######## design 1 ########
Design 1, metal layers overlaid:
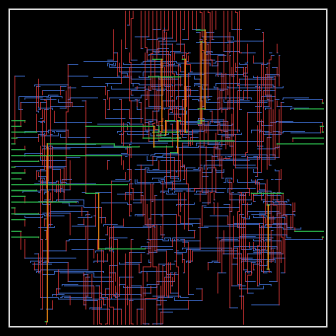

**src/rtl/matrix_rd_arbiter.sv**
```systemverilog
// matrix_rd_arbiter: round-robin burst arbiter for the matrix memory read port.
// Ports: clk/rst (sync, active-high); req + req_slot/req_row/req_col per requester;
// gnt one-hot registered grant; rd_data/rd_valid return word routed to its issuer;
// busy while granted, turning over or a read is in flight; mem_rd_slot/row/col
// registered memory address, mem_rd_data word valid the cycle after the address.
// Optional ARB_BURST_LIMIT_EN: preempt an owner after MAX_BURST reads when others wait.
module matrix_rd_arbiter #(
    parameter int N_REQ     = 3,
    parameter int MAX_BURST = 16
) (
    input  logic               clk,
    input  logic               rst,
    input  logic [N_REQ-1:0]   req,
    input  logic [2*N_REQ-1:0] req_slot,
    input  logic [3*N_REQ-1:0] req_row,
    input  logic [3*N_REQ-1:0] req_col,
    output logic [N_REQ-1:0]   gnt,
    output logic [15:0]        rd_data,
    output logic [N_REQ-1:0]   rd_valid,
    output logic               busy,
    output logic [1:0]         mem_rd_slot,
    output logic [2:0]         mem_rd_row,
    output logic [2:0]         mem_rd_col,
    input  logic [15:0]        mem_rd_data
);
    typedef enum logic [1:0] {IDLE, OWN, TURN} state_t;
    localparam int IW = $clog2(N_REQ);
    state_t state_q, state_d;
    logic [IW-1:0] last_q, last_d, owner_q, owner_d, tag_q, win, sel;
    logic win_vld, rel, issue, preempt, infl_q;
    logic [N_REQ-1:0] gnt_q, gnt_d, rd_valid_q;
    logic [15:0] rd_data_q;
    logic [1:0] slot_q;
    logic [2:0] row_q, col_q;

    if (N_REQ < 2 || MAX_BURST < 1) begin : g_param_chk
        $error("matrix_rd_arbiter: need N_REQ >= 2 and MAX_BURST >= 1");
    end

    // Scan downward so the requester nearest to last_q+1 is the final (winning) assignment.
    always_comb begin
        win = '0;
        win_vld = 1'b0;
        for (int k = N_REQ; k >= 1; k--) begin
            if (req[(int'(last_q) + k) % N_REQ]) begin
                win = IW'((int'(last_q) + k) % N_REQ);
                win_vld = 1'b1;
            end
        end
    end

`ifdef ARB_BURST_LIMIT_EN
    localparam int CW = $clog2(MAX_BURST + 1);
    logic [CW-1:0] cnt_q, cnt_d;
    // The grant cycle counts as the first read; the count saturates at MAX_BURST.
    assign preempt = cnt_q == CW'(MAX_BURST) && |(req & ~(N_REQ'(1) << owner_q));
    assign cnt_d = state_q == IDLE ? CW'(1) :
                   (issue && cnt_q != CW'(MAX_BURST)) ? cnt_q + 1'b1 : cnt_q;
    always_ff @(posedge clk) begin
        if (rst) cnt_q <= '0;
        else     cnt_q <= cnt_d;
    end
`else
    assign preempt = 1'b0;
`endif

    assign rel = state_q == OWN && (!req[owner_q] || preempt);

    always_ff @(posedge clk) begin
        if (rst) state_q <= IDLE;
        else     state_q <= state_d;
    end

    always_comb begin
        state_d = state_q == IDLE ? (win_vld ? OWN : IDLE) :
                  state_q == OWN  ? (rel ? TURN : OWN) : IDLE;
    end

    always_comb begin
        issue   = (state_q == IDLE && win_vld) || (state_q == OWN && !rel);
        sel     = state_q == IDLE ? win : owner_q;
        owner_d = issue ? sel : owner_q;
        last_d  = rel ? owner_q : last_q;
        gnt_d   = issue ? N_REQ'(1) << sel : '0;
    end

    // Read pipeline: the issuing owner rides along as a tag so the returned word
    // is strobed to the right requester even after the grant has moved on.
    always_ff @(posedge clk) begin
        if (rst) begin
            last_q     <= IW'(N_REQ - 1);
            owner_q    <= '0;
            gnt_q      <= '0;
            infl_q     <= 1'b0;
            tag_q      <= '0;
            rd_valid_q <= '0;
            rd_data_q  <= '0;
            slot_q     <= '0;
            row_q      <= '0;
            col_q      <= '0;
        end else begin
            last_q     <= last_d;
            owner_q    <= owner_d;
            gnt_q      <= gnt_d;
            infl_q     <= issue;
            rd_valid_q <= infl_q ? N_REQ'(1) << tag_q : '0;
            if (issue) begin
                tag_q  <= sel;
                slot_q <= req_slot[2*int'(sel) +: 2];
                row_q  <= req_row[3*int'(sel) +: 3];
                col_q  <= req_col[3*int'(sel) +: 3];
            end
            if (infl_q) rd_data_q <= mem_rd_data;
        end
    end

    assign gnt         = gnt_q;
    assign rd_valid    = rd_valid_q;
    assign rd_data     = rd_data_q;
    assign busy        = state_q != IDLE || infl_q;
    assign mem_rd_slot = slot_q;
    assign mem_rd_row  = row_q;
    assign mem_rd_col  = col_q;
endmodule

```
**config.mk**
```make
export PLATFORM = sky130hd
export DESIGN_NAME = matrix_rd_arbiter
export DESIGN_NICKNAME = d
export VERILOG_FILES = /design/src/rtl/matrix_rd_arbiter.sv
export SDC_FILE = /design/constraint.sdc
export NUM_CORES = 1
export LEC_CHECK = 0
export ABC_AREA = 1
export CORE_MARGIN = 2
export CORE_UTILIZATION = 39
export DETAILED_ROUTE_END_ITERATION = 6
export PLACE_DENSITY = 0.78
export SYNTH_ARGS = -nofsm -noshare
export SYNTH_HDL_FRONTEND = slang
export SYNTH_SLANG_ARGS = --single-unit
```
**constraint.sdc**
```tcl
create_clock -name clk -period 1.81 [get_ports clk]
set_input_delay 0.362 -clock clk [delete_from_list [all_inputs] [get_ports clk]]
set_output_delay 0.362 -clock clk [all_outputs]
set_load 0.02 [all_outputs]
```
######## design 2 ########
===== config.mk =====
export PLATFORM = sky130hd
export DESIGN_NAME = fp32_stream_accumulator
export DESIGN_NICKNAME = d
export VERILOG_FILES = /design/src/rtl/fp32_pkg.sv /design/src/rtl/fp32_stream_accumulator_final.sv /design/src/rtl/fp32_stream_accumulator.sv
export SDC_FILE = /design/constraint.sdc
export NUM_CORES = 1
export LEC_CHECK = 0
export CAP_MARGIN = 20
export CORE_MARGIN = 2
export CORE_UTILIZATION = 50
export DETAILED_ROUTE_END_ITERATION = 8
export PLACE_DENSITY = 0.71
export SETUP_SLACK_MARGIN = 0.1
export SLEW_MARGIN = 20
export SYNTH_ARGS = -nofsm -noshare
export SYNTH_HDL_FRONTEND = slang
export SYNTH_SLANG_ARGS = --single-unit

===== constraint.sdc =====
create_clock -name clk -period 29.8 [get_ports clk]
set_input_delay 8.94 -clock clk [delete_from_list [all_inputs] [get_ports clk]]
set_output_delay 8.94 -clock clk [all_outputs]
set_load 0.02 [all_outputs]

===== src/rtl/fp32_pkg.sv =====
// Shared FP32 constants, accumulator state encoding and small field helpers.
package fp32_pkg;

  localparam logic [31:0] FP32_ZERO    = 32'h0000_0000;
  localparam logic [31:0] FP32_QNAN    = 32'hFF80_0001;
  localparam logic [31:0] FP32_ADD_NAN = 32'h7FC0_0000;
  localparam logic [7:0]  FP32_EXP_MAX = 8'hFF;

  typedef enum logic {
    ST_ACCUM = 1'b0,
    ST_HOLD  = 1'b1
  } acc_state_t;

  function automatic logic fp32_is_nan(input logic [31:0] v);
    return (v[30:23] == FP32_EXP_MAX) && (v[22:0] != 23'd0);
  endfunction

  function automatic logic fp32_is_inf(input logic [31:0] v);
    return (v[30:23] == FP32_EXP_MAX) && (v[22:0] == 23'd0);
  endfunction

  function automatic logic [4:0] fp32_lzc27(input logic [26:0] v);
    logic [4:0] n;
    logic       found;
    n     = 5'd0;
    found = 1'b0;
    for (int i = 26; i >= 0; i--) begin
      if (!found && v[i]) begin
        n     = 5'(26 - i);
        found = 1'b1;
      end
    end
    return n;
  endfunction

endpackage


===== src/rtl/fp32_stream_accumulator_final.sv =====
// Combinational FP32 adder/subtractor: round-to-nearest-even, subnormals flushed to zero.
// Result = NumberA + (A_S ? -NumberB : NumberB); any NaN operand or inf-inf yields a quiet NaN.
module Final
  import fp32_pkg::*;
(
  input  logic [31:0] NumberA,
  input  logic [31:0] NumberB,
  input  logic        A_S,
  output logic [31:0] Result
);

  logic        w_sa, w_sb, w_swap, w_s_big, w_s_sml, w_sticky, w_rup;
  logic        w_a_nan, w_b_nan, w_a_inf, w_b_inf, w_a_zero, w_b_zero;
  logic [7:0]  w_e_big, w_e_sml, w_d;
  logic [26:0] w_m_big, w_m_sml, w_m_shf, w_norm;
  logic [27:0] w_raw;
  logic [24:0] w_rnd;
  logic [22:0] w_frac;
  logic [4:0]  w_lz;
  logic signed [9:0] w_exp_n, w_exp_r;

  always_comb begin
    w_sa     = NumberA[31];
    w_sb     = NumberB[31] ^ A_S;
    w_a_nan  = fp32_is_nan(NumberA);
    w_b_nan  = fp32_is_nan(NumberB);
    w_a_inf  = fp32_is_inf(NumberA);
    w_b_inf  = fp32_is_inf(NumberB);
    w_a_zero = (NumberA[30:23] == 8'd0);
    w_b_zero = (NumberB[30:23] == 8'd0);

    // Order operands by magnitude so the subtraction below never goes negative.
    w_swap  = NumberB[30:0] > NumberA[30:0];
    w_s_big = w_swap ? w_sb : w_sa;
    w_s_sml = w_swap ? w_sa : w_sb;
    w_e_big = w_swap ? NumberB[30:23] : NumberA[30:23];
    w_e_sml = w_swap ? NumberA[30:23] : NumberB[30:23];
    w_m_big = {1'b1, (w_swap ? NumberB[22:0] : NumberA[22:0]), 3'b000};
    w_m_sml = {1'b1, (w_swap ? NumberA[22:0] : NumberB[22:0]), 3'b000};
    w_d     = w_e_big - w_e_sml;

    w_sticky = 1'b0;
    w_m_shf  = 27'd1;
    if (w_d < 8'd27) begin
      w_m_shf    = w_m_sml >> w_d;
      w_sticky   = |(w_m_sml & ~({27{1'b1}} << w_d));
      w_m_shf[0] = w_m_shf[0] | w_sticky;
    end

    if (w_s_big == w_s_sml) w_raw = {1'b0, w_m_big} + {1'b0, w_m_shf};
    else                    w_raw = {1'b0, w_m_big} - {1'b0, w_m_shf};

    w_lz    = fp32_lzc27(w_raw[26:0]);
    w_exp_n = signed'({2'b00, w_e_big});
    if (w_raw[27]) begin
      w_norm  = w_raw[27:1] | {26'd0, w_raw[0]};
      w_exp_n = w_exp_n + 10'sd1;
    end else begin
      w_norm  = w_raw[26:0] << w_lz;
      w_exp_n = w_exp_n - signed'({5'd0, w_lz});
    end

    // Guard at bit 2; round/sticky below it; lsb of the kept mantissa is bit 3.
    w_rup   = w_norm[2] & (w_norm[1] | w_norm[0] | w_norm[3]);
    w_rnd   = {1'b0, w_norm[26:3]} + {24'd0, w_rup};
    w_frac  = w_rnd[24] ? w_rnd[23:1] : w_rnd[22:0];
    w_exp_r = w_rnd[24] ? (w_exp_n + 10'sd1) : w_exp_n;

    if (w_raw == 28'd0)            Result = FP32_ZERO;
    else if (w_exp_r >= 10'sd255)  Result = {w_s_big, FP32_EXP_MAX, 23'd0};
    else if (w_exp_r <= 10'sd0)    Result = {w_s_big, 31'd0};
    else                           Result = {w_s_big, w_exp_r[7:0], w_frac};

    if (w_a_nan || w_b_nan)        Result = FP32_ADD_NAN;
    else if (w_a_inf && w_b_inf)   Result = (w_sa != w_sb) ? FP32_ADD_NAN
                                                           : {w_sa, FP32_EXP_MAX, 23'd0};
    else if (w_a_inf)              Result = {w_sa, FP32_EXP_MAX, 23'd0};
    else if (w_b_inf)              Result = {w_sb, FP32_EXP_MAX, 23'd0};
    else if (w_a_zero && w_b_zero) Result = {w_sa & w_sb, 31'd0};
    else if (w_a_zero)             Result = {w_sb, NumberB[30:0]};
    else if (w_b_zero)             Result = {w_sa, NumberA[30:0]};
  end

endmodule


===== src/rtl/fp32_stream_accumulator.sv =====
// Streaming FP32 accumulator: one operand per cycle, result valid 1 cycle after the last beat.
// While a result is held (out_valid) in_ready is low until out_ready drains it; clr overrides all.
module fp32_stream_accumulator
  import fp32_pkg::*;
#(
  parameter int COUNT_W = 16
) (
  input  logic               clk,
  input  logic               rst_n,
  input  logic               clr,
  input  logic               in_valid,
  output logic               in_ready,
  input  logic [31:0]        in_data,
  input  logic               in_sub,
  input  logic               in_last,
  output logic               out_valid,
  input  logic               out_ready,
  output logic [31:0]        out_sum,
  output logic [COUNT_W-1:0] out_count,
  output logic [2:0]         out_flags
);

  acc_state_t         r_state;
  logic [31:0]        r_acc;
  logic [COUNT_W-1:0] r_count;
  logic [2:0]         r_flags;

  logic [31:0]        w_result;
  logic [31:0]        w_acc_next;
  logic               w_nan_next;
  logic [COUNT_W-1:0] w_count_next;

  Final u_adder (
    .NumberA (r_acc),
    .NumberB (in_data),
    .A_S     (in_sub),
    .Result  (w_result)
  );

  // Once a NaN appears it is pinned to the canonical pattern for the rest of the sequence.
  assign w_nan_next   = r_flags[2] | fp32_is_nan(w_result);
  assign w_acc_next   = w_nan_next ? FP32_QNAN : w_result;
  assign w_count_next = (r_count == {COUNT_W{1'b1}}) ? r_count
                                                    : r_count + {{(COUNT_W-1){1'b0}}, 1'b1};

  assign in_ready  = (r_state == ST_ACCUM) && !clr;
  assign out_valid = (r_state == ST_HOLD);
  assign out_sum   = r_acc;
  assign out_count = r_count;
  assign out_flags = r_flags;

  // Flags are captured with each accepted beat so they describe the held sum and read 0 when idle.
  always_ff @(posedge clk or negedge rst_n) begin
    if (!rst_n) begin
      r_state <= ST_ACCUM;
      r_acc   <= FP32_ZERO;
      r_count <= '0;
      r_flags <= 3'b000;
    end else if (clr) begin
      r_state <= ST_ACCUM;
      r_acc   <= FP32_ZERO;
      r_count <= '0;
      r_flags <= 3'b000;
    end else begin
      case (r_state)
        ST_ACCUM: begin
          if (in_valid) begin
            r_acc   <= w_acc_next;
            r_count <= w_count_next;
            r_flags <= {w_nan_next, fp32_is_inf(w_acc_next), (w_acc_next[30:0] == 31'd0)};
            if (in_last) r_state <= ST_HOLD;
          end
        end
        ST_HOLD: begin
          if (out_ready) begin
            r_state <= ST_ACCUM;
            r_acc   <= FP32_ZERO;
            r_count <= '0;
            r_flags <= 3'b000;
          end
        end
        default: r_state <= ST_ACCUM;
      endcase
    end
  end

endmodule


######## design 3 ########
--- config.mk ---
export PLATFORM = sky130hd
export DESIGN_NAME = lpm_counter_sched
export DESIGN_NICKNAME = d
export VERILOG_FILES = /design/src/rtl/lpm_counter_sched.sv
export SDC_FILE = /design/constraint.sdc
export NUM_CORES = 1
export LEC_CHECK = 0
export CORE_MARGIN = 2
export CORE_UTILIZATION = 45
export CTS_BUF_LIST = sky130_fd_sc_hd__clkbuf_8
export CTS_CLUSTER_DIAMETER = 100
export CTS_CLUSTER_SIZE = 8
export DETAILED_ROUTE_END_ITERATION = 10
export PLACE_DENSITY = 0.79
export SLEW_MARGIN = 15
export SYNTH_ARGS = -nofsm -noshare
export SYNTH_HDL_FRONTEND = slang
export SYNTH_SLANG_ARGS = --single-unit
--- constraint.sdc ---
create_clock -name clock -period 3.79 [get_ports clock]
set_input_delay 0.5685 -clock clock [delete_from_list [all_inputs] [get_ports clock]]
set_output_delay 0.5685 -clock clock [all_outputs]
set_load 0.005 [all_outputs]
--- src/rtl/lpm_counter_sched.sv ---
// Round-robin scheduler sharing one down-counting interval timer among
// lpm_nreq requesters; the owner gets a one-cycle done pulse at terminal count.
module lpm_counter_sched #(
  parameter int lpm_width = 8,
  parameter int lpm_nreq  = 4,
  parameter     lpm_hint  = "UNUSED"
) (
  input  logic                          clock,
  input  logic                          aclr,
  input  logic                          clk_en,
  input  logic [lpm_nreq-1:0]           req,
  input  logic [lpm_nreq*lpm_width-1:0] data,
  output logic [lpm_nreq-1:0]           grant,
  output logic                          busy,
  output logic [lpm_width-1:0]          q,
  output logic                          cout,
  output logic [lpm_nreq-1:0]           done
);

  localparam int PW = (lpm_nreq > 1) ? $clog2(lpm_nreq) : 1;
  localparam logic [lpm_width-1:0] ONE = lpm_width'(1);
  localparam logic [PW-1:0] LAST = PW'(lpm_nreq - 1);

  typedef enum logic [1:0] {IDLE, RUN, DONE} state_t;

  state_t                state_q, state_d;
  logic [lpm_nreq-1:0]   grant_q, grant_d;
  logic [lpm_nreq-1:0]   done_q, done_d;
  logic [lpm_width-1:0]  q_q, q_d;
  logic                  busy_q, busy_d;
  logic [PW-1:0]         ptr_q, ptr_d;
  logic [PW-1:0]         own_q, own_d;

  logic                  found;
  logic [PW-1:0]         win;
  logic [lpm_nreq-1:0]   win_oh;
  logic [lpm_width-1:0]  load_val;
  logic [PW-1:0]         ptr_next;
  int unsigned           idx;

  // First requester at or after ptr, wrapping modulo lpm_nreq.
  always_comb begin
    found  = 1'b0;
    win    = '0;
    win_oh = '0;
    idx    = 0;
    for (int unsigned i = 0; i < lpm_nreq; i++) begin
      idx = {{(32-PW){1'b0}}, ptr_q} + i;
      if (idx >= lpm_nreq) idx = idx - lpm_nreq;
      if (!found && req[idx[PW-1:0]]) begin
        found = 1'b1;
        win   = idx[PW-1:0];
      end
    end
    win_oh[win] = 1'b1;
    load_val    = data[win*lpm_width +: lpm_width];
  end

  assign ptr_next = (own_q == LAST) ? '0 : own_q + PW'(1);

  always_comb begin
    state_d = state_q;
    grant_d = grant_q;
    done_d  = done_q;
    q_d     = q_q;
    busy_d  = busy_q;
    ptr_d   = ptr_q;
    own_d   = own_q;
    if (clk_en) begin
      unique case (state_q)
        IDLE: begin
          if (found) begin
            own_d   = win;
            grant_d = win_oh;
            q_d     = load_val;
            busy_d  = 1'b1;
            if (load_val == '0) begin
              state_d = DONE;
              done_d  = win_oh;
            end else begin
              state_d = RUN;
            end
          end
        end
        RUN: begin
          if (req[own_q]) begin
            q_d = q_q - ONE;
            if (q_q == ONE) begin
              state_d = DONE;
              done_d  = grant_q;
            end
          end else begin
            // Abort: q keeps its last value and no done is issued.
            state_d = IDLE;
            grant_d = '0;
            busy_d  = 1'b0;
            ptr_d   = ptr_next;
          end
        end
        DONE: begin
          state_d = IDLE;
          grant_d = '0;
          done_d  = '0;
          busy_d  = 1'b0;
          ptr_d   = ptr_next;
        end
        default: begin
          state_d = IDLE;
          grant_d = '0;
          done_d  = '0;
          busy_d  = 1'b0;
        end
      endcase
    end
  end

  always_ff @(posedge clock or posedge aclr) begin
    if (aclr) begin
      state_q <= IDLE;
      grant_q <= '0;
      done_q  <= '0;
      q_q     <= '0;
      busy_q  <= 1'b0;
      ptr_q   <= '0;
      own_q   <= '0;
    end else begin
      state_q <= state_d;
      grant_q <= grant_d;
      done_q  <= done_d;
      q_q     <= q_d;
      busy_q  <= busy_d;
      ptr_q   <= ptr_d;
      own_q   <= own_d;
    end
  end

  assign grant = grant_q;
  assign done  = done_q;
  assign q     = q_q;
  assign busy  = busy_q;
  assign cout  = (state_q == RUN) && (q_q == ONE);

endmodule

######## design 4 ########
## config.mk

```make
export PLATFORM = sky130hd
export DESIGN_NAME = vdo_stream_ctrl
export DESIGN_NICKNAME = d
export VERILOG_FILES = /design/src/rtl/vdo_stream_ctrl.sv
export SDC_FILE = /design/constraint.sdc
export NUM_CORES = 1
export LEC_CHECK = 0
export CAP_MARGIN = 20
export CORE_ASPECT_RATIO = 0.8
export CORE_MARGIN = 2
export CORE_UTILIZATION = 32
export DETAILED_ROUTE_END_ITERATION = 8
export PLACE_DENSITY = 0.7
export SYNTH_ARGS = -nofsm -noshare
export SYNTH_HDL_FRONTEND = slang
export SYNTH_SLANG_ARGS = --single-unit
```

## constraint.sdc

```tcl
create_clock -name aclk -period 1.95 [get_ports aclk]
set_input_delay 0.4875 -clock aclk [delete_from_list [all_inputs] [get_ports aclk]]
set_output_delay 0.4875 -clock aclk [all_outputs]
set_load 0.05 [all_outputs]
```

## src/rtl/vdo_stream_ctrl.sv

```systemverilog
// Video stream gate and CSI-2 TX configurator: qualifies format reports, hands over line/frame config,
// opens the AXI4-Stream path on SOF and closes it at the next frame boundary on format change or loss.
module vdo_stream_ctrl #(
   parameter int          STABLE_CNT  = 3,
   parameter logic [23:0] ARM_TIMEOUT = 24'hFFFFFF,
   parameter logic [11:0] WPL_1080    = 12'd960,
   parameter logic [11:0] LPF_1080    = 12'd1080,
   parameter logic [11:0] WPL_4K      = 12'd1920,
   parameter logic [11:0] LPF_4K      = 12'd2160
) (
   input  logic        aclk,
   input  logic        rst,
   input  logic        fmt_update,
   input  logic [1:0]  frame_format,
   input  logic [47:0] s_axis_tdata,
   input  logic        s_axis_tuser,
   input  logic        s_axis_tlast,
   input  logic        s_axis_tvalid,
   output logic        s_axis_tready,
   output logic [47:0] m_axis_tdata,
   output logic        m_axis_tuser,
   output logic        m_axis_tlast,
   output logic        m_axis_tvalid,
   input  logic        m_axis_tready,
   output logic        cfg_valid,
   input  logic        cfg_ready,
   output logic [11:0] cfg_wpl,
   output logic [11:0] cfg_lpf,
   output logic [1:0]  cfg_fmt,
   output logic        stream_on,
   output logic [2:0]  ctrl_state,
   output logic [7:0]  drop_cnt
);

   localparam int CW = $clog2(STABLE_CNT + 1);

   typedef enum logic [2:0] {
      S_IDLE   = 3'd0,
      S_QUAL   = 3'd1,
      S_CFG    = 3'd2,
      S_ARM    = 3'd3,
      S_STREAM = 3'd4,
      S_DRAIN  = 3'd5
   } state_t;

   state_t        state;
   logic [1:0]    cand;
   logic [CW-1:0] count;
   logic [23:0]   timer;
   logic          abort_pend;
   logic          drain_pend;

   logic          fmt_diff;
   logic [1:0]    next_fmt;
   logic          gate_open;
   logic          stall;
   logic          sof_acc;

   function automatic logic [11:0] map_wpl(input logic [1:0] f);
      case (f)
         2'b01:        map_wpl = WPL_1080;
         2'b10, 2'b11: map_wpl = WPL_4K;
         default:      map_wpl = 12'd0;
      endcase
   endfunction

   function automatic logic [11:0] map_lpf(input logic [1:0] f);
      case (f)
         2'b01:        map_lpf = LPF_1080;
         2'b10, 2'b11: map_lpf = LPF_4K;
         default:      map_lpf = 12'd0;
      endcase
   endfunction

   assign fmt_diff = fmt_update & (frame_format != cfg_fmt);
   assign next_fmt = fmt_update ? frame_format : cand;

   // In ARM only an SOF beat may pass, and a conflicting report in the same cycle vetoes it.
   always_comb begin
      gate_open = 1'b0;
      case (state)
         S_ARM:    gate_open = s_axis_tvalid & s_axis_tuser & ~fmt_diff;
         S_STREAM: gate_open = 1'b1;
         S_DRAIN:  gate_open = ~s_axis_tuser;
         default:  gate_open = 1'b0;
      endcase
   end

   assign m_axis_tvalid = gate_open & s_axis_tvalid;
   assign s_axis_tready = gate_open ? m_axis_tready : 1'b1;
   assign m_axis_tdata  = s_axis_tdata;
   assign m_axis_tuser  = s_axis_tuser;
   assign m_axis_tlast  = s_axis_tlast;

   assign stall   = s_axis_tvalid & ~s_axis_tready;
   assign sof_acc = s_axis_tvalid & s_axis_tready & s_axis_tuser;

   assign cfg_valid  = (state == S_CFG);
   assign stream_on  = (state == S_STREAM) || (state == S_DRAIN);
   assign ctrl_state = state;

   always_ff @(posedge aclk) begin
      if (rst) begin
         state      <= S_IDLE;
         cand       <= 2'b00;
         count      <= '0;
         timer      <= 24'd0;
         abort_pend <= 1'b0;
         drain_pend <= 1'b0;
         cfg_fmt    <= 2'b00;
         cfg_wpl    <= 12'd0;
         cfg_lpf    <= 12'd0;
         drop_cnt   <= 8'd0;
      end else begin
         case (state)
            S_IDLE: begin
               if (fmt_update && frame_format != 2'b00) begin
                  cand  <= frame_format;
                  count <= CW'(1);
                  state <= S_QUAL;
               end
            end
            S_QUAL: begin
               if (fmt_update) begin
                  if (frame_format == 2'b00) begin
                     state <= S_IDLE;
                  end else if (frame_format == cand) begin
                     if (count != CW'(STABLE_CNT)) count <= count + CW'(1);
                  end else begin
                     cand  <= frame_format;
                     count <= CW'(1);
                  end
               end else if (count == CW'(STABLE_CNT)) begin
                  state      <= S_CFG;
                  cfg_fmt    <= cand;
                  cfg_wpl    <= map_wpl(cand);
                  cfg_lpf    <= map_lpf(cand);
                  abort_pend <= 1'b0;
               end
            end
            S_CFG: begin
               // The offered config is never withdrawn; a conflicting report only redirects after acceptance.
               if (fmt_update) begin
                  cand       <= frame_format;
                  abort_pend <= fmt_diff;
               end
               if (cfg_ready) begin
                  if (fmt_update ? fmt_diff : abort_pend) begin
                     count <= CW'(1);
                     state <= (next_fmt == 2'b00) ? S_IDLE : S_QUAL;
                  end else begin
                     timer <= 24'd0;
                     state <= S_ARM;
                  end
               end
            end
            S_ARM: begin
               if (fmt_diff) begin
                  cand  <= frame_format;
                  count <= CW'(1);
                  state <= (frame_format == 2'b00) ? S_IDLE : S_QUAL;
               end else if (sof_acc) begin
                  state <= S_STREAM;
               end else if (timer == ARM_TIMEOUT) begin
                  state <= S_IDLE;
               end else begin
                  timer <= timer + 24'd1;
               end
            end
            S_STREAM: begin
               // Hold off the switch while a beat is stalled so the gate never changes under it.
               if (fmt_update) cand <= frame_format;
               if ((fmt_diff || drain_pend) && !stall) begin
                  state      <= S_DRAIN;
                  drain_pend <= 1'b0;
                  if (drop_cnt != 8'hFF) drop_cnt <= drop_cnt + 8'd1;
               end else if (fmt_diff) begin
                  drain_pend <= 1'b1;
               end
            end
            S_DRAIN: begin
               if (fmt_update) cand <= frame_format;
               if (s_axis_tvalid && s_axis_tuser) begin
                  count <= CW'(1);
                  state <= (next_fmt == 2'b00) ? S_IDLE : S_QUAL;
               end
            end
            default: state <= S_IDLE;
         endcase
      end
   end

endmodule
```

Design 2, gate families picked out:
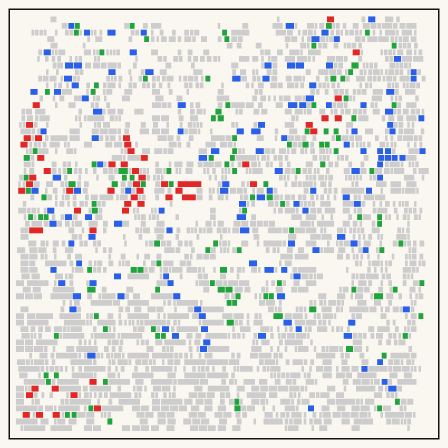
| color | family | cells | where |
|---|---|---|---|
| blue | non-inverting ao/oa cells | 133 | widely spread |
| red | xor and xnor cells | 52 | widely spread |
| green | and/or cells | 126 | widely spread |
most common cell after layout, fill and taps aside: nand2_1
count of non-filler cells in the finished layout: 2561
multi-input gate share of total cell area: 0.784

==> job_summary.md, design 2 <==
## Synthesis and layout report

| Metric | Value |
|---|---|
| Most numerous logic cells after layout | nand2_1 (268), nor2_1 (193), o21ai_0 (159) |
| Die y size | 177 um |
| Buffers, non-clock | around 120 |
| Cell type with the largest total area after synthesis | dfrtp_1 |
| GR Overflow Total | 0 |
| Clock tree from TritonCTS | built |
| Hold Fails Final Rpt | 0 |
| Mux cell area share | 0.0921 |
| Cell with the most instances on the worst path | a21o_1 |
| Post-layout period usage | 0.825 |
| Shortest clock period the worst path allows after layout | approximately 25000 ps |
| Category of the worst setup path capture point | flop |
| Fraction of synthesis flops using an asynchronous set or reset pin | 1.00 |
| Origin of the critical flop-to-flop path | out_sum[25] |
| Avg Inst Size Synth | around 7 um2 |
| Number of multi-input logic gates | 1881 |
| IO buf count | between 90 and 100 |
| Type of element launching the critical path | primary input |
| Pins Over Slew Limit | 0 |
| Setup repair after global routing missed its margin | false |
| Number of global-route vias before repair | ~16000 |
| Post-synth tally of flip-flops with integrated enable | 0 |
| Yosys warning tally | 0 |
| Number of max-cap violations | 0 |
| Tool warning count | approximately 50 |
| Clk buf depth | 2 |
| Result of the run | finished, final reports clean |
| Combined flip-flop and latch cell area | ~0.0013 mm2 |
| Slack of the critical path | between 5000 and 6000 ps |
==> design 2: sequential cells by signal (all words and copies together), names as in the netlist <==
| register | cells |
|---|---|
| out_count | 16 |
| out_flags | 3 |
| out_sum | 32 |
| out_valid | 1 |
==> design 2: per-layer routing <==
metal,track usage,up-vias,share of wire
met2,0.627,1168,0.43
met3,0.0741,186,0.11
li1,-,8195,-
met4,0.182,2,0.053
met5,0.0128,-,0.00071
met1,0.553,8567,0.41
==> design 2: worst max-delay path, delay by kind of cell <==
| family | cells | cell delay, ps |
|---|---|---|
| simple gates | 13 | 3960 |
| mux | 4 | 1300 |
| compound gates | 25 | 7550 |
| fa+ha+maj | 3 | 1250 |
| buf+inv | 5 | 1740 |
==> design 2: metrics by stage <==
stage               instance area [um2]  hold slack [ps]  cells
floorplan                         14900              592   2174
global placement                  15900              517   2553
detailed placement                15900              494   2553
CTS                               16000              524   2561
global route                      16000              543   2561
finish                            16000              529   2561
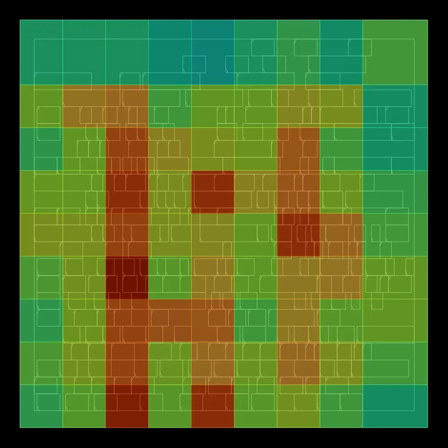
Design 3: congestion heat map
global-route track usage on met3: 0.0411
met1 Use GR: 0.303
global-route met2 utilization: 0.407
total routing resource utilization after global routing: 0.235

==> job_summary.md, design 3 <==
## Synthesis and layout report

| Metric | Value |
|---|---|
| Result of the run | finished, final reports clean |
| Number of antenna violations at the first check in global routing | 0 |
| End of the worst hold path | busy |
| Reg-to-reg critical path endpoint | done[1] |
| Required time reported for the critical path endpoint | just under 4000 ps |
| Global-route wire length before repair | roughly 8.0 mm |
| Most used DFF post-synth | dfrtp_1 |
| Most numerous logic cells after layout | clkdlybuf4s50_1 (56), dfrtp_1 (23), nor2_1 (22) |
| NonClk Buf Share | 0.261 |
| Pins Over Slew Limit | 0 |
| Basic Gates by Area | 0.178 |
| Maximum clock frequency | around 310 MHz |
| Number of different library cells in the post-synthesis netlist | 39 |
| Number of global-route vias before repair | between 1500 and 2000 |
| Final routed DRC violation total | 0 |
| Buffers, non-clock | ~62 |
| Fraction of synthesis flops using an asynchronous set or reset pin | 1.00 |
| Kind of path behind the tightest hold check | reg2reg |
| Total clock buffers created by CTS | 3 |
| Setup repair after global routing missed its margin | false |
| Clock tree from TritonCTS | built |
| Clock network latency to the later pin of the worst-skew pair | ~270 ps |
| R2R depth | 8 |
| Cell Area, Synth | 0.00171 mm2 |
| Number of nets in the synthesized netlist | about 250 |
| Routed via count divided by cell count | between 5 and 6 |
| Count of instances resized after the clock tree is built | 0 |
| Synthesized-area fraction occupied by xor and xnor cells | 0 |
design 3: flip-flops by register name (all words and copies together) (netlist names):
register  flops
busy          1
done          4
grant         4
own_q         2
ptr_q         2
q             8
state_q       2
design 3: per-stage QoR:
step           hold slack (ps)  std cells  instance area, um2
2_1_floorplan              471        208                1710
5_1_grt                    522        307                2370
3_5_place_dp               472        303                2320
4_1_cts                    492        307                2370
6_report                   488        307                2370
3_3_place_gp               471        303                2320
design 3: logic make-up (layout without fill, tap and decap cells):
| logic type | after synthesis | in the layout |
|---|---|---|
| compound gates | 88 | 88 |
| buf+inv | 23 | 74 |
| flops | 23 | 23 |
| mux | 7 | 7 |
| fa+ha+maj | 3 | 3 |
| simple gates | 64 | 64 |
design 3: critical path, cell delays in order:
cell and delay [ps]:
clkdlybuf4s50_1 480, nor2b_1 160, a221o_1 340, and2_4 220, a211oi_1 340, o22ai_1 150, or4_4 590, a21oi_4 260
mux2_4 320
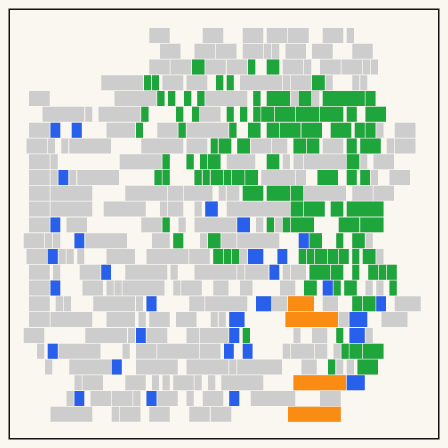
Design 1: gate families picked out
| color | family | cells |
|---|---|---|
| green | nand cells | 110 |
| blue | aoi and oai cells | 31 |
| orange | fa/ha/maj cells | 4 |
most common cell after layout, fill and taps aside: clkdlybuf4s50_1
count of non-filler cells in the finished layout: 413
multi-input gate share of total cell area: 0.366

Notes on 'metal layers overlaid' of design 1 above:
| color | layer | wire length |
|---|---|---|
| red | M2 | 2640 um |
| blue | M1 | 2210 um |
| orange | M4 | 156 um |
| green | M3 | 274 um |
DRT Wirelength: 5.28 mm
detailed-route via count: 2035

==> job_summary.md, design 1 <==
## Synthesis and layout report

| Metric | Value |
|---|---|
| Result of the run | finished, final reports clean |
| Number of hold buffers added after cts | 0 |
| Total clock sinks | 37 |
| Critical path depth in cells | 12 |
| Cell class contributing the biggest share of worst-path delay | simple AND/OR/NAND/NOR gates |
| GR Overflow Total | 0 |
| Relative max-transition margin | 0.798 |
| Kind of path behind the tightest hold check | reg2reg |
| Largest register FFs | 16 |
| Worst-case hold slack | 456 ps |
| Maximum fanout encountered on the critical timing path | 10 |
| Area added between synthesis and finish | 60.6% |
| Final setup skew | 7.19 ps |
| IO buf count | ~75 |
| R2R depth | 12 |
| CP max-delay cell | dfxtp_2 |
| Number of global-route vias before repair | around 1900 |
| Most used DFF post-synth | dfxtp_1 |
| Origin of the critical flop-to-flop path | last_q[0] |
| Top-Level Pins | between 70 and 80 |
| Clk buf depth | 2 |
| Category of the worst setup path capture point | flop |
| Most common cell in the netlist | nand2_1 |
| NonClk Buf Share | 0.279 |
| Critical path buffers and inverters | 2 |
| Tap cell instance count | 54 |
==> design 1: tightest hold or removal path, cell delays in order (launching register included) <==
cell and delay, ps:
dfxtp_1 310, nand2_1 60, nand2_1 50
==> design 1: layer usage <==
metal  share of wire  track usage  up-vias
met2            0.50        0.324       62
li1                -            -     1045
met4           0.030       0.0949        0
met1            0.42        0.245      908
met5               0            0        -
met3           0.052       0.0466       20
==> design 1: cells by family (layout without fill, tap and decap cells) <==
kind of cell,Yosys count,in the layout,synth area share
and+or+nand+nor,154,156,0.406
buffers and inverters,41,131,0.0890
DFF,37,37,0.391
AOI/OAI and AO/OA,31,31,0.0884
adders and majority gates,4,4,0.0264
==> design 1: cell usage in the layout (no fill, tap or decap), types with 2 or more instances in the layout <==
cell             instances
nor2_1                  40
buf_4                   11
inv_1                   26
clkbuf_8                 6
dlymetal6s2s_1           2
nand3_2                 13
o22ai_1                  2
a21oi_1                  3
inv_4                    2
nand2_4                  6
clkdlybuf4s50_1         72
o21ai_1                 11
nor3_1                   3
nand2_2                 22
o21ai_0                  9
inv_2                    6
dfxtp_1                 35
nand3_1                 14
nand4_1                  8
ha_4                     3
nand2_1                 45
dfxtp_2                  2
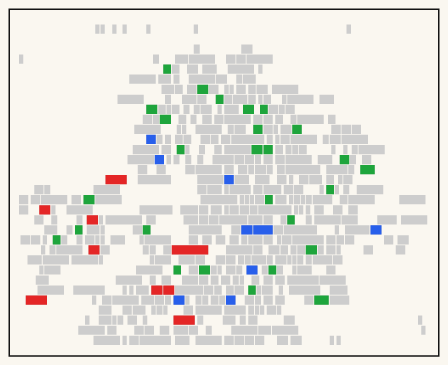
Design 4: gate families picked out
| color | family | cells |
|---|---|---|
| blue | non-inverting ao/oa cells | 9 |
| green | and/or cells | 27 |
| red | xor and xnor cells | 9 |
most common cell after layout, fill and taps aside: buf_4
multi-input gate share of total cell area: 0.462
count of non-filler cells in the finished layout: 593

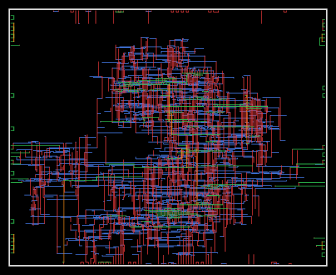
Design 4: metal layers overlaid
| color | layer | wire length |
|---|---|---|
| blue | M1 | 3990 um |
| orange | M4 | 121 um |
| red | M2 | 4070 um |
| green | M3 | 723 um |
routed wire length per instance: 15.0 um
DRT Wirelength: 8.90 mm

==> job_summary.md, design 4 <==
## Synthesis and layout report

| Metric | Value |
|---|---|
| Die Span X | 116 um |
| Combinational gate area | about 0.0020 mm2 |
| Area figure in the yosys stat output | 0.00321 mm2 |
| Largest stage delay on the critical path | between 400 and 500 ps |
| Global-route wire length before repair | 14.0 mm |
| Tool warning count | 29 |
| Cell Area, Synth | 0.00321 mm2 |
| Ant. Diodes | 0 |
| Result of the run | finished with violations |
| Violated checks | negative setup slack |
| Most used DFF post-synth | dfxtp_1 |
| Pins Over Slew Limit | 0 |
| Avg Inst Size Synth | approximately 7.7 um2 |
| Post-synth tally of flip-flops with integrated enable | 0 |
| Combined flip-flop and latch cell area | 940 um2 |
| NonClk Buf Share | 0.234 |
| CP Data Arrival Time | around 2400 ps |
| Cell type with the largest total area after synthesis | dfxtp_1 |
| Tap cell instance count | about 140 |
| Worst Hold Depth | 2 |
| Setup Viol. Count Final | 34 |
| Die y size | between 90 and 100 um |
| Clock transition time at the flip-flop clock pins of the worst setup and hold paths | roughly 70 ps |
| Yosys warning tally | 0 |
| Slack of the critical path | -243 ps |
| Relative max-transition margin | 0.473 |
| Total clock buffers created by CTS | 5 |
| Total clock sinks | approximately 46 |
| Filler instances | 930 |
| Fraction of synthesis flops using an asynchronous set or reset pin | 0 |
| Number of max-cap violations | 0 |
| Clock network latency to the later pin of the worst-skew pair | approximately 290 ps |
| Cell class contributing the biggest share of worst-path delay | AND-OR/OR-AND gates |
| Remaining antenna violation count | 0 |
-- design 4: per-stage QoR --
stage	setup slack [ps]	std cells	hold WS [ps]
2_1_floorplan	-19.1	427	443
3_3_place_gp	-565	562	460
3_5_place_dp	-616	562	465
4_1_cts	-131	583	482
5_1_grt	-332	593	526
6_report	-243	593	482
-- design 4: per-layer routing --
metal | global-route usage | share of wire | routed length, um | vias up
li1 | - | - | - | 1500
met1 | 0.232 | 0.45 | 3990 | 1506
met2 | 0.233 | 0.46 | 4070 | 152
met3 | 0.0279 | 0.081 | 723 | 22
met4 | 0.0446 | 0.013 | 120 | 0
met5 | 0 | 0 | 0 | -
-- design 4: worst reg2reg max path, cell delays in order (launching register included) --
cell	delay (ps)
dfxtp_4	350
buf_8	120
nand3b_1	200
buf_4	160
a21o_4	200
a2111oi_4	430
nand4_1	210
buf_4	190
a21oi_1	130
o21ai_1	70
-- design 4: state kept, by name (all words and copies together), names as in the netlist --
| name | flops |
|---|---|
| abort_pend | 1 |
| cand | 2 |
| cfg_fmt | 2 |
| cfg_lpf | 3 |
| count | 2 |
| ctrl_state | 3 |
| drain_pend | 1 |
| drop_cnt | 8 |
| timer | 24 |

######## design 5 ########
==> config.mk <==
export PLATFORM = sky130hd
export DESIGN_NAME = reversalmb_sb_tx_arbiter
export DESIGN_NICKNAME = d
export VERILOG_FILES = /design/src/rtl/reversalmb_sb_tx_arbiter.sv
export SDC_FILE = /design/constraint.sdc
export NUM_CORES = 1
export LEC_CHECK = 0
export ABC_AREA = 0
export CAP_MARGIN = 0
export CORE_MARGIN = 1.5
export CORE_UTILIZATION = 36
export DETAILED_ROUTE_END_ITERATION = 8
export GPL_ROUTABILITY_DRIVEN = 0
export PLACE_DENSITY = 0.78
export SKIP_LAST_GASP = 1
export SLEW_MARGIN = 40
export SYNTH_ARGS = -nofsm -noshare
export SYNTH_HDL_FRONTEND = slang
export SYNTH_SLANG_ARGS = --single-unit
==> constraint.sdc <==
create_clock -name CLK -period 1.57 [get_ports CLK]
set_input_delay 0.314 -clock CLK [delete_from_list [all_inputs] [get_ports CLK]]
set_output_delay 0.314 -clock CLK [all_outputs]
set_load 0.05 [all_outputs]
==> src/rtl/reversalmb_sb_tx_arbiter.sv <==
// ---------------------------------------------------------------------------
// reversalmb_sb_tx_arbiter
//
// Shares the single sideband transmit port between the REVERSALMB
// ModuleInitiator and ModulePartner state machines. Each requester holds a
// request level until it receives its one-cycle o_sent_* pulse. For the
// granted requester the block waits for sideband idle, drives the message,
// waits for the busy falling edge and then pulses o_sent_*. Ties are broken
// round-robin on the last granted requester (init wins the first tie).
//
// Optional feature macro: REVERSALMB_SB_ARB_TIMEOUT_EN
//   When defined, a grant that does not finish within TIMEOUT_CYCLES sets
//   the sticky o_timeout flag and releases the port without an o_sent pulse.
//
// Ports:
//   CLK, rst_n                 clock, asynchronous active-low reset
//   i_enable                   phase active; low aborts and clears outputs
//   i_Busy_SideBand            sideband TX busy
//   i_req_*/i_msg_*/i_dvalid_*/i_data_*   per-requester request and payload
//   o_TX_SbMessage, o_ValidOutData, o_ValidDataFieldParameters, o_TX_Data
//                              registered message to the sideband
//   o_grant                    one-hot grant, bit0 = init, bit1 = part
//   o_sent_init, o_sent_part   one-cycle "message sent" pulses
//   o_timeout                  sticky timeout flag (macro builds only)
// ---------------------------------------------------------------------------
module reversalmb_sb_tx_arbiter #(
  parameter int MSG_W          = 4,
  parameter int DATA_W         = 16,
  parameter int TIMEOUT_CYCLES = 4096
) (
  input  logic              CLK,
  input  logic              rst_n,
  input  logic              i_enable,
  input  logic              i_Busy_SideBand,
  input  logic              i_req_init,
  input  logic              i_req_part,
  input  logic [MSG_W-1:0]  i_msg_init,
  input  logic [MSG_W-1:0]  i_msg_part,
  input  logic              i_dvalid_init,
  input  logic              i_dvalid_part,
  input  logic [DATA_W-1:0] i_data_init,
  input  logic [DATA_W-1:0] i_data_part,
  output logic [MSG_W-1:0]  o_TX_SbMessage,
  output logic              o_ValidOutData,
  output logic              o_ValidDataFieldParameters,
  output logic [DATA_W-1:0] o_TX_Data,
  output logic [1:0]        o_grant,
  output logic              o_sent_init,
  output logic              o_sent_part
`ifdef REVERSALMB_SB_ARB_TIMEOUT_EN
  ,
  output logic              o_timeout
`endif
);

  typedef enum logic [1:0] {
    ST_IDLE      = 2'd0,
    ST_SEND      = 2'd1,
    ST_WAIT_FALL = 2'd2,
    ST_RELEASE   = 2'd3
  } state_t;

  state_t              state_r;
  state_t              state_nxt_s;
  // 1'b1 = partner was granted last; reset to partner so init wins the first tie
  logic                last_grant_r;
  logic                last_grant_nxt_s;
  logic                busy_d_r;
  logic                fall_s;

  logic [MSG_W-1:0]    msg_r;
  logic [MSG_W-1:0]    msg_nxt_s;
  logic                valid_r;
  logic                valid_nxt_s;
  logic                dfv_r;
  logic                dfv_nxt_s;
  logic [DATA_W-1:0]   data_r;
  logic [DATA_W-1:0]   data_nxt_s;
  logic [1:0]          grant_r;
  logic [1:0]          grant_nxt_s;
  logic                sent_init_r;
  logic                sent_init_nxt_s;
  logic                sent_part_r;
  logic                sent_part_nxt_s;

  logic                pick_part_s;
  logic [MSG_W-1:0]    win_msg_s;
  logic                win_dvalid_s;
  logic [DATA_W-1:0]   win_data_s;

`ifdef REVERSALMB_SB_ARB_TIMEOUT_EN
  localparam logic [15:0] TO_LAST = 16'(TIMEOUT_CYCLES - 1);
  logic [15:0]         cnt_r;
  logic [15:0]         cnt_nxt_s;
  logic                timeout_r;
  logic                timeout_nxt_s;
  logic                to_hit_s;
`endif

  assign fall_s = busy_d_r & ~i_Busy_SideBand;

`ifdef REVERSALMB_SB_ARB_TIMEOUT_EN
  assign to_hit_s = (cnt_r == TO_LAST);
`endif

  // Round-robin winner: on a tie the requester that was not granted last wins
  always_comb begin
    if (i_req_init && i_req_part) begin
      pick_part_s = ~last_grant_r;
    end else begin
      pick_part_s = i_req_part;
    end
  end

  // Payload mux for the selected requester; data is zeroed when no data field
  always_comb begin
    if (pick_part_s) begin
      win_msg_s    = i_msg_part;
      win_dvalid_s = i_dvalid_part;
      win_data_s   = i_dvalid_part ? i_data_part : {DATA_W{1'b0}};
    end else begin
      win_msg_s    = i_msg_init;
      win_dvalid_s = i_dvalid_init;
      win_data_s   = i_dvalid_init ? i_data_init : {DATA_W{1'b0}};
    end
  end

  // Next-state and next-output logic for the handshake FSM
  always_comb begin
    state_nxt_s      = state_r;
    last_grant_nxt_s = last_grant_r;
    msg_nxt_s        = msg_r;
    valid_nxt_s      = valid_r;
    dfv_nxt_s        = dfv_r;
    data_nxt_s       = data_r;
    grant_nxt_s      = grant_r;
    sent_init_nxt_s  = 1'b0;
    sent_part_nxt_s  = 1'b0;
`ifdef REVERSALMB_SB_ARB_TIMEOUT_EN
    cnt_nxt_s        = cnt_r;
    timeout_nxt_s    = timeout_r;
`endif

    if (!i_enable) begin
      // Abort: back to idle with every output cleared, arbitration history kept
      state_nxt_s   = ST_IDLE;
      msg_nxt_s     = {MSG_W{1'b0}};
      valid_nxt_s   = 1'b0;
      dfv_nxt_s     = 1'b0;
      data_nxt_s    = {DATA_W{1'b0}};
      grant_nxt_s   = 2'b00;
`ifdef REVERSALMB_SB_ARB_TIMEOUT_EN
      cnt_nxt_s     = 16'd0;
      timeout_nxt_s = 1'b0;
`endif
    end else begin
      case (state_r)
        ST_IDLE: begin
          if ((i_req_init || i_req_part) && !i_Busy_SideBand) begin
            state_nxt_s      = ST_SEND;
            last_grant_nxt_s = pick_part_s;
            msg_nxt_s        = win_msg_s;
            valid_nxt_s      = 1'b1;
            dfv_nxt_s        = win_dvalid_s;
            data_nxt_s       = win_data_s;
            grant_nxt_s      = pick_part_s ? 2'b10 : 2'b01;
`ifdef REVERSALMB_SB_ARB_TIMEOUT_EN
            cnt_nxt_s        = 16'd0;
`endif
          end else begin
            state_nxt_s = ST_IDLE;
          end
        end

        ST_SEND: begin
`ifdef REVERSALMB_SB_ARB_TIMEOUT_EN
          cnt_nxt_s = cnt_r + 16'd1;
          // Timeout is checked first so a late busy rise cannot skip the limit
          if (to_hit_s) begin
            state_nxt_s   = ST_RELEASE;
            timeout_nxt_s = 1'b1;
            msg_nxt_s     = {MSG_W{1'b0}};
            valid_nxt_s   = 1'b0;
            dfv_nxt_s     = 1'b0;
            data_nxt_s    = {DATA_W{1'b0}};
          end else
`endif
          if (i_Busy_SideBand) begin
            state_nxt_s = ST_WAIT_FALL;
          end else begin
            state_nxt_s = ST_SEND;
          end
        end

        ST_WAIT_FALL: begin
`ifdef REVERSALMB_SB_ARB_TIMEOUT_EN
          cnt_nxt_s = cnt_r + 16'd1;
`endif
          // A completed transfer on the last allowed cycle still counts as sent
          if (fall_s) begin
            state_nxt_s     = ST_RELEASE;
            msg_nxt_s       = {MSG_W{1'b0}};
            valid_nxt_s     = 1'b0;
            dfv_nxt_s       = 1'b0;
            data_nxt_s      = {DATA_W{1'b0}};
            sent_init_nxt_s = grant_r[0];
            sent_part_nxt_s = grant_r[1];
          end
`ifdef REVERSALMB_SB_ARB_TIMEOUT_EN
          else if (to_hit_s) begin
            state_nxt_s   = ST_RELEASE;
            timeout_nxt_s = 1'b1;
            msg_nxt_s     = {MSG_W{1'b0}};
            valid_nxt_s   = 1'b0;
            dfv_nxt_s     = 1'b0;
            data_nxt_s    = {DATA_W{1'b0}};
          end
`endif
          else begin
            state_nxt_s = ST_WAIT_FALL;
          end
        end

        ST_RELEASE: begin
          // Requests are ignored here while the requester updates its level
          state_nxt_s = ST_IDLE;
          grant_nxt_s = 2'b00;
        end

        default: begin
          state_nxt_s = ST_IDLE;
          msg_nxt_s   = {MSG_W{1'b0}};
          valid_nxt_s = 1'b0;
          dfv_nxt_s   = 1'b0;
          data_nxt_s  = {DATA_W{1'b0}};
          grant_nxt_s = 2'b00;
        end
      endcase
    end
  end

  // FSM state and round-robin history registers
  always_ff @(posedge CLK or negedge rst_n) begin
    if (!rst_n) begin
      state_r      <= ST_IDLE;
      last_grant_r <= 1'b1;
    end else begin
      state_r      <= state_nxt_s;
      last_grant_r <= last_grant_nxt_s;
    end
  end

  // Delayed busy for falling-edge detection
  always_ff @(posedge CLK or negedge rst_n) begin
    if (!rst_n) begin
      busy_d_r <= 1'b0;
    end else begin
      busy_d_r <= i_Busy_SideBand;
    end
  end

  // Registered sideband outputs, grant and sent pulses
  always_ff @(posedge CLK or negedge rst_n) begin
    if (!rst_n) begin
      msg_r       <= {MSG_W{1'b0}};
      valid_r     <= 1'b0;
      dfv_r       <= 1'b0;
      data_r      <= {DATA_W{1'b0}};
      grant_r     <= 2'b00;
      sent_init_r <= 1'b0;
      sent_part_r <= 1'b0;
    end else begin
      msg_r       <= msg_nxt_s;
      valid_r     <= valid_nxt_s;
      dfv_r       <= dfv_nxt_s;
      data_r      <= data_nxt_s;
      grant_r     <= grant_nxt_s;
      sent_init_r <= sent_init_nxt_s;
      sent_part_r <= sent_part_nxt_s;
    end
  end

`ifdef REVERSALMB_SB_ARB_TIMEOUT_EN
  // Grant-to-completion counter and sticky timeout flag
  always_ff @(posedge CLK or negedge rst_n) begin
    if (!rst_n) begin
      cnt_r     <= 16'd0;
      timeout_r <= 1'b0;
    end else begin
      cnt_r     <= cnt_nxt_s;
      timeout_r <= timeout_nxt_s;
    end
  end

  assign o_timeout = timeout_r;
`endif

  assign o_TX_SbMessage             = msg_r;
  assign o_ValidOutData             = valid_r;
  assign o_ValidDataFieldParameters = dfv_r;
  assign o_TX_Data                  = data_r;
  assign o_grant                    = grant_r;
  assign o_sent_init                = sent_init_r;
  assign o_sent_part                = sent_part_r;

endmodule
######## design 6 ########
$ cat src/rtl/data_sram_bridge.sv
// MEM-side data bridge: one SRAM-like req/addr_ok/data_ok transaction per load/store; bus timeout under DATA_BRIDGE_TIMEOUT_EN.
// Latency: request one cycle after MEM presents it, data registered one cycle after data_ok (2 cycles with a zero-wait slave).
// Backpressure: data_stall_o holds MEM until DONE; each addr_ok/data_ok wait cycle adds one stall cycle.
module data_sram_bridge #(
  parameter int unsigned TIMEOUT_CYCLES = 255
) (
  input  logic        clk_i,
  input  logic        reset_i,
  input  logic        ram_read_enable_i,
  input  logic [31:0] ram_read_addr_i,
  input  logic        ram_write_enable_i,
  input  logic [31:0] ram_write_addr_i,
  input  logic [31:0] ram_write_data_i,
  input  logic [3:0]  ram_write_select_i,
  input  logic        pipeline_stall_i,
  input  logic        flush_i,
  output logic [31:0] ram_read_data_o,
  output logic        data_stall_o,
  output logic        data_sram_req_o,
  output logic        data_sram_wr_o,
  output logic [1:0]  data_sram_size_o,
  output logic [31:0] data_sram_addr_o,
  output logic [31:0] data_sram_wdata_o,
  input  logic        data_sram_addr_ok_i,
  input  logic        data_sram_data_ok_i,
  input  logic [31:0] data_sram_rdata_i,
  output logic        bus_error_o
);

  typedef enum logic [2:0] {S_IDLE, S_REQ, S_WAIT, S_CANCEL, S_DONE} state_e;

  state_e      state_q, state_d;
  logic        req_q, req_d;
  logic        wr_q, wr_d;
  logic [1:0]  size_q, size_d;
  logic [31:0] addr_q, addr_d;
  logic [31:0] wdata_q, wdata_d;
  logic [31:0] rdata_q, rdata_d;
  logic        tmo_fire;
  logic        timeout;

  logic        acc_wr, acc_rd, access, busy;
  logic [1:0]  wr_size, wr_off, acc_size;
  logic [31:0] acc_addr;
  logic        unused_addr_lsb;

  if (TIMEOUT_CYCLES == 0) begin : g_bad_timeout
    $error("TIMEOUT_CYCLES must be nonzero");
  end

  assign acc_wr          = ram_write_enable_i && (ram_write_select_i != 4'b0000);
  assign acc_rd          = ram_read_enable_i && !acc_wr;
  assign access          = acc_wr || acc_rd;
  assign busy            = (state_q == S_REQ) || (state_q == S_WAIT) || (state_q == S_CANCEL);
  assign unused_addr_lsb = ^ram_write_addr_i[1:0];

  // Byte-lane select maps to bus size and the low address bits; odd patterns fall back to a word access.
  always_comb begin
    wr_size = 2'd2;
    wr_off  = 2'd0;
    case (ram_write_select_i)
      4'b0001: begin wr_size = 2'd0; wr_off = 2'd0; end
      4'b0010: begin wr_size = 2'd0; wr_off = 2'd1; end
      4'b0100: begin wr_size = 2'd0; wr_off = 2'd2; end
      4'b1000: begin wr_size = 2'd0; wr_off = 2'd3; end
      4'b0011: begin wr_size = 2'd1; wr_off = 2'd0; end
      4'b1100: begin wr_size = 2'd1; wr_off = 2'd2; end
      default: ;
    endcase
  end

  assign acc_size = acc_wr ? wr_size : 2'd2;
  assign acc_addr = acc_wr ? {ram_write_addr_i[31:2], wr_off} : ram_read_addr_i;

  always_comb begin
    state_d  = state_q;
    req_d    = req_q;
    wr_d     = wr_q;
    size_d   = size_q;
    addr_d   = addr_q;
    wdata_d  = wdata_q;
    rdata_d  = rdata_q;
    tmo_fire = 1'b0;
    case (state_q)
      S_IDLE: begin
        if (access && !flush_i) begin
          state_d = S_REQ;
          req_d   = 1'b1;
          wr_d    = acc_wr;
          size_d  = acc_size;
          addr_d  = acc_addr;
          wdata_d = ram_write_data_i;
        end
      end
      S_REQ: begin
        if (data_sram_addr_ok_i) begin
          req_d = 1'b0;
          // Once accepted the slave owes a data_ok, so a flush only decides whether the result is kept.
          if (data_sram_data_ok_i) begin
            if (flush_i) begin
              state_d = S_IDLE;
            end else begin
              state_d = S_DONE;
              rdata_d = data_sram_rdata_i;
            end
          end else begin
            state_d = flush_i ? S_CANCEL : S_WAIT;
          end
        end else if (flush_i) begin
          state_d = S_IDLE;
          req_d   = 1'b0;
        end else if (timeout) begin
          state_d  = S_IDLE;
          req_d    = 1'b0;
          rdata_d  = '0;
          tmo_fire = 1'b1;
        end
      end
      S_WAIT: begin
        if (data_sram_data_ok_i) begin
          if (flush_i) begin
            state_d = S_IDLE;
          end else begin
            state_d = S_DONE;
            rdata_d = data_sram_rdata_i;
          end
        end else if (flush_i) begin
          state_d = S_CANCEL;
        end else if (timeout) begin
          state_d  = S_IDLE;
          rdata_d  = '0;
          tmo_fire = 1'b1;
        end
      end
      S_CANCEL: begin
        if (data_sram_data_ok_i) begin
          state_d = S_IDLE;
        end else if (timeout) begin
          state_d  = S_IDLE;
          tmo_fire = 1'b1;
        end
      end
      S_DONE: begin
        if (!pipeline_stall_i || flush_i) state_d = S_IDLE;
      end
      default: state_d = S_IDLE;
    endcase
  end

  always_ff @(posedge clk_i or negedge reset_i) begin
    if (!reset_i) begin
      state_q <= S_IDLE;
      req_q   <= 1'b0;
      wr_q    <= 1'b0;
      size_q  <= 2'd0;
      addr_q  <= '0;
      wdata_q <= '0;
      rdata_q <= '0;
    end else begin
      state_q <= state_d;
      req_q   <= req_d;
      wr_q    <= wr_d;
      size_q  <= size_d;
      addr_q  <= addr_d;
      wdata_q <= wdata_d;
      rdata_q <= rdata_d;
    end
  end

`ifdef DATA_BRIDGE_TIMEOUT_EN
  localparam int unsigned CNT_W = ($clog2(TIMEOUT_CYCLES + 1) > 8) ? $clog2(TIMEOUT_CYCLES + 1) : 8;

  logic [CNT_W-1:0] cnt_q, cnt_d;
  logic             bus_error_q;

  assign timeout = busy && (cnt_q == CNT_W'(TIMEOUT_CYCLES - 1));

  always_comb begin
    cnt_d = cnt_q + CNT_W'(1);
    if (!busy || ((state_q == S_REQ) && data_sram_addr_ok_i)) cnt_d = '0;
  end

  always_ff @(posedge clk_i or negedge reset_i) begin
    if (!reset_i) begin
      cnt_q       <= '0;
      bus_error_q <= 1'b0;
    end else begin
      cnt_q       <= cnt_d;
      bus_error_q <= tmo_fire;
    end
  end

  assign bus_error_o = bus_error_q;
`else
  logic unused_tmo;

  assign timeout     = 1'b0;
  assign unused_tmo  = tmo_fire ^ busy;
  assign bus_error_o = 1'b0;
`endif

  assign data_sram_req_o   = req_q;
  assign data_sram_wr_o    = wr_q;
  assign data_sram_size_o  = size_q;
  assign data_sram_addr_o  = addr_q;
  assign data_sram_wdata_o = wdata_q;
  assign ram_read_data_o   = rdata_q;
  assign data_stall_o      = reset_i && ((state_q == S_IDLE) ? (access && !flush_i)
                                                               : (state_q != S_DONE));

endmodule

$ cat config.mk
export PLATFORM = sky130hd
export DESIGN_NAME = data_sram_bridge
export DESIGN_NICKNAME = d
export VERILOG_FILES = /design/src/rtl/data_sram_bridge.sv
export SDC_FILE = /design/constraint.sdc
export NUM_CORES = 1
export LEC_CHECK = 0
export ABC_CLOCK_PERIOD_IN_PS = 1700
export CAP_MARGIN = 20
export CORE_AREA = 2 2 114 116
export DETAILED_ROUTE_END_ITERATION = 8
export DIE_AREA = 0 0 116 118
export HOLD_SLACK_MARGIN = 0.15
export PLACE_DENSITY = 0.76
export SYNTH_ARGS = -nofsm -noshare
export SYNTH_HDL_FRONTEND = slang
export SYNTH_SLANG_ARGS = --single-unit
export TNS_END_PERCENT = 50
$ cat constraint.sdc
create_clock -name clk_i -period 1.7 [get_ports clk_i]
set_input_delay 0.255 -clock clk_i [delete_from_list [all_inputs] [get_ports clk_i]]
set_output_delay 0.255 -clock clk_i [all_outputs]
set_load 0.01 [all_outputs]
######## design 7 ########
`src/rtl/seq_pkg.sv`:
```
// rtl/seq_pkg.sv - shared state encoding and idle level for the C serial interface
package seq_pkg;

  // Gray encoded so SHIFT<->DONE and IDLE<->SHIFT differ by one bit; 2'b10 is unused.
  typedef enum logic [1:0] {
    ST_IDLE  = 2'b00,
    ST_SHIFT = 2'b01,
    ST_DONE  = 2'b11
  } seq_state_t;

  localparam logic SEQ_IDLE_LVL = 1'b0;

endpackage

```
`src/rtl/seq_bit_ctr.sv`:
```
// rtl/seq_bit_ctr.sv - bit index and repeat down-counters with wrap/final flags
module seq_bit_ctr #(
  parameter int LEN_W = 4,
  parameter int REP_W = 4
) (
  input  logic             clk,
  input  logic             rst_n,
  input  logic             load,
  input  logic             dec,
  input  logic             clr,
  input  logic [LEN_W-1:0] load_len,
  input  logic [REP_W-1:0] load_rep,
  output logic [LEN_W-1:0] idx,
  output logic [REP_W-1:0] rep,
  output logic [LEN_W-1:0] len,
  output logic             wrap,
  output logic             fin
);

  assign wrap = (idx == '0) && (rep != '0);
  assign fin  = (idx == '0) && (rep == '0);

  always_ff @(posedge clk or negedge rst_n) begin
    if (!rst_n) begin
      idx <= '0;
      rep <= '0;
      len <= '0;
    end else if (clr) begin
      idx <= '0;
      rep <= '0;
      len <= '0;
    end else if (load) begin
      len <= load_len;
      rep <= load_rep;
      idx <= (load_len == '0) ? '0 : load_len - LEN_W'(1);
    end else if (dec) begin
      // Reload on bit 0 with repeats left, so repetitions run back-to-back.
      if (idx == '0) begin
        if (rep != '0) begin
          rep <= rep - REP_W'(1);
          idx <= len - LEN_W'(1);
        end
      end else begin
        idx <= idx - LEN_W'(1);
      end
    end
  end

endmodule

```
`src/rtl/seq_pattern_gen.sv`:
```
// rtl/seq_pattern_gen.sv - serial pattern transmitter driving the C stream MSB-first
module seq_pattern_gen
  import seq_pkg::*;
#(
  parameter int   PAT_W    = 8,
  parameter int   LEN_W    = 4,
  parameter int   REP_W    = 4,
  parameter logic IDLE_LVL = SEQ_IDLE_LVL
) (
  input  logic             clk,
  input  logic             rst_n,
  input  logic             pat_valid,
  output logic             pat_ready,
  input  logic [PAT_W-1:0] pat_data,
  input  logic [LEN_W-1:0] pat_len,
  input  logic [REP_W-1:0] pat_rep,
  input  logic             abort,
  output logic             C,
  output logic             busy,
  output logic             last,
  output logic             done
);

  localparam logic [LEN_W-1:0] PAT_W_L = LEN_W'(PAT_W);

  seq_state_t       state, state_nxt;
  logic [PAT_W-1:0] data_q;
  logic [LEN_W-1:0] len_eff, idx, len_q;
  logic [REP_W-1:0] rep;
  logic             wrap, fin, xfer;
  logic             ld, dec, clr, c_nxt, done_nxt, last_nxt;

  function automatic logic bit_at(input logic [PAT_W-1:0] d, input logic [LEN_W-1:0] i);
    bit_at = 1'b0;
    for (int k = 0; k < PAT_W; k++) begin
      if (LEN_W'(k) == i) bit_at = d[k];
    end
  endfunction

  assign len_eff   = (pat_len > PAT_W_L) ? PAT_W_L : pat_len;
  assign pat_ready = (state == ST_IDLE) && !abort;
  assign xfer      = pat_valid && pat_ready;
  assign busy      = (state == ST_SHIFT) || (state == ST_DONE);

  seq_bit_ctr #(.LEN_W(LEN_W), .REP_W(REP_W)) u_ctr (
    .clk      (clk),
    .rst_n    (rst_n),
    .load     (ld),
    .dec      (dec),
    .clr      (clr),
    .load_len (len_eff),
    .load_rep (pat_rep),
    .idx      (idx),
    .rep      (rep),
    .len      (len_q),
    .wrap     (wrap),
    .fin      (fin)
  );

  always_ff @(posedge clk or negedge rst_n) begin
    if (!rst_n) state <= ST_IDLE;
    else        state <= state_nxt;
  end

  always_comb begin
    state_nxt = state;
    c_nxt     = IDLE_LVL;
    done_nxt  = 1'b0;
    last_nxt  = 1'b0;
    ld        = 1'b0;
    dec       = 1'b0;
    clr       = 1'b0;
    case (state)
      ST_IDLE: begin
        if (xfer) begin
          ld = 1'b1;
          if (len_eff != '0) begin
            state_nxt = ST_SHIFT;
            c_nxt     = bit_at(pat_data, len_eff - LEN_W'(1));
            last_nxt  = (len_eff == LEN_W'(1)) && (pat_rep == '0);
          end else begin
            state_nxt = ST_DONE;
            done_nxt  = 1'b1;
          end
        end
      end
      ST_SHIFT: begin
        if (abort) begin
          state_nxt = ST_IDLE;
          clr       = 1'b1;
        end else if (fin) begin
          state_nxt = ST_DONE;
          done_nxt  = 1'b1;
          clr       = 1'b1;
        end else begin
          dec = 1'b1;
          // last marks the bit about to appear on C, hence the look-ahead on idx/rep.
          if (wrap) begin
            c_nxt    = bit_at(data_q, len_q - LEN_W'(1));
            last_nxt = (rep == REP_W'(1)) && (len_q == LEN_W'(1));
          end else begin
            c_nxt    = bit_at(data_q, idx - LEN_W'(1));
            last_nxt = (idx == LEN_W'(1)) && (rep == '0);
          end
        end
      end
      ST_DONE: state_nxt = ST_IDLE;
      default: state_nxt = ST_IDLE;
    endcase
  end

  always_ff @(posedge clk or negedge rst_n) begin
    if (!rst_n) begin
      data_q <= '0;
      C      <= IDLE_LVL;
      done   <= 1'b0;
      last   <= 1'b0;
    end else begin
      if (xfer) data_q <= pat_data;
      C    <= c_nxt;
      done <= done_nxt;
      last <= last_nxt;
    end
  end

endmodule
```
`config.mk`:
```
export PLATFORM = sky130hd
export DESIGN_NAME = seq_pattern_gen
export DESIGN_NICKNAME = d
export VERILOG_FILES = /design/src/rtl/seq_pkg.sv /design/src/rtl/seq_bit_ctr.sv /design/src/rtl/seq_pattern_gen.sv
export SDC_FILE = /design/constraint.sdc
export NUM_CORES = 1
export LEC_CHECK = 0
export CAP_MARGIN = 10
export CORE_MARGIN = 8
export CORE_UTILIZATION = 55
export DETAILED_ROUTE_END_ITERATION = 12
export PLACE_DENSITY_LB_ADDON = 0.08
export SYNTH_ARGS = -nofsm -noshare
export SYNTH_HDL_FRONTEND = slang
export SYNTH_SLANG_ARGS = --single-unit
```
`constraint.sdc`:
```
create_clock -name clk -period 2.5 [get_ports clk]
set_input_delay 0.375 -clock clk [delete_from_list [all_inputs] [get_ports clk]]
set_output_delay 0.375 -clock clk [all_outputs]
set_load 0.02 [all_outputs]
```
Design 5, metal layers overlaid:
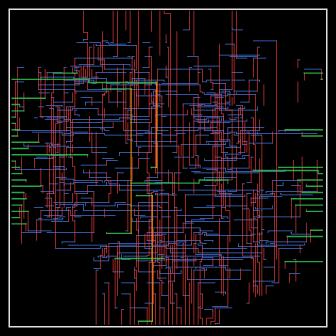
| color | layer | wire length |
|---|---|---|
| green | M3 | 247 um |
| red | M2 | 2130 um |
| orange | M4 | 76.8 um |
| blue | M1 | 1760 um |
detailed-route via count: 1477
DRT Wirelength: 4.21 mm
routed wire length per instance: 14.5 um

==> job_summary.md, design 5 <==
## Synthesis and layout report

| Metric | Value |
|---|---|
| Result of the run | finished, final reports clean |
| Post-layout period usage | 0.953 |
| Hold Fails Final Rpt | 0 |
| Dominant cell area share | 0.471 |
| Clock network latency to the later pin of the worst-skew pair | 280 ps |
| Number of hold buffers added after cts | 0 |
| Proportion of layout cells with a drive suffix above 1 | 0.270 |
| Die Span X | 68.4 um |
| IO buf count | around 73 |
| Ratio of total power to cell area | about 810 mW/mm2 |
| Power of the combinational group | between 600 and 700 uW |
| Post-synthesis share of cell area spent on full adders, half adders and majority gates | 0 |
| Seq cells post-synth | 30 |
| Clock Buffer Count | 8 |
| Basic Gates by Area | 0.131 |
| Area figure in the yosys stat output | between 0.0015 and 0.002 mm2 |
| Worst-case hold slack | roughly 390 ps |
| Global-route track usage on met3 | 0.0658 |
| Final cell utilization of the core | 0.642 |
| Shortest clock period the worst path allows after layout | about 1500 ps |
| Ant. Diodes | 0 |
| Combinational power share | 0.314 |
| Clock buffers and inverters, area share | 0.0308 |
| Std cell rows | 23 |
| First-pass iteration count of the detailed router | 5 |
| Power dissipated by switching net loads | around 640 uW |
| Combined flip-flop and latch cell area | between 700 and 800 um2 |
| Buffers, non-clock | 98 |
| Multi-input gate share of total cell area | 0.255 |
| Number of nets in the synthesized netlist | around 200 |
| Pins Over Slew Limit | 0 |
| Start point of the critical path | i_Busy_SideBand |
| Total clock buffers created by CTS | 5 |
==> design 5: placed cells by master (no fill, tap or decap), drive strengths merged, types with 4 or more instances in the layout <==
master,n
nor2,4
inv,16
buf,51
mux2,5
a22o,21
clkdlybuf4s50,45
clkbuf,8
nand2,19
dfrtp,29
o32ai,15
==> design 5: logic make-up after synthesis <==
| kind of cell | Yosys count |
|---|---|
| multiplexers | 6 |
| flip-flops | 30 |
| AND/OR/NAND/NOR | 39 |
| buffers and inverters | 29 |
| AND-OR/OR-AND | 44 |
==> design 5: per-stage QoR <==
step | setup TNS [ps] | setup WS, ps | power (mW) | area, um2
floorplan | 0 | 91.9 | 1.20 | 1540
global placement | -6350 | -276 | 1.52 | 2490
global route | 0 | 22.1 | 2.21 | 2600
finish | 0 | 73.0 | 2.11 | 2600
CTS | 0 | 8.77 | 2.13 | 2570
detailed placement | -6370 | -290 | 1.53 | 2490
==> design 5: registers in the layout (all words and copies together) (netlist names) <==
signal                      cells
busy_d_r                        1
last_grant_r                    1
o_TX_Data                      16
o_TX_SbMessage                  4
o_ValidDataFieldParameters      1
o_ValidOutData                  1
o_grant                         2
o_sent_init                     1
o_sent_part                     1
state_r                         2
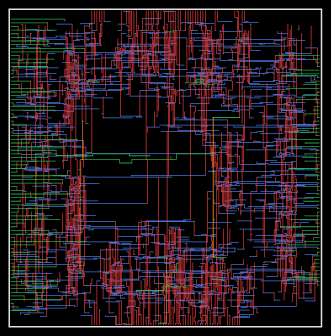
Design 6: metal layers overlaid
| color | layer | wire length |
|---|---|---|
| blue | M1 | 5430 um |
| red | M2 | 6910 um |
| orange | M4 | 193 um |
| green | M3 | 1320 um |
total routing resource utilization after global routing: 0.206
detailed-route via count: 4124
DRT Wirelength: 13.8 mm
routed wire length per instance: 16.2 um

==> job_summary.md, design 6 <==
## Synthesis and layout report

| Metric | Value |
|---|---|
| Result of the run | finished, final reports clean |
| Most common cell after layout, fill and taps aside | clkdlybuf4s50_1 |
| Post-DP Area | 0.00701 mm2 |
| Last element of the critical path | data_stall_o |
| Power of the combinational group | around 5.4 mW |
| Cell class contributing the biggest share of worst-path delay | AND-OR/OR-AND gates |
| Number of antenna violations at the first check in global routing | 0 |
| Multi-input gate share of total cell area | 0.216 |
| Ant. Diodes | 0 |
| R2R depth | 6 |
| Seq cells post-synth | between 100 and 150 |
| Internal cell power | around 8.0 mW |
| Register share after synthesis | 0.602 |
| Type of element launching the critical path | primary input |
| Core region area | 0.0124 mm2 |
| Power dissipated in sequential cells | roughly 4.3 mW |
| Complex-gate fraction of the synthesized area | 0.0409 |
==> design 6: cells in the mapped netlist <==
master / number / area, um2
a32o_1: 1 / 10.0
nor3_1: 88 / 440
nor2b_1: 1 / 6.26
a211o_1: 1 / 8.76
a22oi_1: 1 / 7.51
mux2i_1: 1 / 10.0
nand3b_1: 1 / 7.51
buf_2: 13 / 65.1
a31oi_1: 1 / 6.26
a41o_1: 1 / 10.0
o21ai_1: 1 / 5.00
mux2_2: 32 / 360
and3_1: 1 / 6.26
nand2_1: 105 / 394
o21ai_0: 11 / 55.1
xor2_1: 1 / 8.76
o41a_1: 1 / 11.3
a21oi_1: 3 / 15.0
nor4_2: 1 / 12.5
o41ai_2: 1 / 16.3
conb_1: 1 / 3.75
o21a_1: 2 / 15.0
nor2_1: 36 / 135
a21boi_0: 1 / 7.51
buf_4: 1 / 7.51
clkbuf_1: 15 / 56.3
inv_1: 2 / 7.51
dfrtp_1: 103 / 2580
nor4b_1: 1 / 8.76
o31ai_1: 1 / 7.51
==> design 6: state kept, by name, indices dropped and copies added, names as in the netlist <==
register,flops
data_sram_size_o,2
data_sram_req_o,1
data_sram_addr_o,32
data_sram_wdata_o,32
state_q,3
ram_read_data_o,32
data_sram_wr_o,1
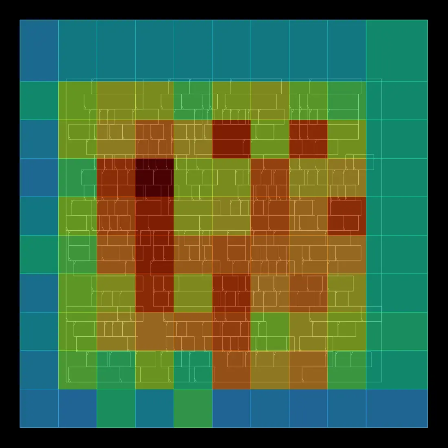
Design 7: congestion heat map
global-route track usage on met3: 0.0357
routing layer with the top usage in global route: met2
total routing resource utilization after global routing: 0.185

==> job_summary.md, design 7 <==
## Synthesis and layout report

| Metric | Value |
|---|---|
| Result of the run | finished, final reports clean |
| Setup repair after global routing missed its margin | false |
| Cell Area, Synth | approximately 0.0018 mm2 |
| Maximum level of the CTS H-tree | 1 |
| Reg-to-reg critical path endpoint | u_ctr.idx[0] |
| Power group with the highest consumption | combinational logic |
| Hold Fails Final Rpt | 0 |
| Routed via count divided by cell count | roughly 6.0 |
| Met1 Use GR | 0.233 |
| R2R depth | 7 |
| Most common cell after layout, fill and taps aside | nand2_1 |
| Clock transition time at the flip-flop clock pins of the worst setup and hold paths | ~140 ps |
| Number of standard cells reported by yosys | between 200 and 250 |
| Number of different library cells in the post-synthesis netlist | approximately 44 |
| Sw Ratio | 0.413 |
| Number of antenna violations at the first check in global routing | 0 |
| Ratio of total power to cell area | around 700 mW/mm2 |
| Largest register FFs | 8 |
| Core region area | 0.00308 mm2 |
| Power dissipated by switching net loads | slightly below 600 uW |
| Cell Count Post-Placement | 277 |
| Buffers, non-clock | 31 |
| GR Overflow Total | 0 |
| Seq cells post-synth | 25 |
==> design 7: worst max-delay path, cell delays in order <==
cell,delay [ps]
clkdlybuf4s50_1,530
nor3_1,280
clkdlybuf4s50_1,670
==> design 7: per-stage QoR <==
step                      power (mW)  area (um2)
after floorplan                 1.06        1790
after global placement          1.22        2090
after detailed placement        1.26        2090
after CTS                       1.44        2120
after global routing            1.55        2120
final                           1.45        2120
==> design 7: kinds of logic after synthesis <==
group	share of synthesized area
AND/OR/NAND/NOR	0.225
adder cells (fa/ha/maj)	0.119
multiplexers	0.0251
flip-flops	0.349
XOR/XNOR	0.0146
AND-OR/OR-AND	0.215
buffers and inverters	0.0537
==> design 7: worst min-delay path by stage <==
| stage | from | end | slack, ps | depth (start not counted) |
|---|---|---|---|---|
| floorplan | rst_n | C | 80 | 0 |
| global placement | data_q[5] | data_q[5] | 510 | 2 |
| detailed placement | data_q[1] | data_q[1] | 510 | 2 |
| CTS | rst_n | data_q[5] | 410 | 2 |
| global route | rst_n | data_q[1] | 430 | 2 |
| finish | rst_n | u_ctr.rep[0] | 400 | 2 |

==> screenshots <==
Cell area per tile.
panel A
12 x 12 tiles, from white (low) to dark blue (high), 0 to 100% covered.
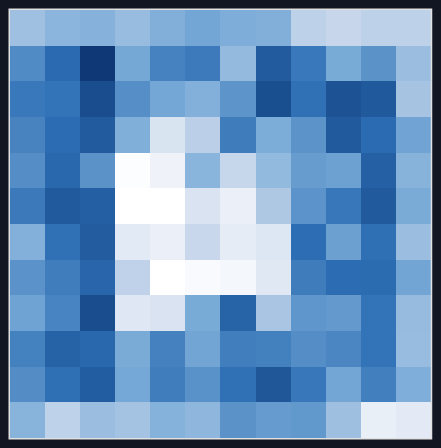
panel B
7 x 7 tiles, from white (low) to dark blue (high), 0 to 100% covered.
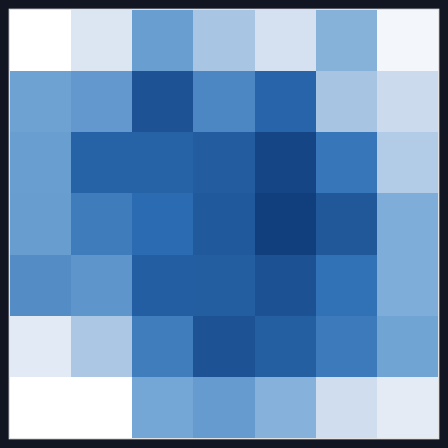
panel C
7 x 7 tiles, from white (low) to dark blue (high), 0 to 100% covered.
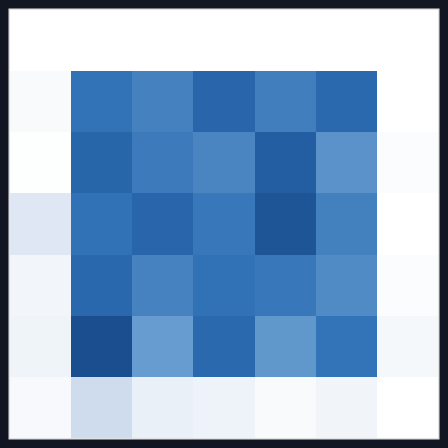
Design 7 is panel C.
Design 5 is panel B.
Design 6 is panel A.

Key to panel A:
tiles over 75% full: 19%
fullest tile: 96%
nearly empty tiles: 2.8%


######## design 8 ########
Design 8, metal layers overlaid:
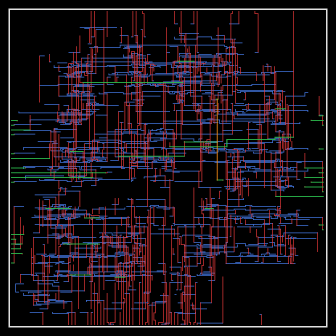

## config.mk

```make
export PLATFORM = sky130hd
export DESIGN_NAME = pipe_hazard_ctrl
export DESIGN_NICKNAME = d
export VERILOG_FILES = /design/src/rtl/pipe_hazard_ctrl_pkg.sv /design/src/rtl/pipe_hazard_ctrl_load_use_detect.sv /design/src/rtl/pipe_hazard_ctrl.sv
export SDC_FILE = /design/constraint.sdc
export NUM_CORES = 1
export LEC_CHECK = 0
export CAP_MARGIN = 20
export CORE_MARGIN = 1.5
export CORE_UTILIZATION = 35
export CTS_CLUSTER_DIAMETER = 120
export DETAILED_ROUTE_END_ITERATION = 10
export GPL_TIMING_DRIVEN = 1
export PLACE_DENSITY_LB_ADDON = 0.25
export SYNTH_ARGS = -nofsm -noshare
export SYNTH_HDL_FRONTEND = slang
export SYNTH_SLANG_ARGS = --single-unit
```

## constraint.sdc

```tcl
create_clock -name clock -period 4.2 [get_ports clock]
set_input_delay 0.84 -clock clock [delete_from_list [all_inputs] [get_ports clock]]
set_output_delay 0.84 -clock clock [all_outputs]
set_load 0.01 [all_outputs]
```

## src/rtl/pipe_hazard_ctrl_pkg.sv

```systemverilog
// Shared instruction-field decoders, opcode/aluop constants and FSM encoding
// for the pipeline hazard controller.
package pipe_hazard_ctrl_pkg;

  localparam logic [4:0] OP_RTYPE = 5'b00000;
  localparam logic [4:0] OP_ADDI  = 5'b00101;
  localparam logic [4:0] OP_LW    = 5'b01000;
  localparam logic [4:0] OP_SW    = 5'b00111;
  localparam logic [4:0] OP_BNE   = 5'b00010;
  localparam logic [4:0] OP_BLT   = 5'b00110;
  localparam logic [4:0] OP_JR    = 5'b00100;
  localparam logic [4:0] OP_BEX   = 5'b10110;

  localparam logic [4:0] ALU_MUL  = 5'b00110;
  localparam logic [4:0] ALU_DIV  = 5'b00111;

  localparam logic [4:0] REG_STATUS = 5'd30;

  typedef enum logic [1:0] {
    ST_RUN     = 2'd0,
    ST_MD_BUSY = 2'd1,
    ST_MD_DONE = 2'd2
  } state_e;

  function automatic logic [4:0] f_opcode(input logic [31:0] ins);
    return ins[31:27];
  endfunction

  function automatic logic [4:0] f_rd(input logic [31:0] ins);
    return ins[26:22];
  endfunction

  function automatic logic [4:0] f_rs(input logic [31:0] ins);
    return ins[21:17];
  endfunction

  function automatic logic [4:0] f_rt(input logic [31:0] ins);
    return ins[16:12];
  endfunction

  function automatic logic [4:0] f_aluop(input logic [31:0] ins);
    return ins[6:2];
  endfunction

  function automatic logic is_multdiv(input logic [31:0] ins);
    return (f_opcode(ins) == OP_RTYPE) &&
           ((f_aluop(ins) == ALU_MUL) || (f_aluop(ins) == ALU_DIV));
  endfunction

endpackage

```

## src/rtl/pipe_hazard_ctrl_load_use_detect.sv

```systemverilog
// Flags a decode instruction that reads the destination of a load currently
// in execute; r0 is never a real dependency.
module load_use_detect
  import pipe_hazard_ctrl_pkg::*;
(
  input  logic [31:0] d_ins,
  input  logic [31:0] x_ins,
  output logic        hazard
);

  logic       use_a;
  logic       use_b;
  logic [4:0] src_a;
  logic [4:0] src_b;
  logic [4:0] x_rd;

  always_comb begin
    use_a = 1'b0;
    use_b = 1'b0;
    src_a = '0;
    src_b = '0;
    case (f_opcode(d_ins))
      OP_RTYPE: begin
        use_a = 1'b1; src_a = f_rs(d_ins);
        use_b = 1'b1; src_b = f_rt(d_ins);
      end
      OP_ADDI, OP_LW: begin
        use_a = 1'b1; src_a = f_rs(d_ins);
      end
      OP_SW, OP_BNE, OP_BLT: begin
        use_a = 1'b1; src_a = f_rd(d_ins);
        use_b = 1'b1; src_b = f_rs(d_ins);
      end
      OP_JR: begin
        use_a = 1'b1; src_a = f_rd(d_ins);
      end
      OP_BEX: begin
        use_a = 1'b1; src_a = REG_STATUS;
      end
      default: ;
    endcase
  end

  assign x_rd   = f_rd(x_ins);
  assign hazard = (f_opcode(x_ins) == OP_LW) && (x_rd != 5'd0) &&
                  ((use_a && (src_a == x_rd)) || (use_b && (src_b == x_rd)));

endmodule

```

## src/rtl/pipe_hazard_ctrl.sv

```systemverilog
// Pipeline sequencing controller: load-use stalls, taken-branch flushes,
// multi-cycle mult/div freezes, and a saturating stall-cycle counter.
module pipe_hazard_ctrl
  import pipe_hazard_ctrl_pkg::*;
#(
  parameter int MD_TIMEOUT = 40,
  parameter int CNT_W      = 32
) (
  input  logic             clock,
  input  logic             reset,
  input  logic [31:0]      d_ins,
  input  logic [31:0]      x_ins,
  input  logic             x_branch_taken,
  input  logic             md_ready,
  output logic             pc_en,
  output logic             fd_en,
  output logic             de_en,
  output logic             em_en,
  output logic             mw_en,
  output logic             fd_nop,
  output logic             de_nop,
  output logic             em_nop,
  output logic             md_start,
  output logic             md_busy,
  output logic             md_timeout,
  output logic [CNT_W-1:0] stall_count
);

  localparam int CW = (MD_TIMEOUT > 1) ? $clog2(MD_TIMEOUT) : 1;
  localparam logic [CW-1:0] CNT_LAST = CW'(MD_TIMEOUT - 1);

  state_e        state;
  state_e        state_nxt;
  logic [CW-1:0] cnt;
  logic [CW-1:0] cnt_nxt;
  logic          set_timeout;
  logic          hazard;

  load_use_detect u_lud (
    .d_ins  (d_ins),
    .x_ins  (x_ins),
    .hazard (hazard)
  );

  // Held in reset, every output stays at its free-running default.
  always_comb begin
    pc_en       = 1'b1;
    fd_en       = 1'b1;
    de_en       = 1'b1;
    em_en       = 1'b1;
    mw_en       = 1'b1;
    fd_nop      = 1'b0;
    de_nop      = 1'b0;
    em_nop      = 1'b0;
    md_start    = 1'b0;
    md_busy     = 1'b0;
    state_nxt   = state;
    cnt_nxt     = cnt;
    set_timeout = 1'b0;
    if (reset) begin
      case (state)
        ST_RUN: begin
          if (is_multdiv(x_ins)) begin
            md_start  = 1'b1;
            pc_en     = 1'b0;
            fd_en     = 1'b0;
            de_en     = 1'b0;
            em_nop    = 1'b1;
            state_nxt = ST_MD_BUSY;
            cnt_nxt   = '0;
          end else if (x_branch_taken) begin
            fd_nop = 1'b1;
            de_nop = 1'b1;
          end else if (hazard) begin
            pc_en  = 1'b0;
            fd_en  = 1'b0;
            de_nop = 1'b1;
          end
        end
        ST_MD_BUSY: begin
          pc_en   = 1'b0;
          fd_en   = 1'b0;
          de_en   = 1'b0;
          em_nop  = 1'b1;
          md_busy = 1'b1;
          cnt_nxt = cnt + CW'(1);
          if (md_ready) begin
            state_nxt = ST_MD_DONE;
          end else if (cnt == CNT_LAST) begin
            set_timeout = 1'b1;
            state_nxt   = ST_MD_DONE;
          end
        end
        ST_MD_DONE: state_nxt = ST_RUN;
        default:    state_nxt = ST_RUN;
      endcase
    end
  end

  always_ff @(posedge clock) begin
    if (!reset) begin
      state       <= ST_RUN;
      cnt         <= '0;
      md_timeout  <= 1'b0;
      stall_count <= '0;
    end else begin
      state <= state_nxt;
      cnt   <= cnt_nxt;
      if (set_timeout) md_timeout <= 1'b1;
      if (!pc_en && (stall_count != '1)) stall_count <= stall_count + CNT_W'(1);
    end
  end

endmodule

```

######## design 9 ########
[src/rtl/wave_buffer.sv]
// Acquisition memory for one waveform frame: circular capture with pre-trigger history,
// level/edge trigger, post-trigger fill, then looping oldest-first replay to the DAC.
//
// Ports:
//   in_clk      system clock, all logic on its rising edge
//   reset       asynchronous active-high reset
//   sample_en   one-cycle strobe: write adc_data (PRE/ARMED/POST)
//   resume_en   one-cycle strobe: emit next replay sample (READ)
//   adc_data    unsigned ADC sample
//   arm         one-cycle strobe: restart acquisition, highest priority
//   trig_level  unsigned trigger threshold
//   trig_edge   0 rising, 1 falling
//   dac_data    registered replay sample, held between pulses
//   dac_valid   one-cycle pulse: dac_data updated
//   frame_done  one-cycle pulse with the last sample of a replay pass
//   state       0 IDLE, 1 PRE, 2 ARMED, 3 POST, 4 READ
module wave_buffer #(
  parameter int DW          = 8,
  parameter int AW          = 8,
  parameter int PRE_SAMPLES = 64
) (
  input  logic          in_clk,
  input  logic          reset,
  input  logic          sample_en,
  input  logic          resume_en,
  input  logic [DW-1:0] adc_data,
  input  logic          arm,
  input  logic [DW-1:0] trig_level,
  input  logic          trig_edge,
  output logic [DW-1:0] dac_data,
  output logic          dac_valid,
  output logic          frame_done,
  output logic [2:0]    state
);

  localparam int DEPTH = 1 << AW;

  localparam logic [AW-1:0] PRE_N    = AW'(PRE_SAMPLES);
  localparam logic [AW-1:0] POST_N   = AW'(DEPTH - PRE_SAMPLES);
  localparam logic [AW-1:0] IDX_LAST = AW'(DEPTH - 1);
  localparam logic [AW-1:0] ONE      = AW'(1);

  typedef enum logic [2:0] {
    S_IDLE  = 3'd0,
    S_PRE   = 3'd1,
    S_ARMED = 3'd2,
    S_POST  = 3'd3,
    S_READ  = 3'd4
  } state_t;

  state_t state_q, state_d;

  logic [AW-1:0] wr_ptr_q, wr_ptr_d;
  logic [AW-1:0] rd_ptr_q, rd_ptr_d;
  logic [AW-1:0] rd_idx_q, rd_idx_d;
  logic [AW-1:0] cnt_q, cnt_d;
  logic [DW-1:0] prev_q, prev_d;
  logic [DW-1:0] dac_data_q, dac_data_d;
  logic          dac_valid_q, dac_valid_d;
  logic          frame_done_q, frame_done_d;

  logic [DW-1:0] mem [DEPTH];

  logic          wr_en;
  logic [AW-1:0] wr_inc;
  logic          trig_hit;

  assign wr_inc = wr_ptr_q + ONE;

  // Level crossing relative to the previously written sample.
  always_comb begin
    if (trig_edge) begin
      trig_hit = (prev_q > trig_level) &&
                 (adc_data <= trig_level);
    end else begin
      trig_hit = (prev_q < trig_level) &&
                 (adc_data >= trig_level);
    end
  end

  always_comb begin
    state_d      = state_q;
    wr_ptr_d     = wr_ptr_q;
    rd_ptr_d     = rd_ptr_q;
    rd_idx_d     = rd_idx_q;
    cnt_d        = cnt_q;
    prev_d       = prev_q;
    dac_data_d   = dac_data_q;
    dac_valid_d  = 1'b0;
    frame_done_d = 1'b0;
    wr_en        = 1'b0;

    if (arm) begin
      state_d  = S_PRE;
      wr_ptr_d = '0;
      cnt_d    = '0;
    end else begin
      case (state_q)
        S_PRE: begin
          if (sample_en) begin
            wr_en = 1'b1;
            cnt_d = cnt_q + ONE;
            if (cnt_d == PRE_N) begin
              state_d = S_ARMED;
            end
          end
        end
        S_ARMED: begin
          if (sample_en) begin
            wr_en = 1'b1;
            if (trig_hit) begin
              // Trigger sample is post sample 1.
              cnt_d = ONE;
              if (POST_N == ONE) begin
                state_d  = S_READ;
                rd_ptr_d = wr_inc;
                rd_idx_d = '0;
              end else begin
                state_d = S_POST;
              end
            end
          end
        end
        S_POST: begin
          if (sample_en) begin
            wr_en = 1'b1;
            cnt_d = cnt_q + ONE;
            if (cnt_d == POST_N) begin
              // Frame is full: the next write slot holds the oldest sample.
              state_d  = S_READ;
              rd_ptr_d = wr_inc;
              rd_idx_d = '0;
            end
          end
        end
        S_READ: begin
          if (resume_en) begin
            dac_data_d   = mem[rd_ptr_q];
            dac_valid_d  = 1'b1;
            frame_done_d = (rd_idx_q == IDX_LAST);
            rd_ptr_d     = rd_ptr_q + ONE;
            rd_idx_d     = rd_idx_q + ONE;
          end
        end
        default: begin
        end
      endcase

      if (wr_en) begin
        wr_ptr_d = wr_inc;
        prev_d   = adc_data;
      end
    end
  end

  always_ff @(posedge in_clk or posedge reset) begin
    if (reset) begin
      state_q      <= S_IDLE;
      wr_ptr_q     <= '0;
      rd_ptr_q     <= '0;
      rd_idx_q     <= '0;
      cnt_q        <= '0;
      prev_q       <= '0;
      dac_data_q   <= '0;
      dac_valid_q  <= 1'b0;
      frame_done_q <= 1'b0;
    end else begin
      state_q      <= state_d;
      wr_ptr_q     <= wr_ptr_d;
      rd_ptr_q     <= rd_ptr_d;
      rd_idx_q     <= rd_idx_d;
      cnt_q        <= cnt_d;
      prev_q       <= prev_d;
      dac_data_q   <= dac_data_d;
      dac_valid_q  <= dac_valid_d;
      frame_done_q <= frame_done_d;
    end
  end

  // Sample RAM keeps its contents through reset.
  always_ff @(posedge in_clk) begin
    if (wr_en) begin
      mem[wr_ptr_q] <= adc_data;
    end
  end

  assign dac_data   = dac_data_q;
  assign dac_valid  = dac_valid_q;
  assign frame_done = frame_done_q;
  assign state      = state_q;

endmodule

[config.mk]
export PLATFORM = sky130hd
export DESIGN_NAME = wave_buffer
export DESIGN_NICKNAME = d
export VERILOG_FILES = /design/src/rtl/wave_buffer.sv
export SDC_FILE = /design/constraint.sdc
export NUM_CORES = 2
export LEC_CHECK = 0
export ABC_AREA = 1
export CORE_AREA = 4 4 399 401
export CTS_CLUSTER_SIZE = 20
export DETAILED_ROUTE_END_ITERATION = 8
export DIE_AREA = 0 0 403 405
export PLACE_DENSITY_LB_ADDON = 0.2
export SLEW_MARGIN = 20
export SYNTH_ARGS = -nofsm -noshare
export SYNTH_HDL_FRONTEND = slang
export SYNTH_SLANG_ARGS = --single-unit
[constraint.sdc]
create_clock -name in_clk -period 3.7 [get_ports in_clk]
set_clock_uncertainty 0.1 [all_clocks]
set_input_delay 0.37 -clock in_clk [delete_from_list [all_inputs] [get_ports in_clk]]
set_output_delay 0.37 -clock in_clk [all_outputs]
set_load 0.05 [all_outputs]

==> gallery <==
Cell area per tile.
image #1
9 x 9 tiles, from white (low) to dark blue (high), 0 to 100% covered.
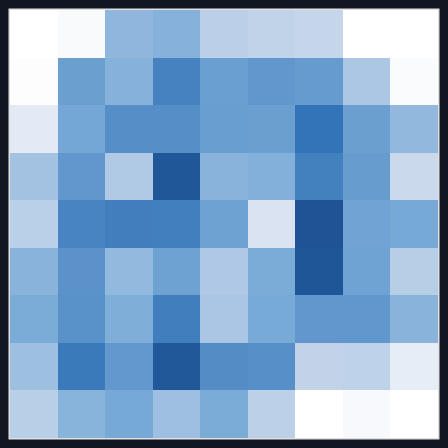
image #2
20 x 20 tiles, from white (low) to dark blue (high), 0 to 100% covered.
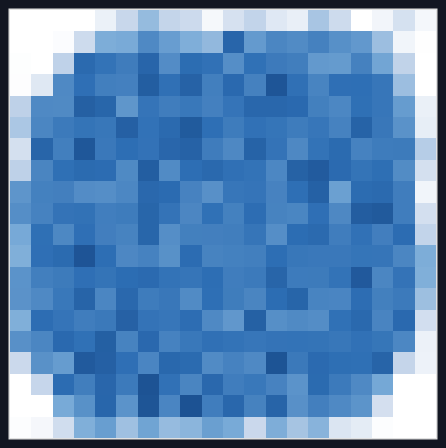
design 8: image #1
design 9: image #2

Design 9, congestion heat map:
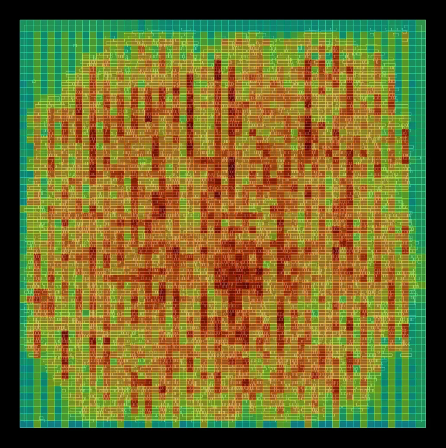
met1 Use GR: 0.421
global-route track usage on met3: 0.0635
global-route met2 utilization: 0.463

==> job_summary.md, design 9 <==
## Synthesis and layout report

| Metric | Value |
|---|---|
| First-pass iteration count of the detailed router | 6 |
| Cell type taking the most area | flip-flops and latches |
| Area figure in the yosys stat output | a little under 0.09 mm2 |
| Sequential cells | approximately 2100 |
| Buffers, non-clock | between 400 and 500 |
| Number of different library cells in the post-synthesis netlist | 37 |
| Basic Gates by Area | 0.184 |
| Dominant cell area share | 0.696 |
| Clk buf depth | 3 |
| Hold Fails Final Rpt | 0 |
| Cell class contributing the biggest share of worst-path delay | buffers and inverters |
| Total routing resource utilization after global routing | 0.301 |
| Slew of the pin with the lowest slew margin | ~1300 ps |
| Count of non-filler cells in the finished layout | 10500 |
| Starting Density | 0.568 |
| Cell type with the largest total area after synthesis | edfxtp_1 |
| Clock Tree Root | clkbuf_16 |
| Clock tree from TritonCTS | built |
| Final cell area excluding filler cells | about 0.1 mm2 |
| Total clock buffers created by CTS | ~210 |
| Cell with the most instances on the worst path | nand2_1 |
| Result of the run | finished, final reports clean |
| Tool warning count | roughly 70 |
| Number of nets in the synthesized netlist | slightly above 8000 |
| Most common cell in the netlist | nand2_1 |
| Routed wire length per instance | about 24 um |
| Die area | 0.163 mm2 |
| Post-layout period usage | 0.899 |
| DRT Wirelength | around 250 mm |
| Die Span X | a little over 400 um |
| Aggregate negative setup slack | 0 ps |
| Sequential share of cell area | 0.632 |
| IO buf count | 34 |
| Worst slack at placement | between 300 and 400 ps |
| Tap cell instance count | 2058 |
| Static leakage power | approximately 37 nW |
| Number of multi-input logic gates | 5019 |
| NonClk Buf Share | 0.0402 |
| Count of inverters other than clock inverters in the layout | between 400 and 500 |
| CP Data Arrival Time | about 4000 ps |
| Post-synthesis share of cell area spent on full adders, half adders and majority gates | 0.00340 |
| HPWL Detailed | 148 mm |
-- design 9: report_power, final --
part           total, mW  internal (mW)  switching (mW)
combinational       22.7           6.22            16.4
clock               20.5           11.5            8.92
sequential          26.6           26.3           0.343
total               69.8           44.0            25.7
-- design 9: layer usage --
layer  wire [um]  up-vias
met4       10600        2
met3       27100      519
met1       97100    29500
met2      113000     3366
li1            -    27700
met5          13        -
-- design 9: flip-flops by register name, indices dropped and copies added, names as in the netlist --
register and cells:
rd_ptr_q 8, wr_ptr_q 8, frame_done 1, mem 2048, prev_q 8, dac_valid 1
state 3, cnt_q 8, rd_idx_q 8, dac_data 8
-- design 9: path summary, 6_finish.rpt --
check | cells past startpoint | endpoint | startpoint
worst max register to register | 15 | dac_data[4] | rd_ptr_q[0]
worst min register to register | 2 | prev_q[0] | prev_q[0]
worst max-delay path | 15 | dac_data[4] | rd_ptr_q[0]
max in group asynchronous | 4 | rd_ptr_q[6] | reset
worst min-delay path | 2 | mem[7][4] | adc_data[4]
min in group asynchronous | 3 | cnt_q[3] | reset
-- design 9: what timing repair did --
item                                   4_1_cts  5_1_grt
setup endpoints to repair                    0        0
buffers inserted                             0        0
hold buffers                                 6        0
endpoints found under the hold margin       94        0
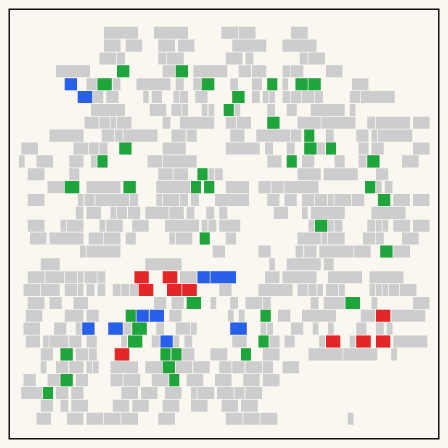
Design 8: gate families picked out
| color | family | cells |
|---|---|---|
| blue | non-inverting ao/oa cells | 10 |
| red | xor and xnor cells | 10 |
| green | and/or cells | 42 |
count of non-filler cells in the finished layout: 518
multi-input gate share of total cell area: 0.461
most common cell after layout, fill and taps aside: clkdlybuf4s50_1

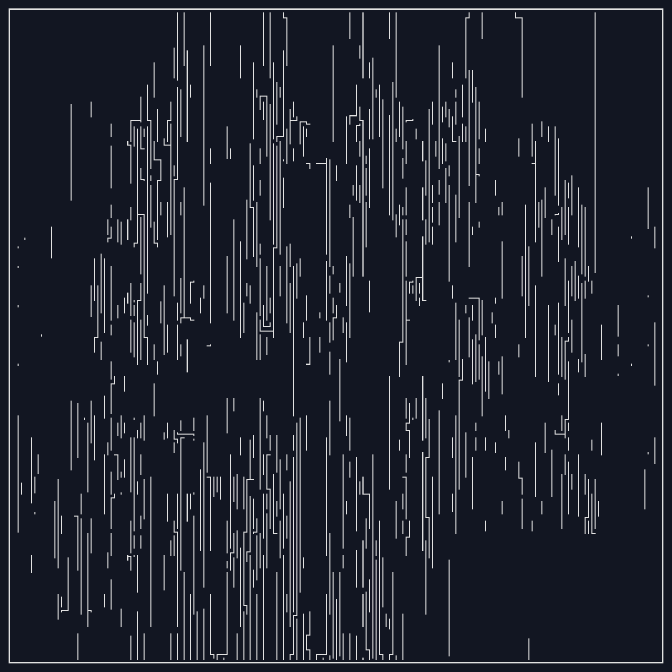
Design 8: the metal 2 layer
main direction: vertical
wire length on this layer: 3420 um
share of all routed wire: 48%
longest straight run: 36.0 um
DRT Wirelength: 7.12 mm
detailed-route via count: 2805
global-route met2 utilization: 0.297

About 'metal layers overlaid' of design 8:
| color | layer | wire length |
|---|---|---|
| blue | M1 | 3410 um |
| orange | M4 | 23.1 um |
| red | M2 | 3420 um |
| green | M3 | 270 um |
routed wire length per instance: 13.7 um
total routing resource utilization after global routing: 0.175

==> job_summary.md, design 8 <==
## Synthesis and layout report

| Metric | Value |
|---|---|
| Seq cells post-synth | 41 |
| Post-synth tally of flip-flops with integrated enable | 0 |
| Critical path depth in cells | 11 |
| Pin count of the biggest net entering global routing | about 42 |
| Final cell utilization of the core | 0.508 |
| Top-Level Pins | 111 |
| Final setup skew | 11.3 ps |
| Ant. Diodes | 0 |
| Result of the run | finished, final reports clean |
| Die Span X | around 90 um |
| Sequential share of cell area | 0.221 |
| Post-layout period usage | 0.964 |
| Start point of the critical path | d_ins[29] |
| Final routed DRC violation total | 0 |
| Power dissipated by switching net loads | 187 uW |
| Cell type with the largest total area after synthesis | dfxtp_1 |
| Slack of the critical path | 152 ps |
| Reg-to-reg critical path endpoint | stall_count[2] |
-- design 8: layout by cell type (no fill, tap or decap), types with 6 or more instances in the layout --
cell,count
a21oi_1,25
o31ai_1,15
clkdlybuf4s50_1,73
o311ai_0,6
inv_1,8
nor2_1,19
or4_1,15
clkbuf_8,6
nand3_1,16
o41ai_1,7
and4_1,6
mux2i_1,8
nor3_1,8
and3_1,10
dfxtp_1,41
nand4_1,7
nand2b_1,11
buf_4,20
o211ai_1,7
nand2_1,31
-- design 8: power by group through the flow --
stage / Sequential, mW / Combinational [mW] / Clock [mW]
after floorplan: 0.398 / 0.0477 / 0
after global placement: 0.398 / 0.106 / 0
after detailed placement: 0.398 / 0.107 / 0
after CTS: 0.389 / 0.107 / 0.284
after global routing: 0.389 / 0.115 / 0.297
final: 0.388 / 0.107 / 0.273
-- design 8: sequential cells by signal, indices dropped and copies added, names as in the netlist --
signal	count
stall_count	32
cnt	6
md_timeout	1
state	2
-- design 8: metrics by stage --
step / setup TNS (ps) / hold WS (ps)
floorplan: 0 / 458
global placement: -310 / 451
detailed placement: -359 / 463
CTS: 0 / 485
global route: 0 / 516
finish: 0 / 482

######## design 10 ########
Design 10, gate families picked out:
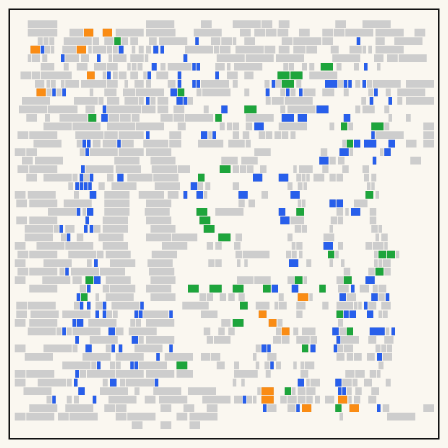

`config.mk`:
```
export PLATFORM = sky130hd
export DESIGN_NAME = voice_allocator
export DESIGN_NICKNAME = d
export VERILOG_FILES = /design/src/rtl/voice_allocator.sv
export SDC_FILE = /design/constraint.sdc
export NUM_CORES = 1
export LEC_CHECK = 0
export CORE_UTILIZATION = 40
export DETAILED_ROUTE_END_ITERATION = 7
export GPL_TIMING_DRIVEN = 0
export PLACE_DENSITY = 0.62
export SKIP_CTS_REPAIR_TIMING = 1
export SLEW_MARGIN = 20
export SYNTH_ARGS = -nofsm -noshare
export SYNTH_HDL_FRONTEND = slang
export SYNTH_SLANG_ARGS = --single-unit
```
`constraint.sdc`:
```
create_clock -name i_clk -period 4.7 [get_ports i_clk]
set_clock_uncertainty 0.2 [all_clocks]
set_input_delay 0.94 -clock i_clk [delete_from_list [all_inputs] [get_ports i_clk]]
set_output_delay 0.94 -clock i_clk [all_outputs]
set_load 0.01 [all_outputs]
```
`src/rtl/voice_allocator.sv`:
```
// Polyphonic voice allocator: turns a pressed-key bitmap into per-voice key/gate
// pairs, one assignment per cycle, stealing the least-recently-assigned voice.
module voice_allocator #(
  parameter int N_KEYS   = 32,
  parameter int N_VOICES = 4,
  parameter int KEY_W    = 5
) (
  input  logic                      i_clk,
  input  logic                      i_rst,
  input  logic [N_KEYS-1:0]         i_keys,
  output logic [N_VOICES*KEY_W-1:0] o_voice_key,
  output logic [N_VOICES-1:0]       o_voice_gate,
  output logic [N_VOICES-1:0]       o_note_on,
  output logic                      o_steal,
  output logic                      o_pending
);

  localparam int VS_W = (N_VOICES > 1) ? $clog2(N_VOICES) : 1;
  typedef logic [VS_W-1:0] vidx_t;

  logic [N_KEYS-1:0]   keys_q, dropped, dropped_nx;
  logic [N_KEYS-1:0]   assigned, req, sel_onehot;
  logic [KEY_W-1:0]    vkey [N_VOICES];
  vidx_t               rank [N_VOICES];
  vidx_t               rank_nx [N_VOICES];
  logic [N_VOICES-1:0] rel, free, gate_nx, note_on_nx;
  logic [KEY_W-1:0]    key_sel;
  logic                key_vld, steal_nx, pending_nx;
  vidx_t               voice_sel, oldest;

  always_comb begin
    for (int v = 0; v < N_VOICES; v++) begin
      o_voice_key[v*KEY_W +: KEY_W] = vkey[v];
    end
  end

  // Releases are evaluated before the assignment, so a voice freed this
  // cycle is immediately reusable.
  always_comb begin
    assigned = '0;
    rel      = '0;
    for (int v = 0; v < N_VOICES; v++) begin
      if (o_voice_gate[v]) begin
        assigned[vkey[v]] = 1'b1;
        rel[v]            = ~keys_q[vkey[v]];
      end
    end
    req     = keys_q & ~assigned & ~dropped;
    key_vld = |req;
    key_sel = '0;
    for (int k = N_KEYS - 1; k >= 0; k--) begin
      if (req[k]) key_sel = KEY_W'(k);
    end
    free      = ~(o_voice_gate & ~rel);
    voice_sel = '0;
    oldest    = '0;
    for (int v = N_VOICES - 1; v >= 0; v--) begin
      if (free[v]) voice_sel = vidx_t'(v);
      if (rank[v] == vidx_t'(N_VOICES - 1)) oldest = vidx_t'(v);
    end
    if (~|free) voice_sel = oldest;
  end

  always_comb begin
    gate_nx    = o_voice_gate & ~rel;
    note_on_nx = '0;
    steal_nx   = 1'b0;
    dropped_nx = dropped & keys_q;
    sel_onehot = N_KEYS'(1) << key_sel;
    pending_nx = |(req & ~sel_onehot);
    for (int v = 0; v < N_VOICES; v++) begin
      rank_nx[v] = rank[v];
    end
    if (key_vld) begin
      gate_nx[voice_sel]    = 1'b1;
      note_on_nx[voice_sel] = 1'b1;
      if (~|free) begin
        steal_nx                   = 1'b1;
        dropped_nx[vkey[voice_sel]] = 1'b1;
      end
      for (int v = 0; v < N_VOICES; v++) begin
        if (vidx_t'(v) == voice_sel) rank_nx[v] = '0;
        else if (rank[v] < rank[voice_sel]) rank_nx[v] = vidx_t'(rank[v] + 1'b1);
      end
    end
  end

  always_ff @(posedge i_clk or posedge i_rst) begin
    if (i_rst) begin
      keys_q       <= '0;
      dropped      <= '0;
      o_voice_gate <= '0;
      o_note_on    <= '0;
      o_steal      <= 1'b0;
      o_pending    <= 1'b0;
      for (int v = 0; v < N_VOICES; v++) begin
        vkey[v] <= '0;
        rank[v] <= vidx_t'(v);
      end
    end else begin
      keys_q       <= i_keys;
      dropped      <= dropped_nx;
      o_voice_gate <= gate_nx;
      o_note_on    <= note_on_nx;
      o_steal      <= steal_nx;
      o_pending    <= pending_nx;
      for (int v = 0; v < N_VOICES; v++) begin
        rank[v] <= rank_nx[v];
      end
      if (key_vld) vkey[voice_sel] <= key_sel;
    end
  end

endmodule

```
######## design 11 ########
`src/rtl/instruction_fetch_unit.sv`:
```
// Instruction fetch unit: drives the PC into a combinational instruction
// memory, buffers fetched {pc, word} pairs in a small prefetch FIFO and
// presents the head to decode over valid/ready. Branch redirects flush the
// FIFO and reload the PC.
// Optional build macro FETCH_STATS_EN adds fetch_count / flush_count outputs.
module instruction_fetch_unit #(
   parameter int          DEPTH    = 4,
   parameter int          PC_STEP  = 4,
   parameter logic [63:0] RESET_PC = 64'h0
) (
   input  logic        clk,
   input  logic        rst_n,
   output logic [63:0] output_address,
   input  logic [31:0] input_data,
   input  logic        branch_taken,
   input  logic [63:0] branch_target,
   output logic        out_valid,
   input  logic        out_ready,
   output logic [31:0] out_instruction,
`ifdef FETCH_STATS_EN
   output logic [31:0] fetch_count,
   output logic [31:0] flush_count,
`endif
   output logic [63:0] out_pc
);

   localparam int          PTR_W    = (DEPTH > 1) ? $clog2(DEPTH) : 1;
   localparam int          CNT_W    = PTR_W + 1;
   localparam logic [CNT_W-1:0] FULL_CNT = CNT_W'(DEPTH);
   localparam logic [63:0] STEP     = 64'(PC_STEP);

   logic [63:0]      pc;
   logic [PTR_W-1:0] rd_ptr;
   logic [PTR_W-1:0] wr_ptr;
   logic [CNT_W-1:0] count;
   logic [31:0]      instr_buf [DEPTH];
   logic [63:0]      pc_buf    [DEPTH];
   logic             push;
   logic             pop;

   assign output_address = pc;
   assign out_valid      = (count != '0);
   // Data storage is not reset, so mask the head with valid to keep the
   // outputs at zero whenever the FIFO is empty (including after reset).
   assign out_instruction = out_valid ? instr_buf[rd_ptr] : 32'h0;
   assign out_pc          = out_valid ? pc_buf[rd_ptr]    : 64'h0;

   assign pop  = out_valid & out_ready & ~branch_taken;
   assign push = ~branch_taken & ((count < FULL_CNT) | pop);

   // Control state: PC, pointers and occupancy; redirect beats push/pop.
   always_ff @(posedge clk) begin
      if (!rst_n) begin
         pc     <= RESET_PC;
         rd_ptr <= '0;
         wr_ptr <= '0;
         count  <= '0;
      end else if (branch_taken) begin
         pc     <= {branch_target[63:2], 2'b00};
         rd_ptr <= '0;
         wr_ptr <= '0;
         count  <= '0;
      end else begin
         if (push) begin
            pc     <= pc + STEP;
            wr_ptr <= wr_ptr + 1'b1;
         end
         if (pop) begin
            rd_ptr <= rd_ptr + 1'b1;
         end
         case ({push, pop})
            2'b10:   count <= count + 1'b1;
            2'b01:   count <= count - 1'b1;
            default: count <= count;
         endcase
      end
   end

   // FIFO payload: capture the fetched word alongside the PC it came from.
   always_ff @(posedge clk) begin
      if (rst_n && push) begin
         instr_buf[wr_ptr] <= input_data;
         pc_buf[wr_ptr]    <= pc;
      end
   end

`ifdef FETCH_STATS_EN
   // Statistics: pushes counted as fetches, discarded entries as flushes.
   always_ff @(posedge clk) begin
      if (!rst_n) begin
         fetch_count <= 32'h0;
         flush_count <= 32'h0;
      end else begin
         if (push) begin
            fetch_count <= fetch_count + 32'h1;
         end
         if (branch_taken) begin
            flush_count <= flush_count + 32'(count);
         end
      end
   end
`endif

endmodule

```
`config.mk`:
```
export PLATFORM = sky130hd
export DESIGN_NAME = instruction_fetch_unit
export DESIGN_NICKNAME = d
export VERILOG_FILES = /design/src/rtl/instruction_fetch_unit.sv
export SDC_FILE = /design/constraint.sdc
export NUM_CORES = 1
export LEC_CHECK = 0
export CAP_MARGIN = 20
export CORE_UTILIZATION = 55
export CTS_BUF_LIST = sky130_fd_sc_hd__clkbuf_8
export CTS_CLUSTER_DIAMETER = 100
export CTS_CLUSTER_SIZE = 28
export DETAILED_ROUTE_END_ITERATION = 10
export PLACE_DENSITY = 0.77
export SYNTH_ARGS = -nofsm -noshare
export SYNTH_HDL_FRONTEND = slang
export SYNTH_SLANG_ARGS = --single-unit
```
`constraint.sdc`:
```
create_clock -name clk -period 9 [get_ports clk]
set_input_delay 0.9 -clock clk [delete_from_list [all_inputs] [get_ports clk]]
set_output_delay 0.9 -clock clk [all_outputs]
set_load 0.01 [all_outputs]
```

==> layout pictures side by side <==
Cell area per tile.
(a)
14 x 14 tiles, from white (low) to dark blue (high), 0 to 100% covered.
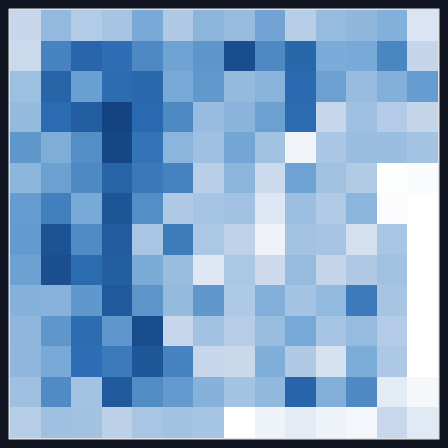
(b)
18 x 18 tiles, from white (low) to dark blue (high), 0 to 100% covered.
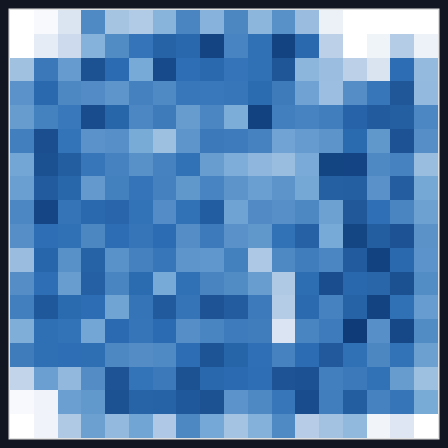
| picture | from |
|---|---|
| (b) | design 11 |
| (a) | design 10 |
The one with the highest utilization is (b).

Key to (a):
densest ninth of the die: left middle
mean over tiles: 45%
fullest tile: 92%

Design 11, metal layers overlaid:
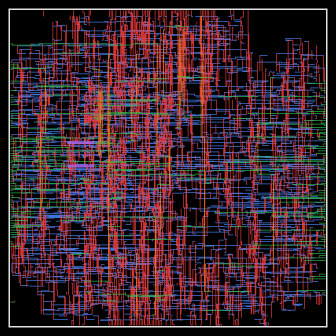
| color | layer | wire length |
|---|---|---|
| purple | M5 | 27.6 um |
| orange | M4 | 1140 um |
| green | M3 | 3090 um |
| red | M2 | 20.2 mm |
| blue | M1 | 17400 um |
total routing resource utilization after global routing: 0.246
DRT Wirelength: 41.8 mm
routed wire length per instance: 23.1 um
detailed-route via count: 10900

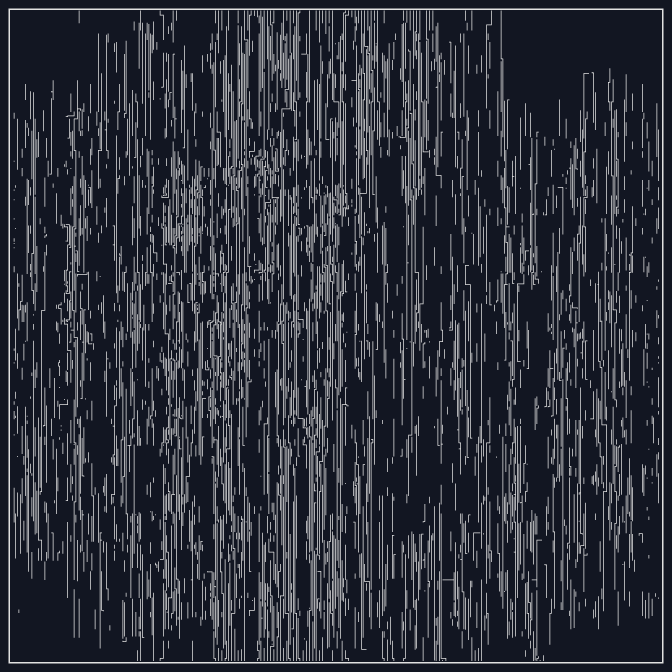
Design 11: the metal 2 layer
share of all routed wire: 48%
wire length on this layer: 20.2 mm
main direction: vertical
global-route met2 utilization: 0.403

==> job_summary.md, design 11 <==
## Synthesis and layout report

| Metric | Value |
|---|---|
| Static leakage power | approximately 6.8 nW |
| Die Span X | 185 um |
| Die y size | 185 um |
| Total clock sinks | 447 |
| Maximum fanout encountered on the critical timing path | 44 |
| Top-Level Pins | 261 |
| Post-synthesis share of cell area spent on full adders, half adders and majority gates | 0.00518 |
| Routed via count divided by cell count | about 6.0 |
| # nets final | between 1000 and 1500 |
| Number of different library cells in the post-synthesis netlist | just over 50 |
| Final routed DRC violation total | 0 |
| Clock Tree Root | clkbuf_8 |
| First-pass iteration count of the detailed router | 5 |
| Number of standard cells reported by yosys | ~1100 |
| Relative max-transition margin | 0.256 |
| HPWL Detailed | around 26 mm |
| Seq cells post-synth | ~450 |
| Complex-gate fraction of the synthesized area | 0.0429 |
| Remaining antenna violation count | 0 |
| Result of the run | finished, final reports clean |
| Count of non-filler cells in the finished layout | 1813 |
| Number of antenna violations at the first check in global routing | 3 |
| Slew of the pin with the lowest slew margin | between 1000 and 1500 ps |
| Die area | 0.0341 mm2 |
| Most used DFF post-synth | edfxtp_1 |
| Pin count of the biggest net entering global routing | between 100 and 150 |
| CP Data Arrival Time | 4110 ps |
| Count of instances resized after the clock tree is built | 0 |
| Most common cell in the netlist | edfxtp_1 |
| Final setup skew | ~22 ps |
| Maximum clock frequency | between 150 and 200 MHz |
| Number of max-cap violations | 0 |
| R2R depth | 6 |
| Fraction of synthesis flops using an asynchronous set or reset pin | 0 |
| Final cell area excluding filler cells | roughly 0.022 mm2 |
| Top logic family | multiplexers |
-- design 11: cell type report --
class,instances,area (um2),share of cell area
Inverter,16,60.1,0.00277
Antenna cell,1,2.50,0.000115
Clock inverter,15,73.8,0.00340
Sequential cell,447,12700,0.586
Timing Repair Buffer,269,2670,0.123
Clock buffer,19,262,0.0121
Tap cell,442,553,0.0255
Multi-Input combinational cell,604,5350,0.247
-- design 11: per-layer routing --
layer  share of wire  vias up  GRT usage
met3           0.074       60     0.0379
met4           0.027        4     0.0688
met1            0.42     5528      0.343
met5         0.00065        -          0
met2            0.48      423      0.403
li1                -     4877          -
-- design 11: logic make-up after synthesis --
group                      count (synthesis)
DFF                                      447
and+or+nand+nor                          327
AOI/OAI and AO/OA                        122
muxes                                    103
buffers and inverters                     84
xor gates and xnor gates                  41
adders and majority gates                  7
other                                      1
-- design 11: power by group --
group	internal (mW)	leakage, nW	switching (mW)
logic	0.171	2.49	0.143
clock network	0.218	0.219	0.577
registers	2.30	4.07	0.0619
total	2.69	6.78	0.782
-- design 11: worst max-delay path: stages (launching register included) --
cell and delay, ps:
dfxtp_4 820, buf_4 510, buf_4 770, mux4_2 590, and2_1 170, clkdlybuf4s50_1 530
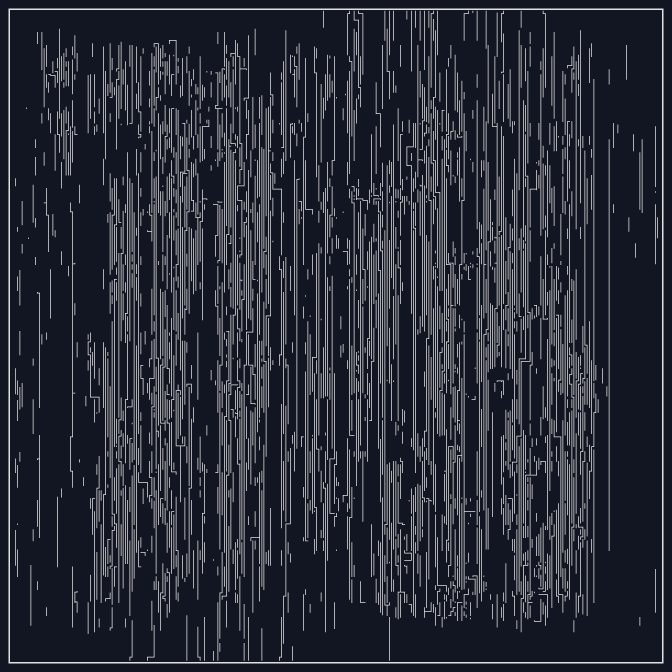
Design 10: the metal 2 layer
nets with wire on the layer: 754
share of all routed wire: 45%
longest straight run: 86.0 um
main direction: vertical
wire length on this layer: 13200 um
DRT Wirelength: 29.1 mm
global-route met2 utilization: 0.493
detailed-route via count: 7040

About 'gate families picked out' of design 10:
| color | family | cells |
|---|---|---|
| blue | nand cells | 154 |
| green | and/or cells | 41 |
| orange | non-inverting ao/oa cells | 15 |
multi-input gate share of total cell area: 0.519
most common cell after layout, fill and taps aside: dfrtp_1

==> job_summary.md, design 10 <==
## Synthesis and layout report

| Metric | Value |
|---|---|
| Number of global-route vias before repair | slightly below 7000 |
| Register share after synthesis | 0.354 |
| Result of the run | finished, final reports clean |
| Dominant cell area share | 0.339 |
| Cell Count Post-Placement | around 1000 |
| Worst slack at placement | between 30 and 40 ps |
| Number of nets in the synthesized netlist | roughly 780 |
| Slack of the critical path | roughly 180 ps |
| Maximum fanout encountered on the critical timing path | 10 |
| Clock network latency to the later pin of the worst-skew pair | about 360 ps |
| Number of different library cells in the post-synthesis netlist | between 70 and 80 |
| Number of max-cap violations | 0 |
| Worst setup path category | reg2reg |
| Origin of the critical flop-to-flop path | o_voice_key[0] |
| First-pass iteration count of the detailed router | 5 |
| Die Span X | 136 um |
| Global-route wire length before repair | approximately 43 mm |
| Power dissipated by switching net loads | ~2.2 mW |
| Cell Area, Synth | 0.00723 mm2 |
| Startpoint of the most critical hold path | dropped[11] |
| Number of standard cells reported by yosys | approximately 740 |
design 10: power groups by stage:
stage	Sequential (mW)	Combinational (mW)	Clock (mW)
global route	1.14	2.89	0.838
global placement	1.13	2.60	0
floorplan	1.12	1.70	0
finish	1.12	2.77	0.782
CTS	1.12	2.62	0.799
detailed placement	1.13	2.61	0
design 10: layer usage:
metal,global-route usage,up-vias
met1,0.464,3532
met5,0,-
met3,0.0585,64
met4,0.134,2
met2,0.493,394
li1,-,3048
design 10: area by class of cell:
| class | count | share of cell area |
|---|---|---|
| inverters | 13 | 0.00623 |
| plain buffers | 44 | 0.0286 |
| flip-flops and latches | 102 | 0.296 |
| well taps | 225 | 0.0326 |
| clock inverters | 7 | 0.00899 |
| repair buffers | 71 | 0.0820 |
| clock buffers | 9 | 0.0261 |
| multi-input cells | 581 | 0.519 |
design 10: kinds of logic after synthesis:
| family | share of synthesized area |
|---|---|
| buffers and inverters | 0.0407 |
| DFF | 0.354 |
| and+or+nand+nor | 0.254 |
| AOI/OAI and AO/OA | 0.180 |
| muxes | 0.157 |
| adders and majority gates | 0.0139 |


==> notes/layouts.md <==
Pictures saved along the way, in no particular order.

Gate families picked out.
Plate I
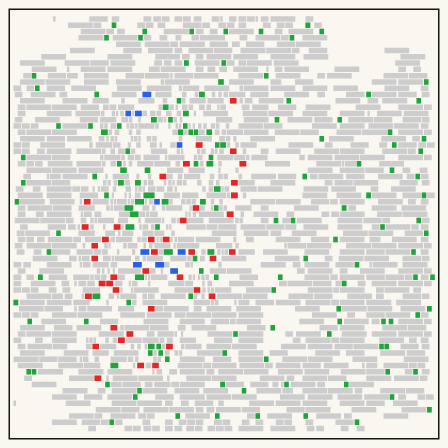
Plate II
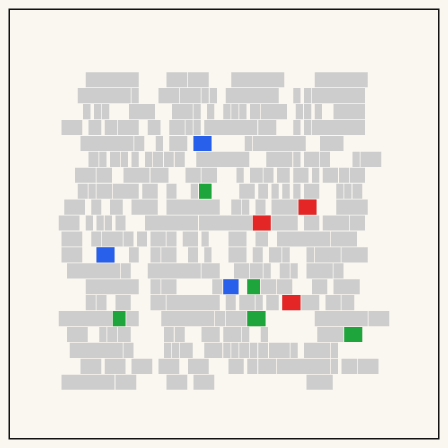
Plate III
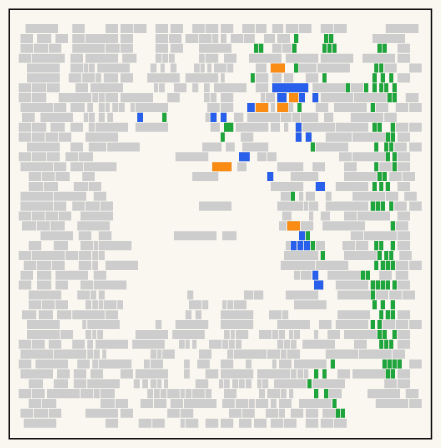
Plate IV
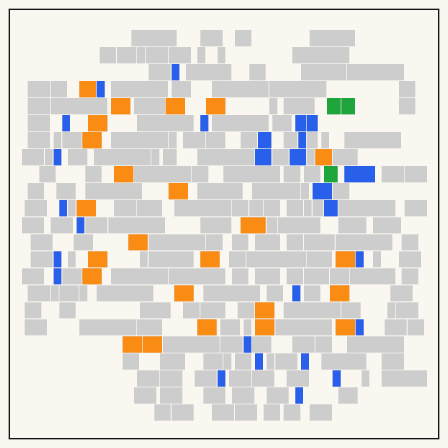
Plate V
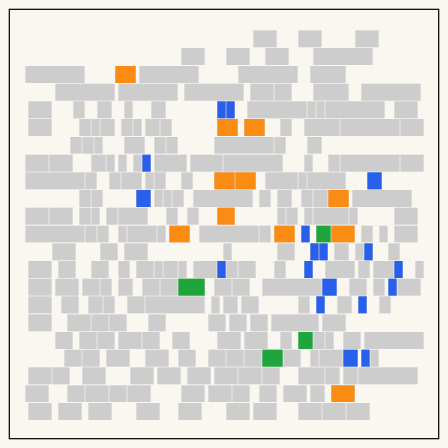
| from | picture |
|---|---|
| design 11 | Plate I |
| design 6 | Plate III |
| design 7 | Plate II |
| design 3 | Plate V |
| design 5 | Plate IV |


==> screenshots <==
Cell area per tile.
shot_01.png
18 x 18 tiles, from white (low) to dark blue (high), 0 to 100% covered.
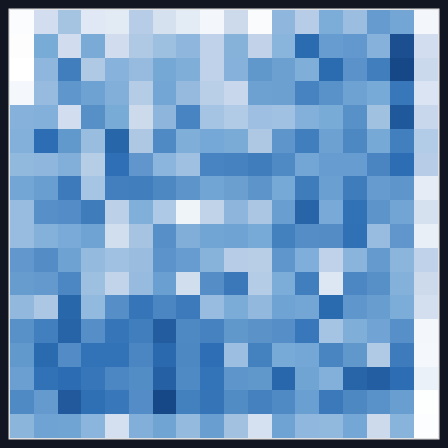
shot_02.png
12 x 9 tiles, from white (low) to dark blue (high), 0 to 100% covered.
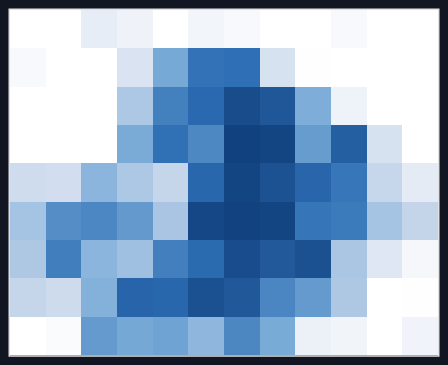
shot_03.png
7 x 7 tiles, from white (low) to dark blue (high), 0 to 100% covered.
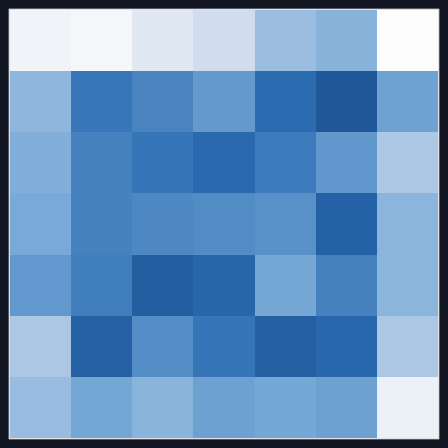
shot_04.png
7 x 7 tiles, from white (low) to dark blue (high), 0 to 100% covered.
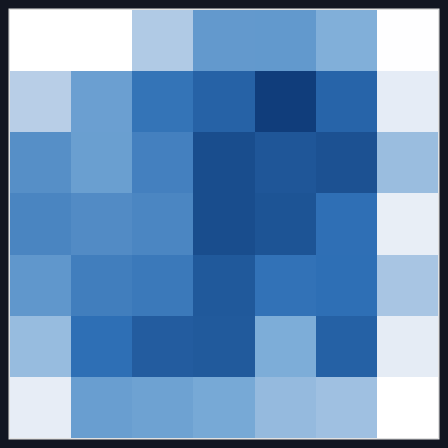
Of these, lowest utilization: shot_02.png
shot_03.png comes from design 3.
shot_04.png comes from design 1.
shot_01.png comes from design 2.
shot_02.png comes from design 4.

Key to shot_04.png:
nearly empty tiles: 8.2%
tiles over 75% full: 25%
emptiest ninth of the die: top left
densest ninth of the die: middle
fullest tile: 95%

Power and IR drop assume default switching activity.
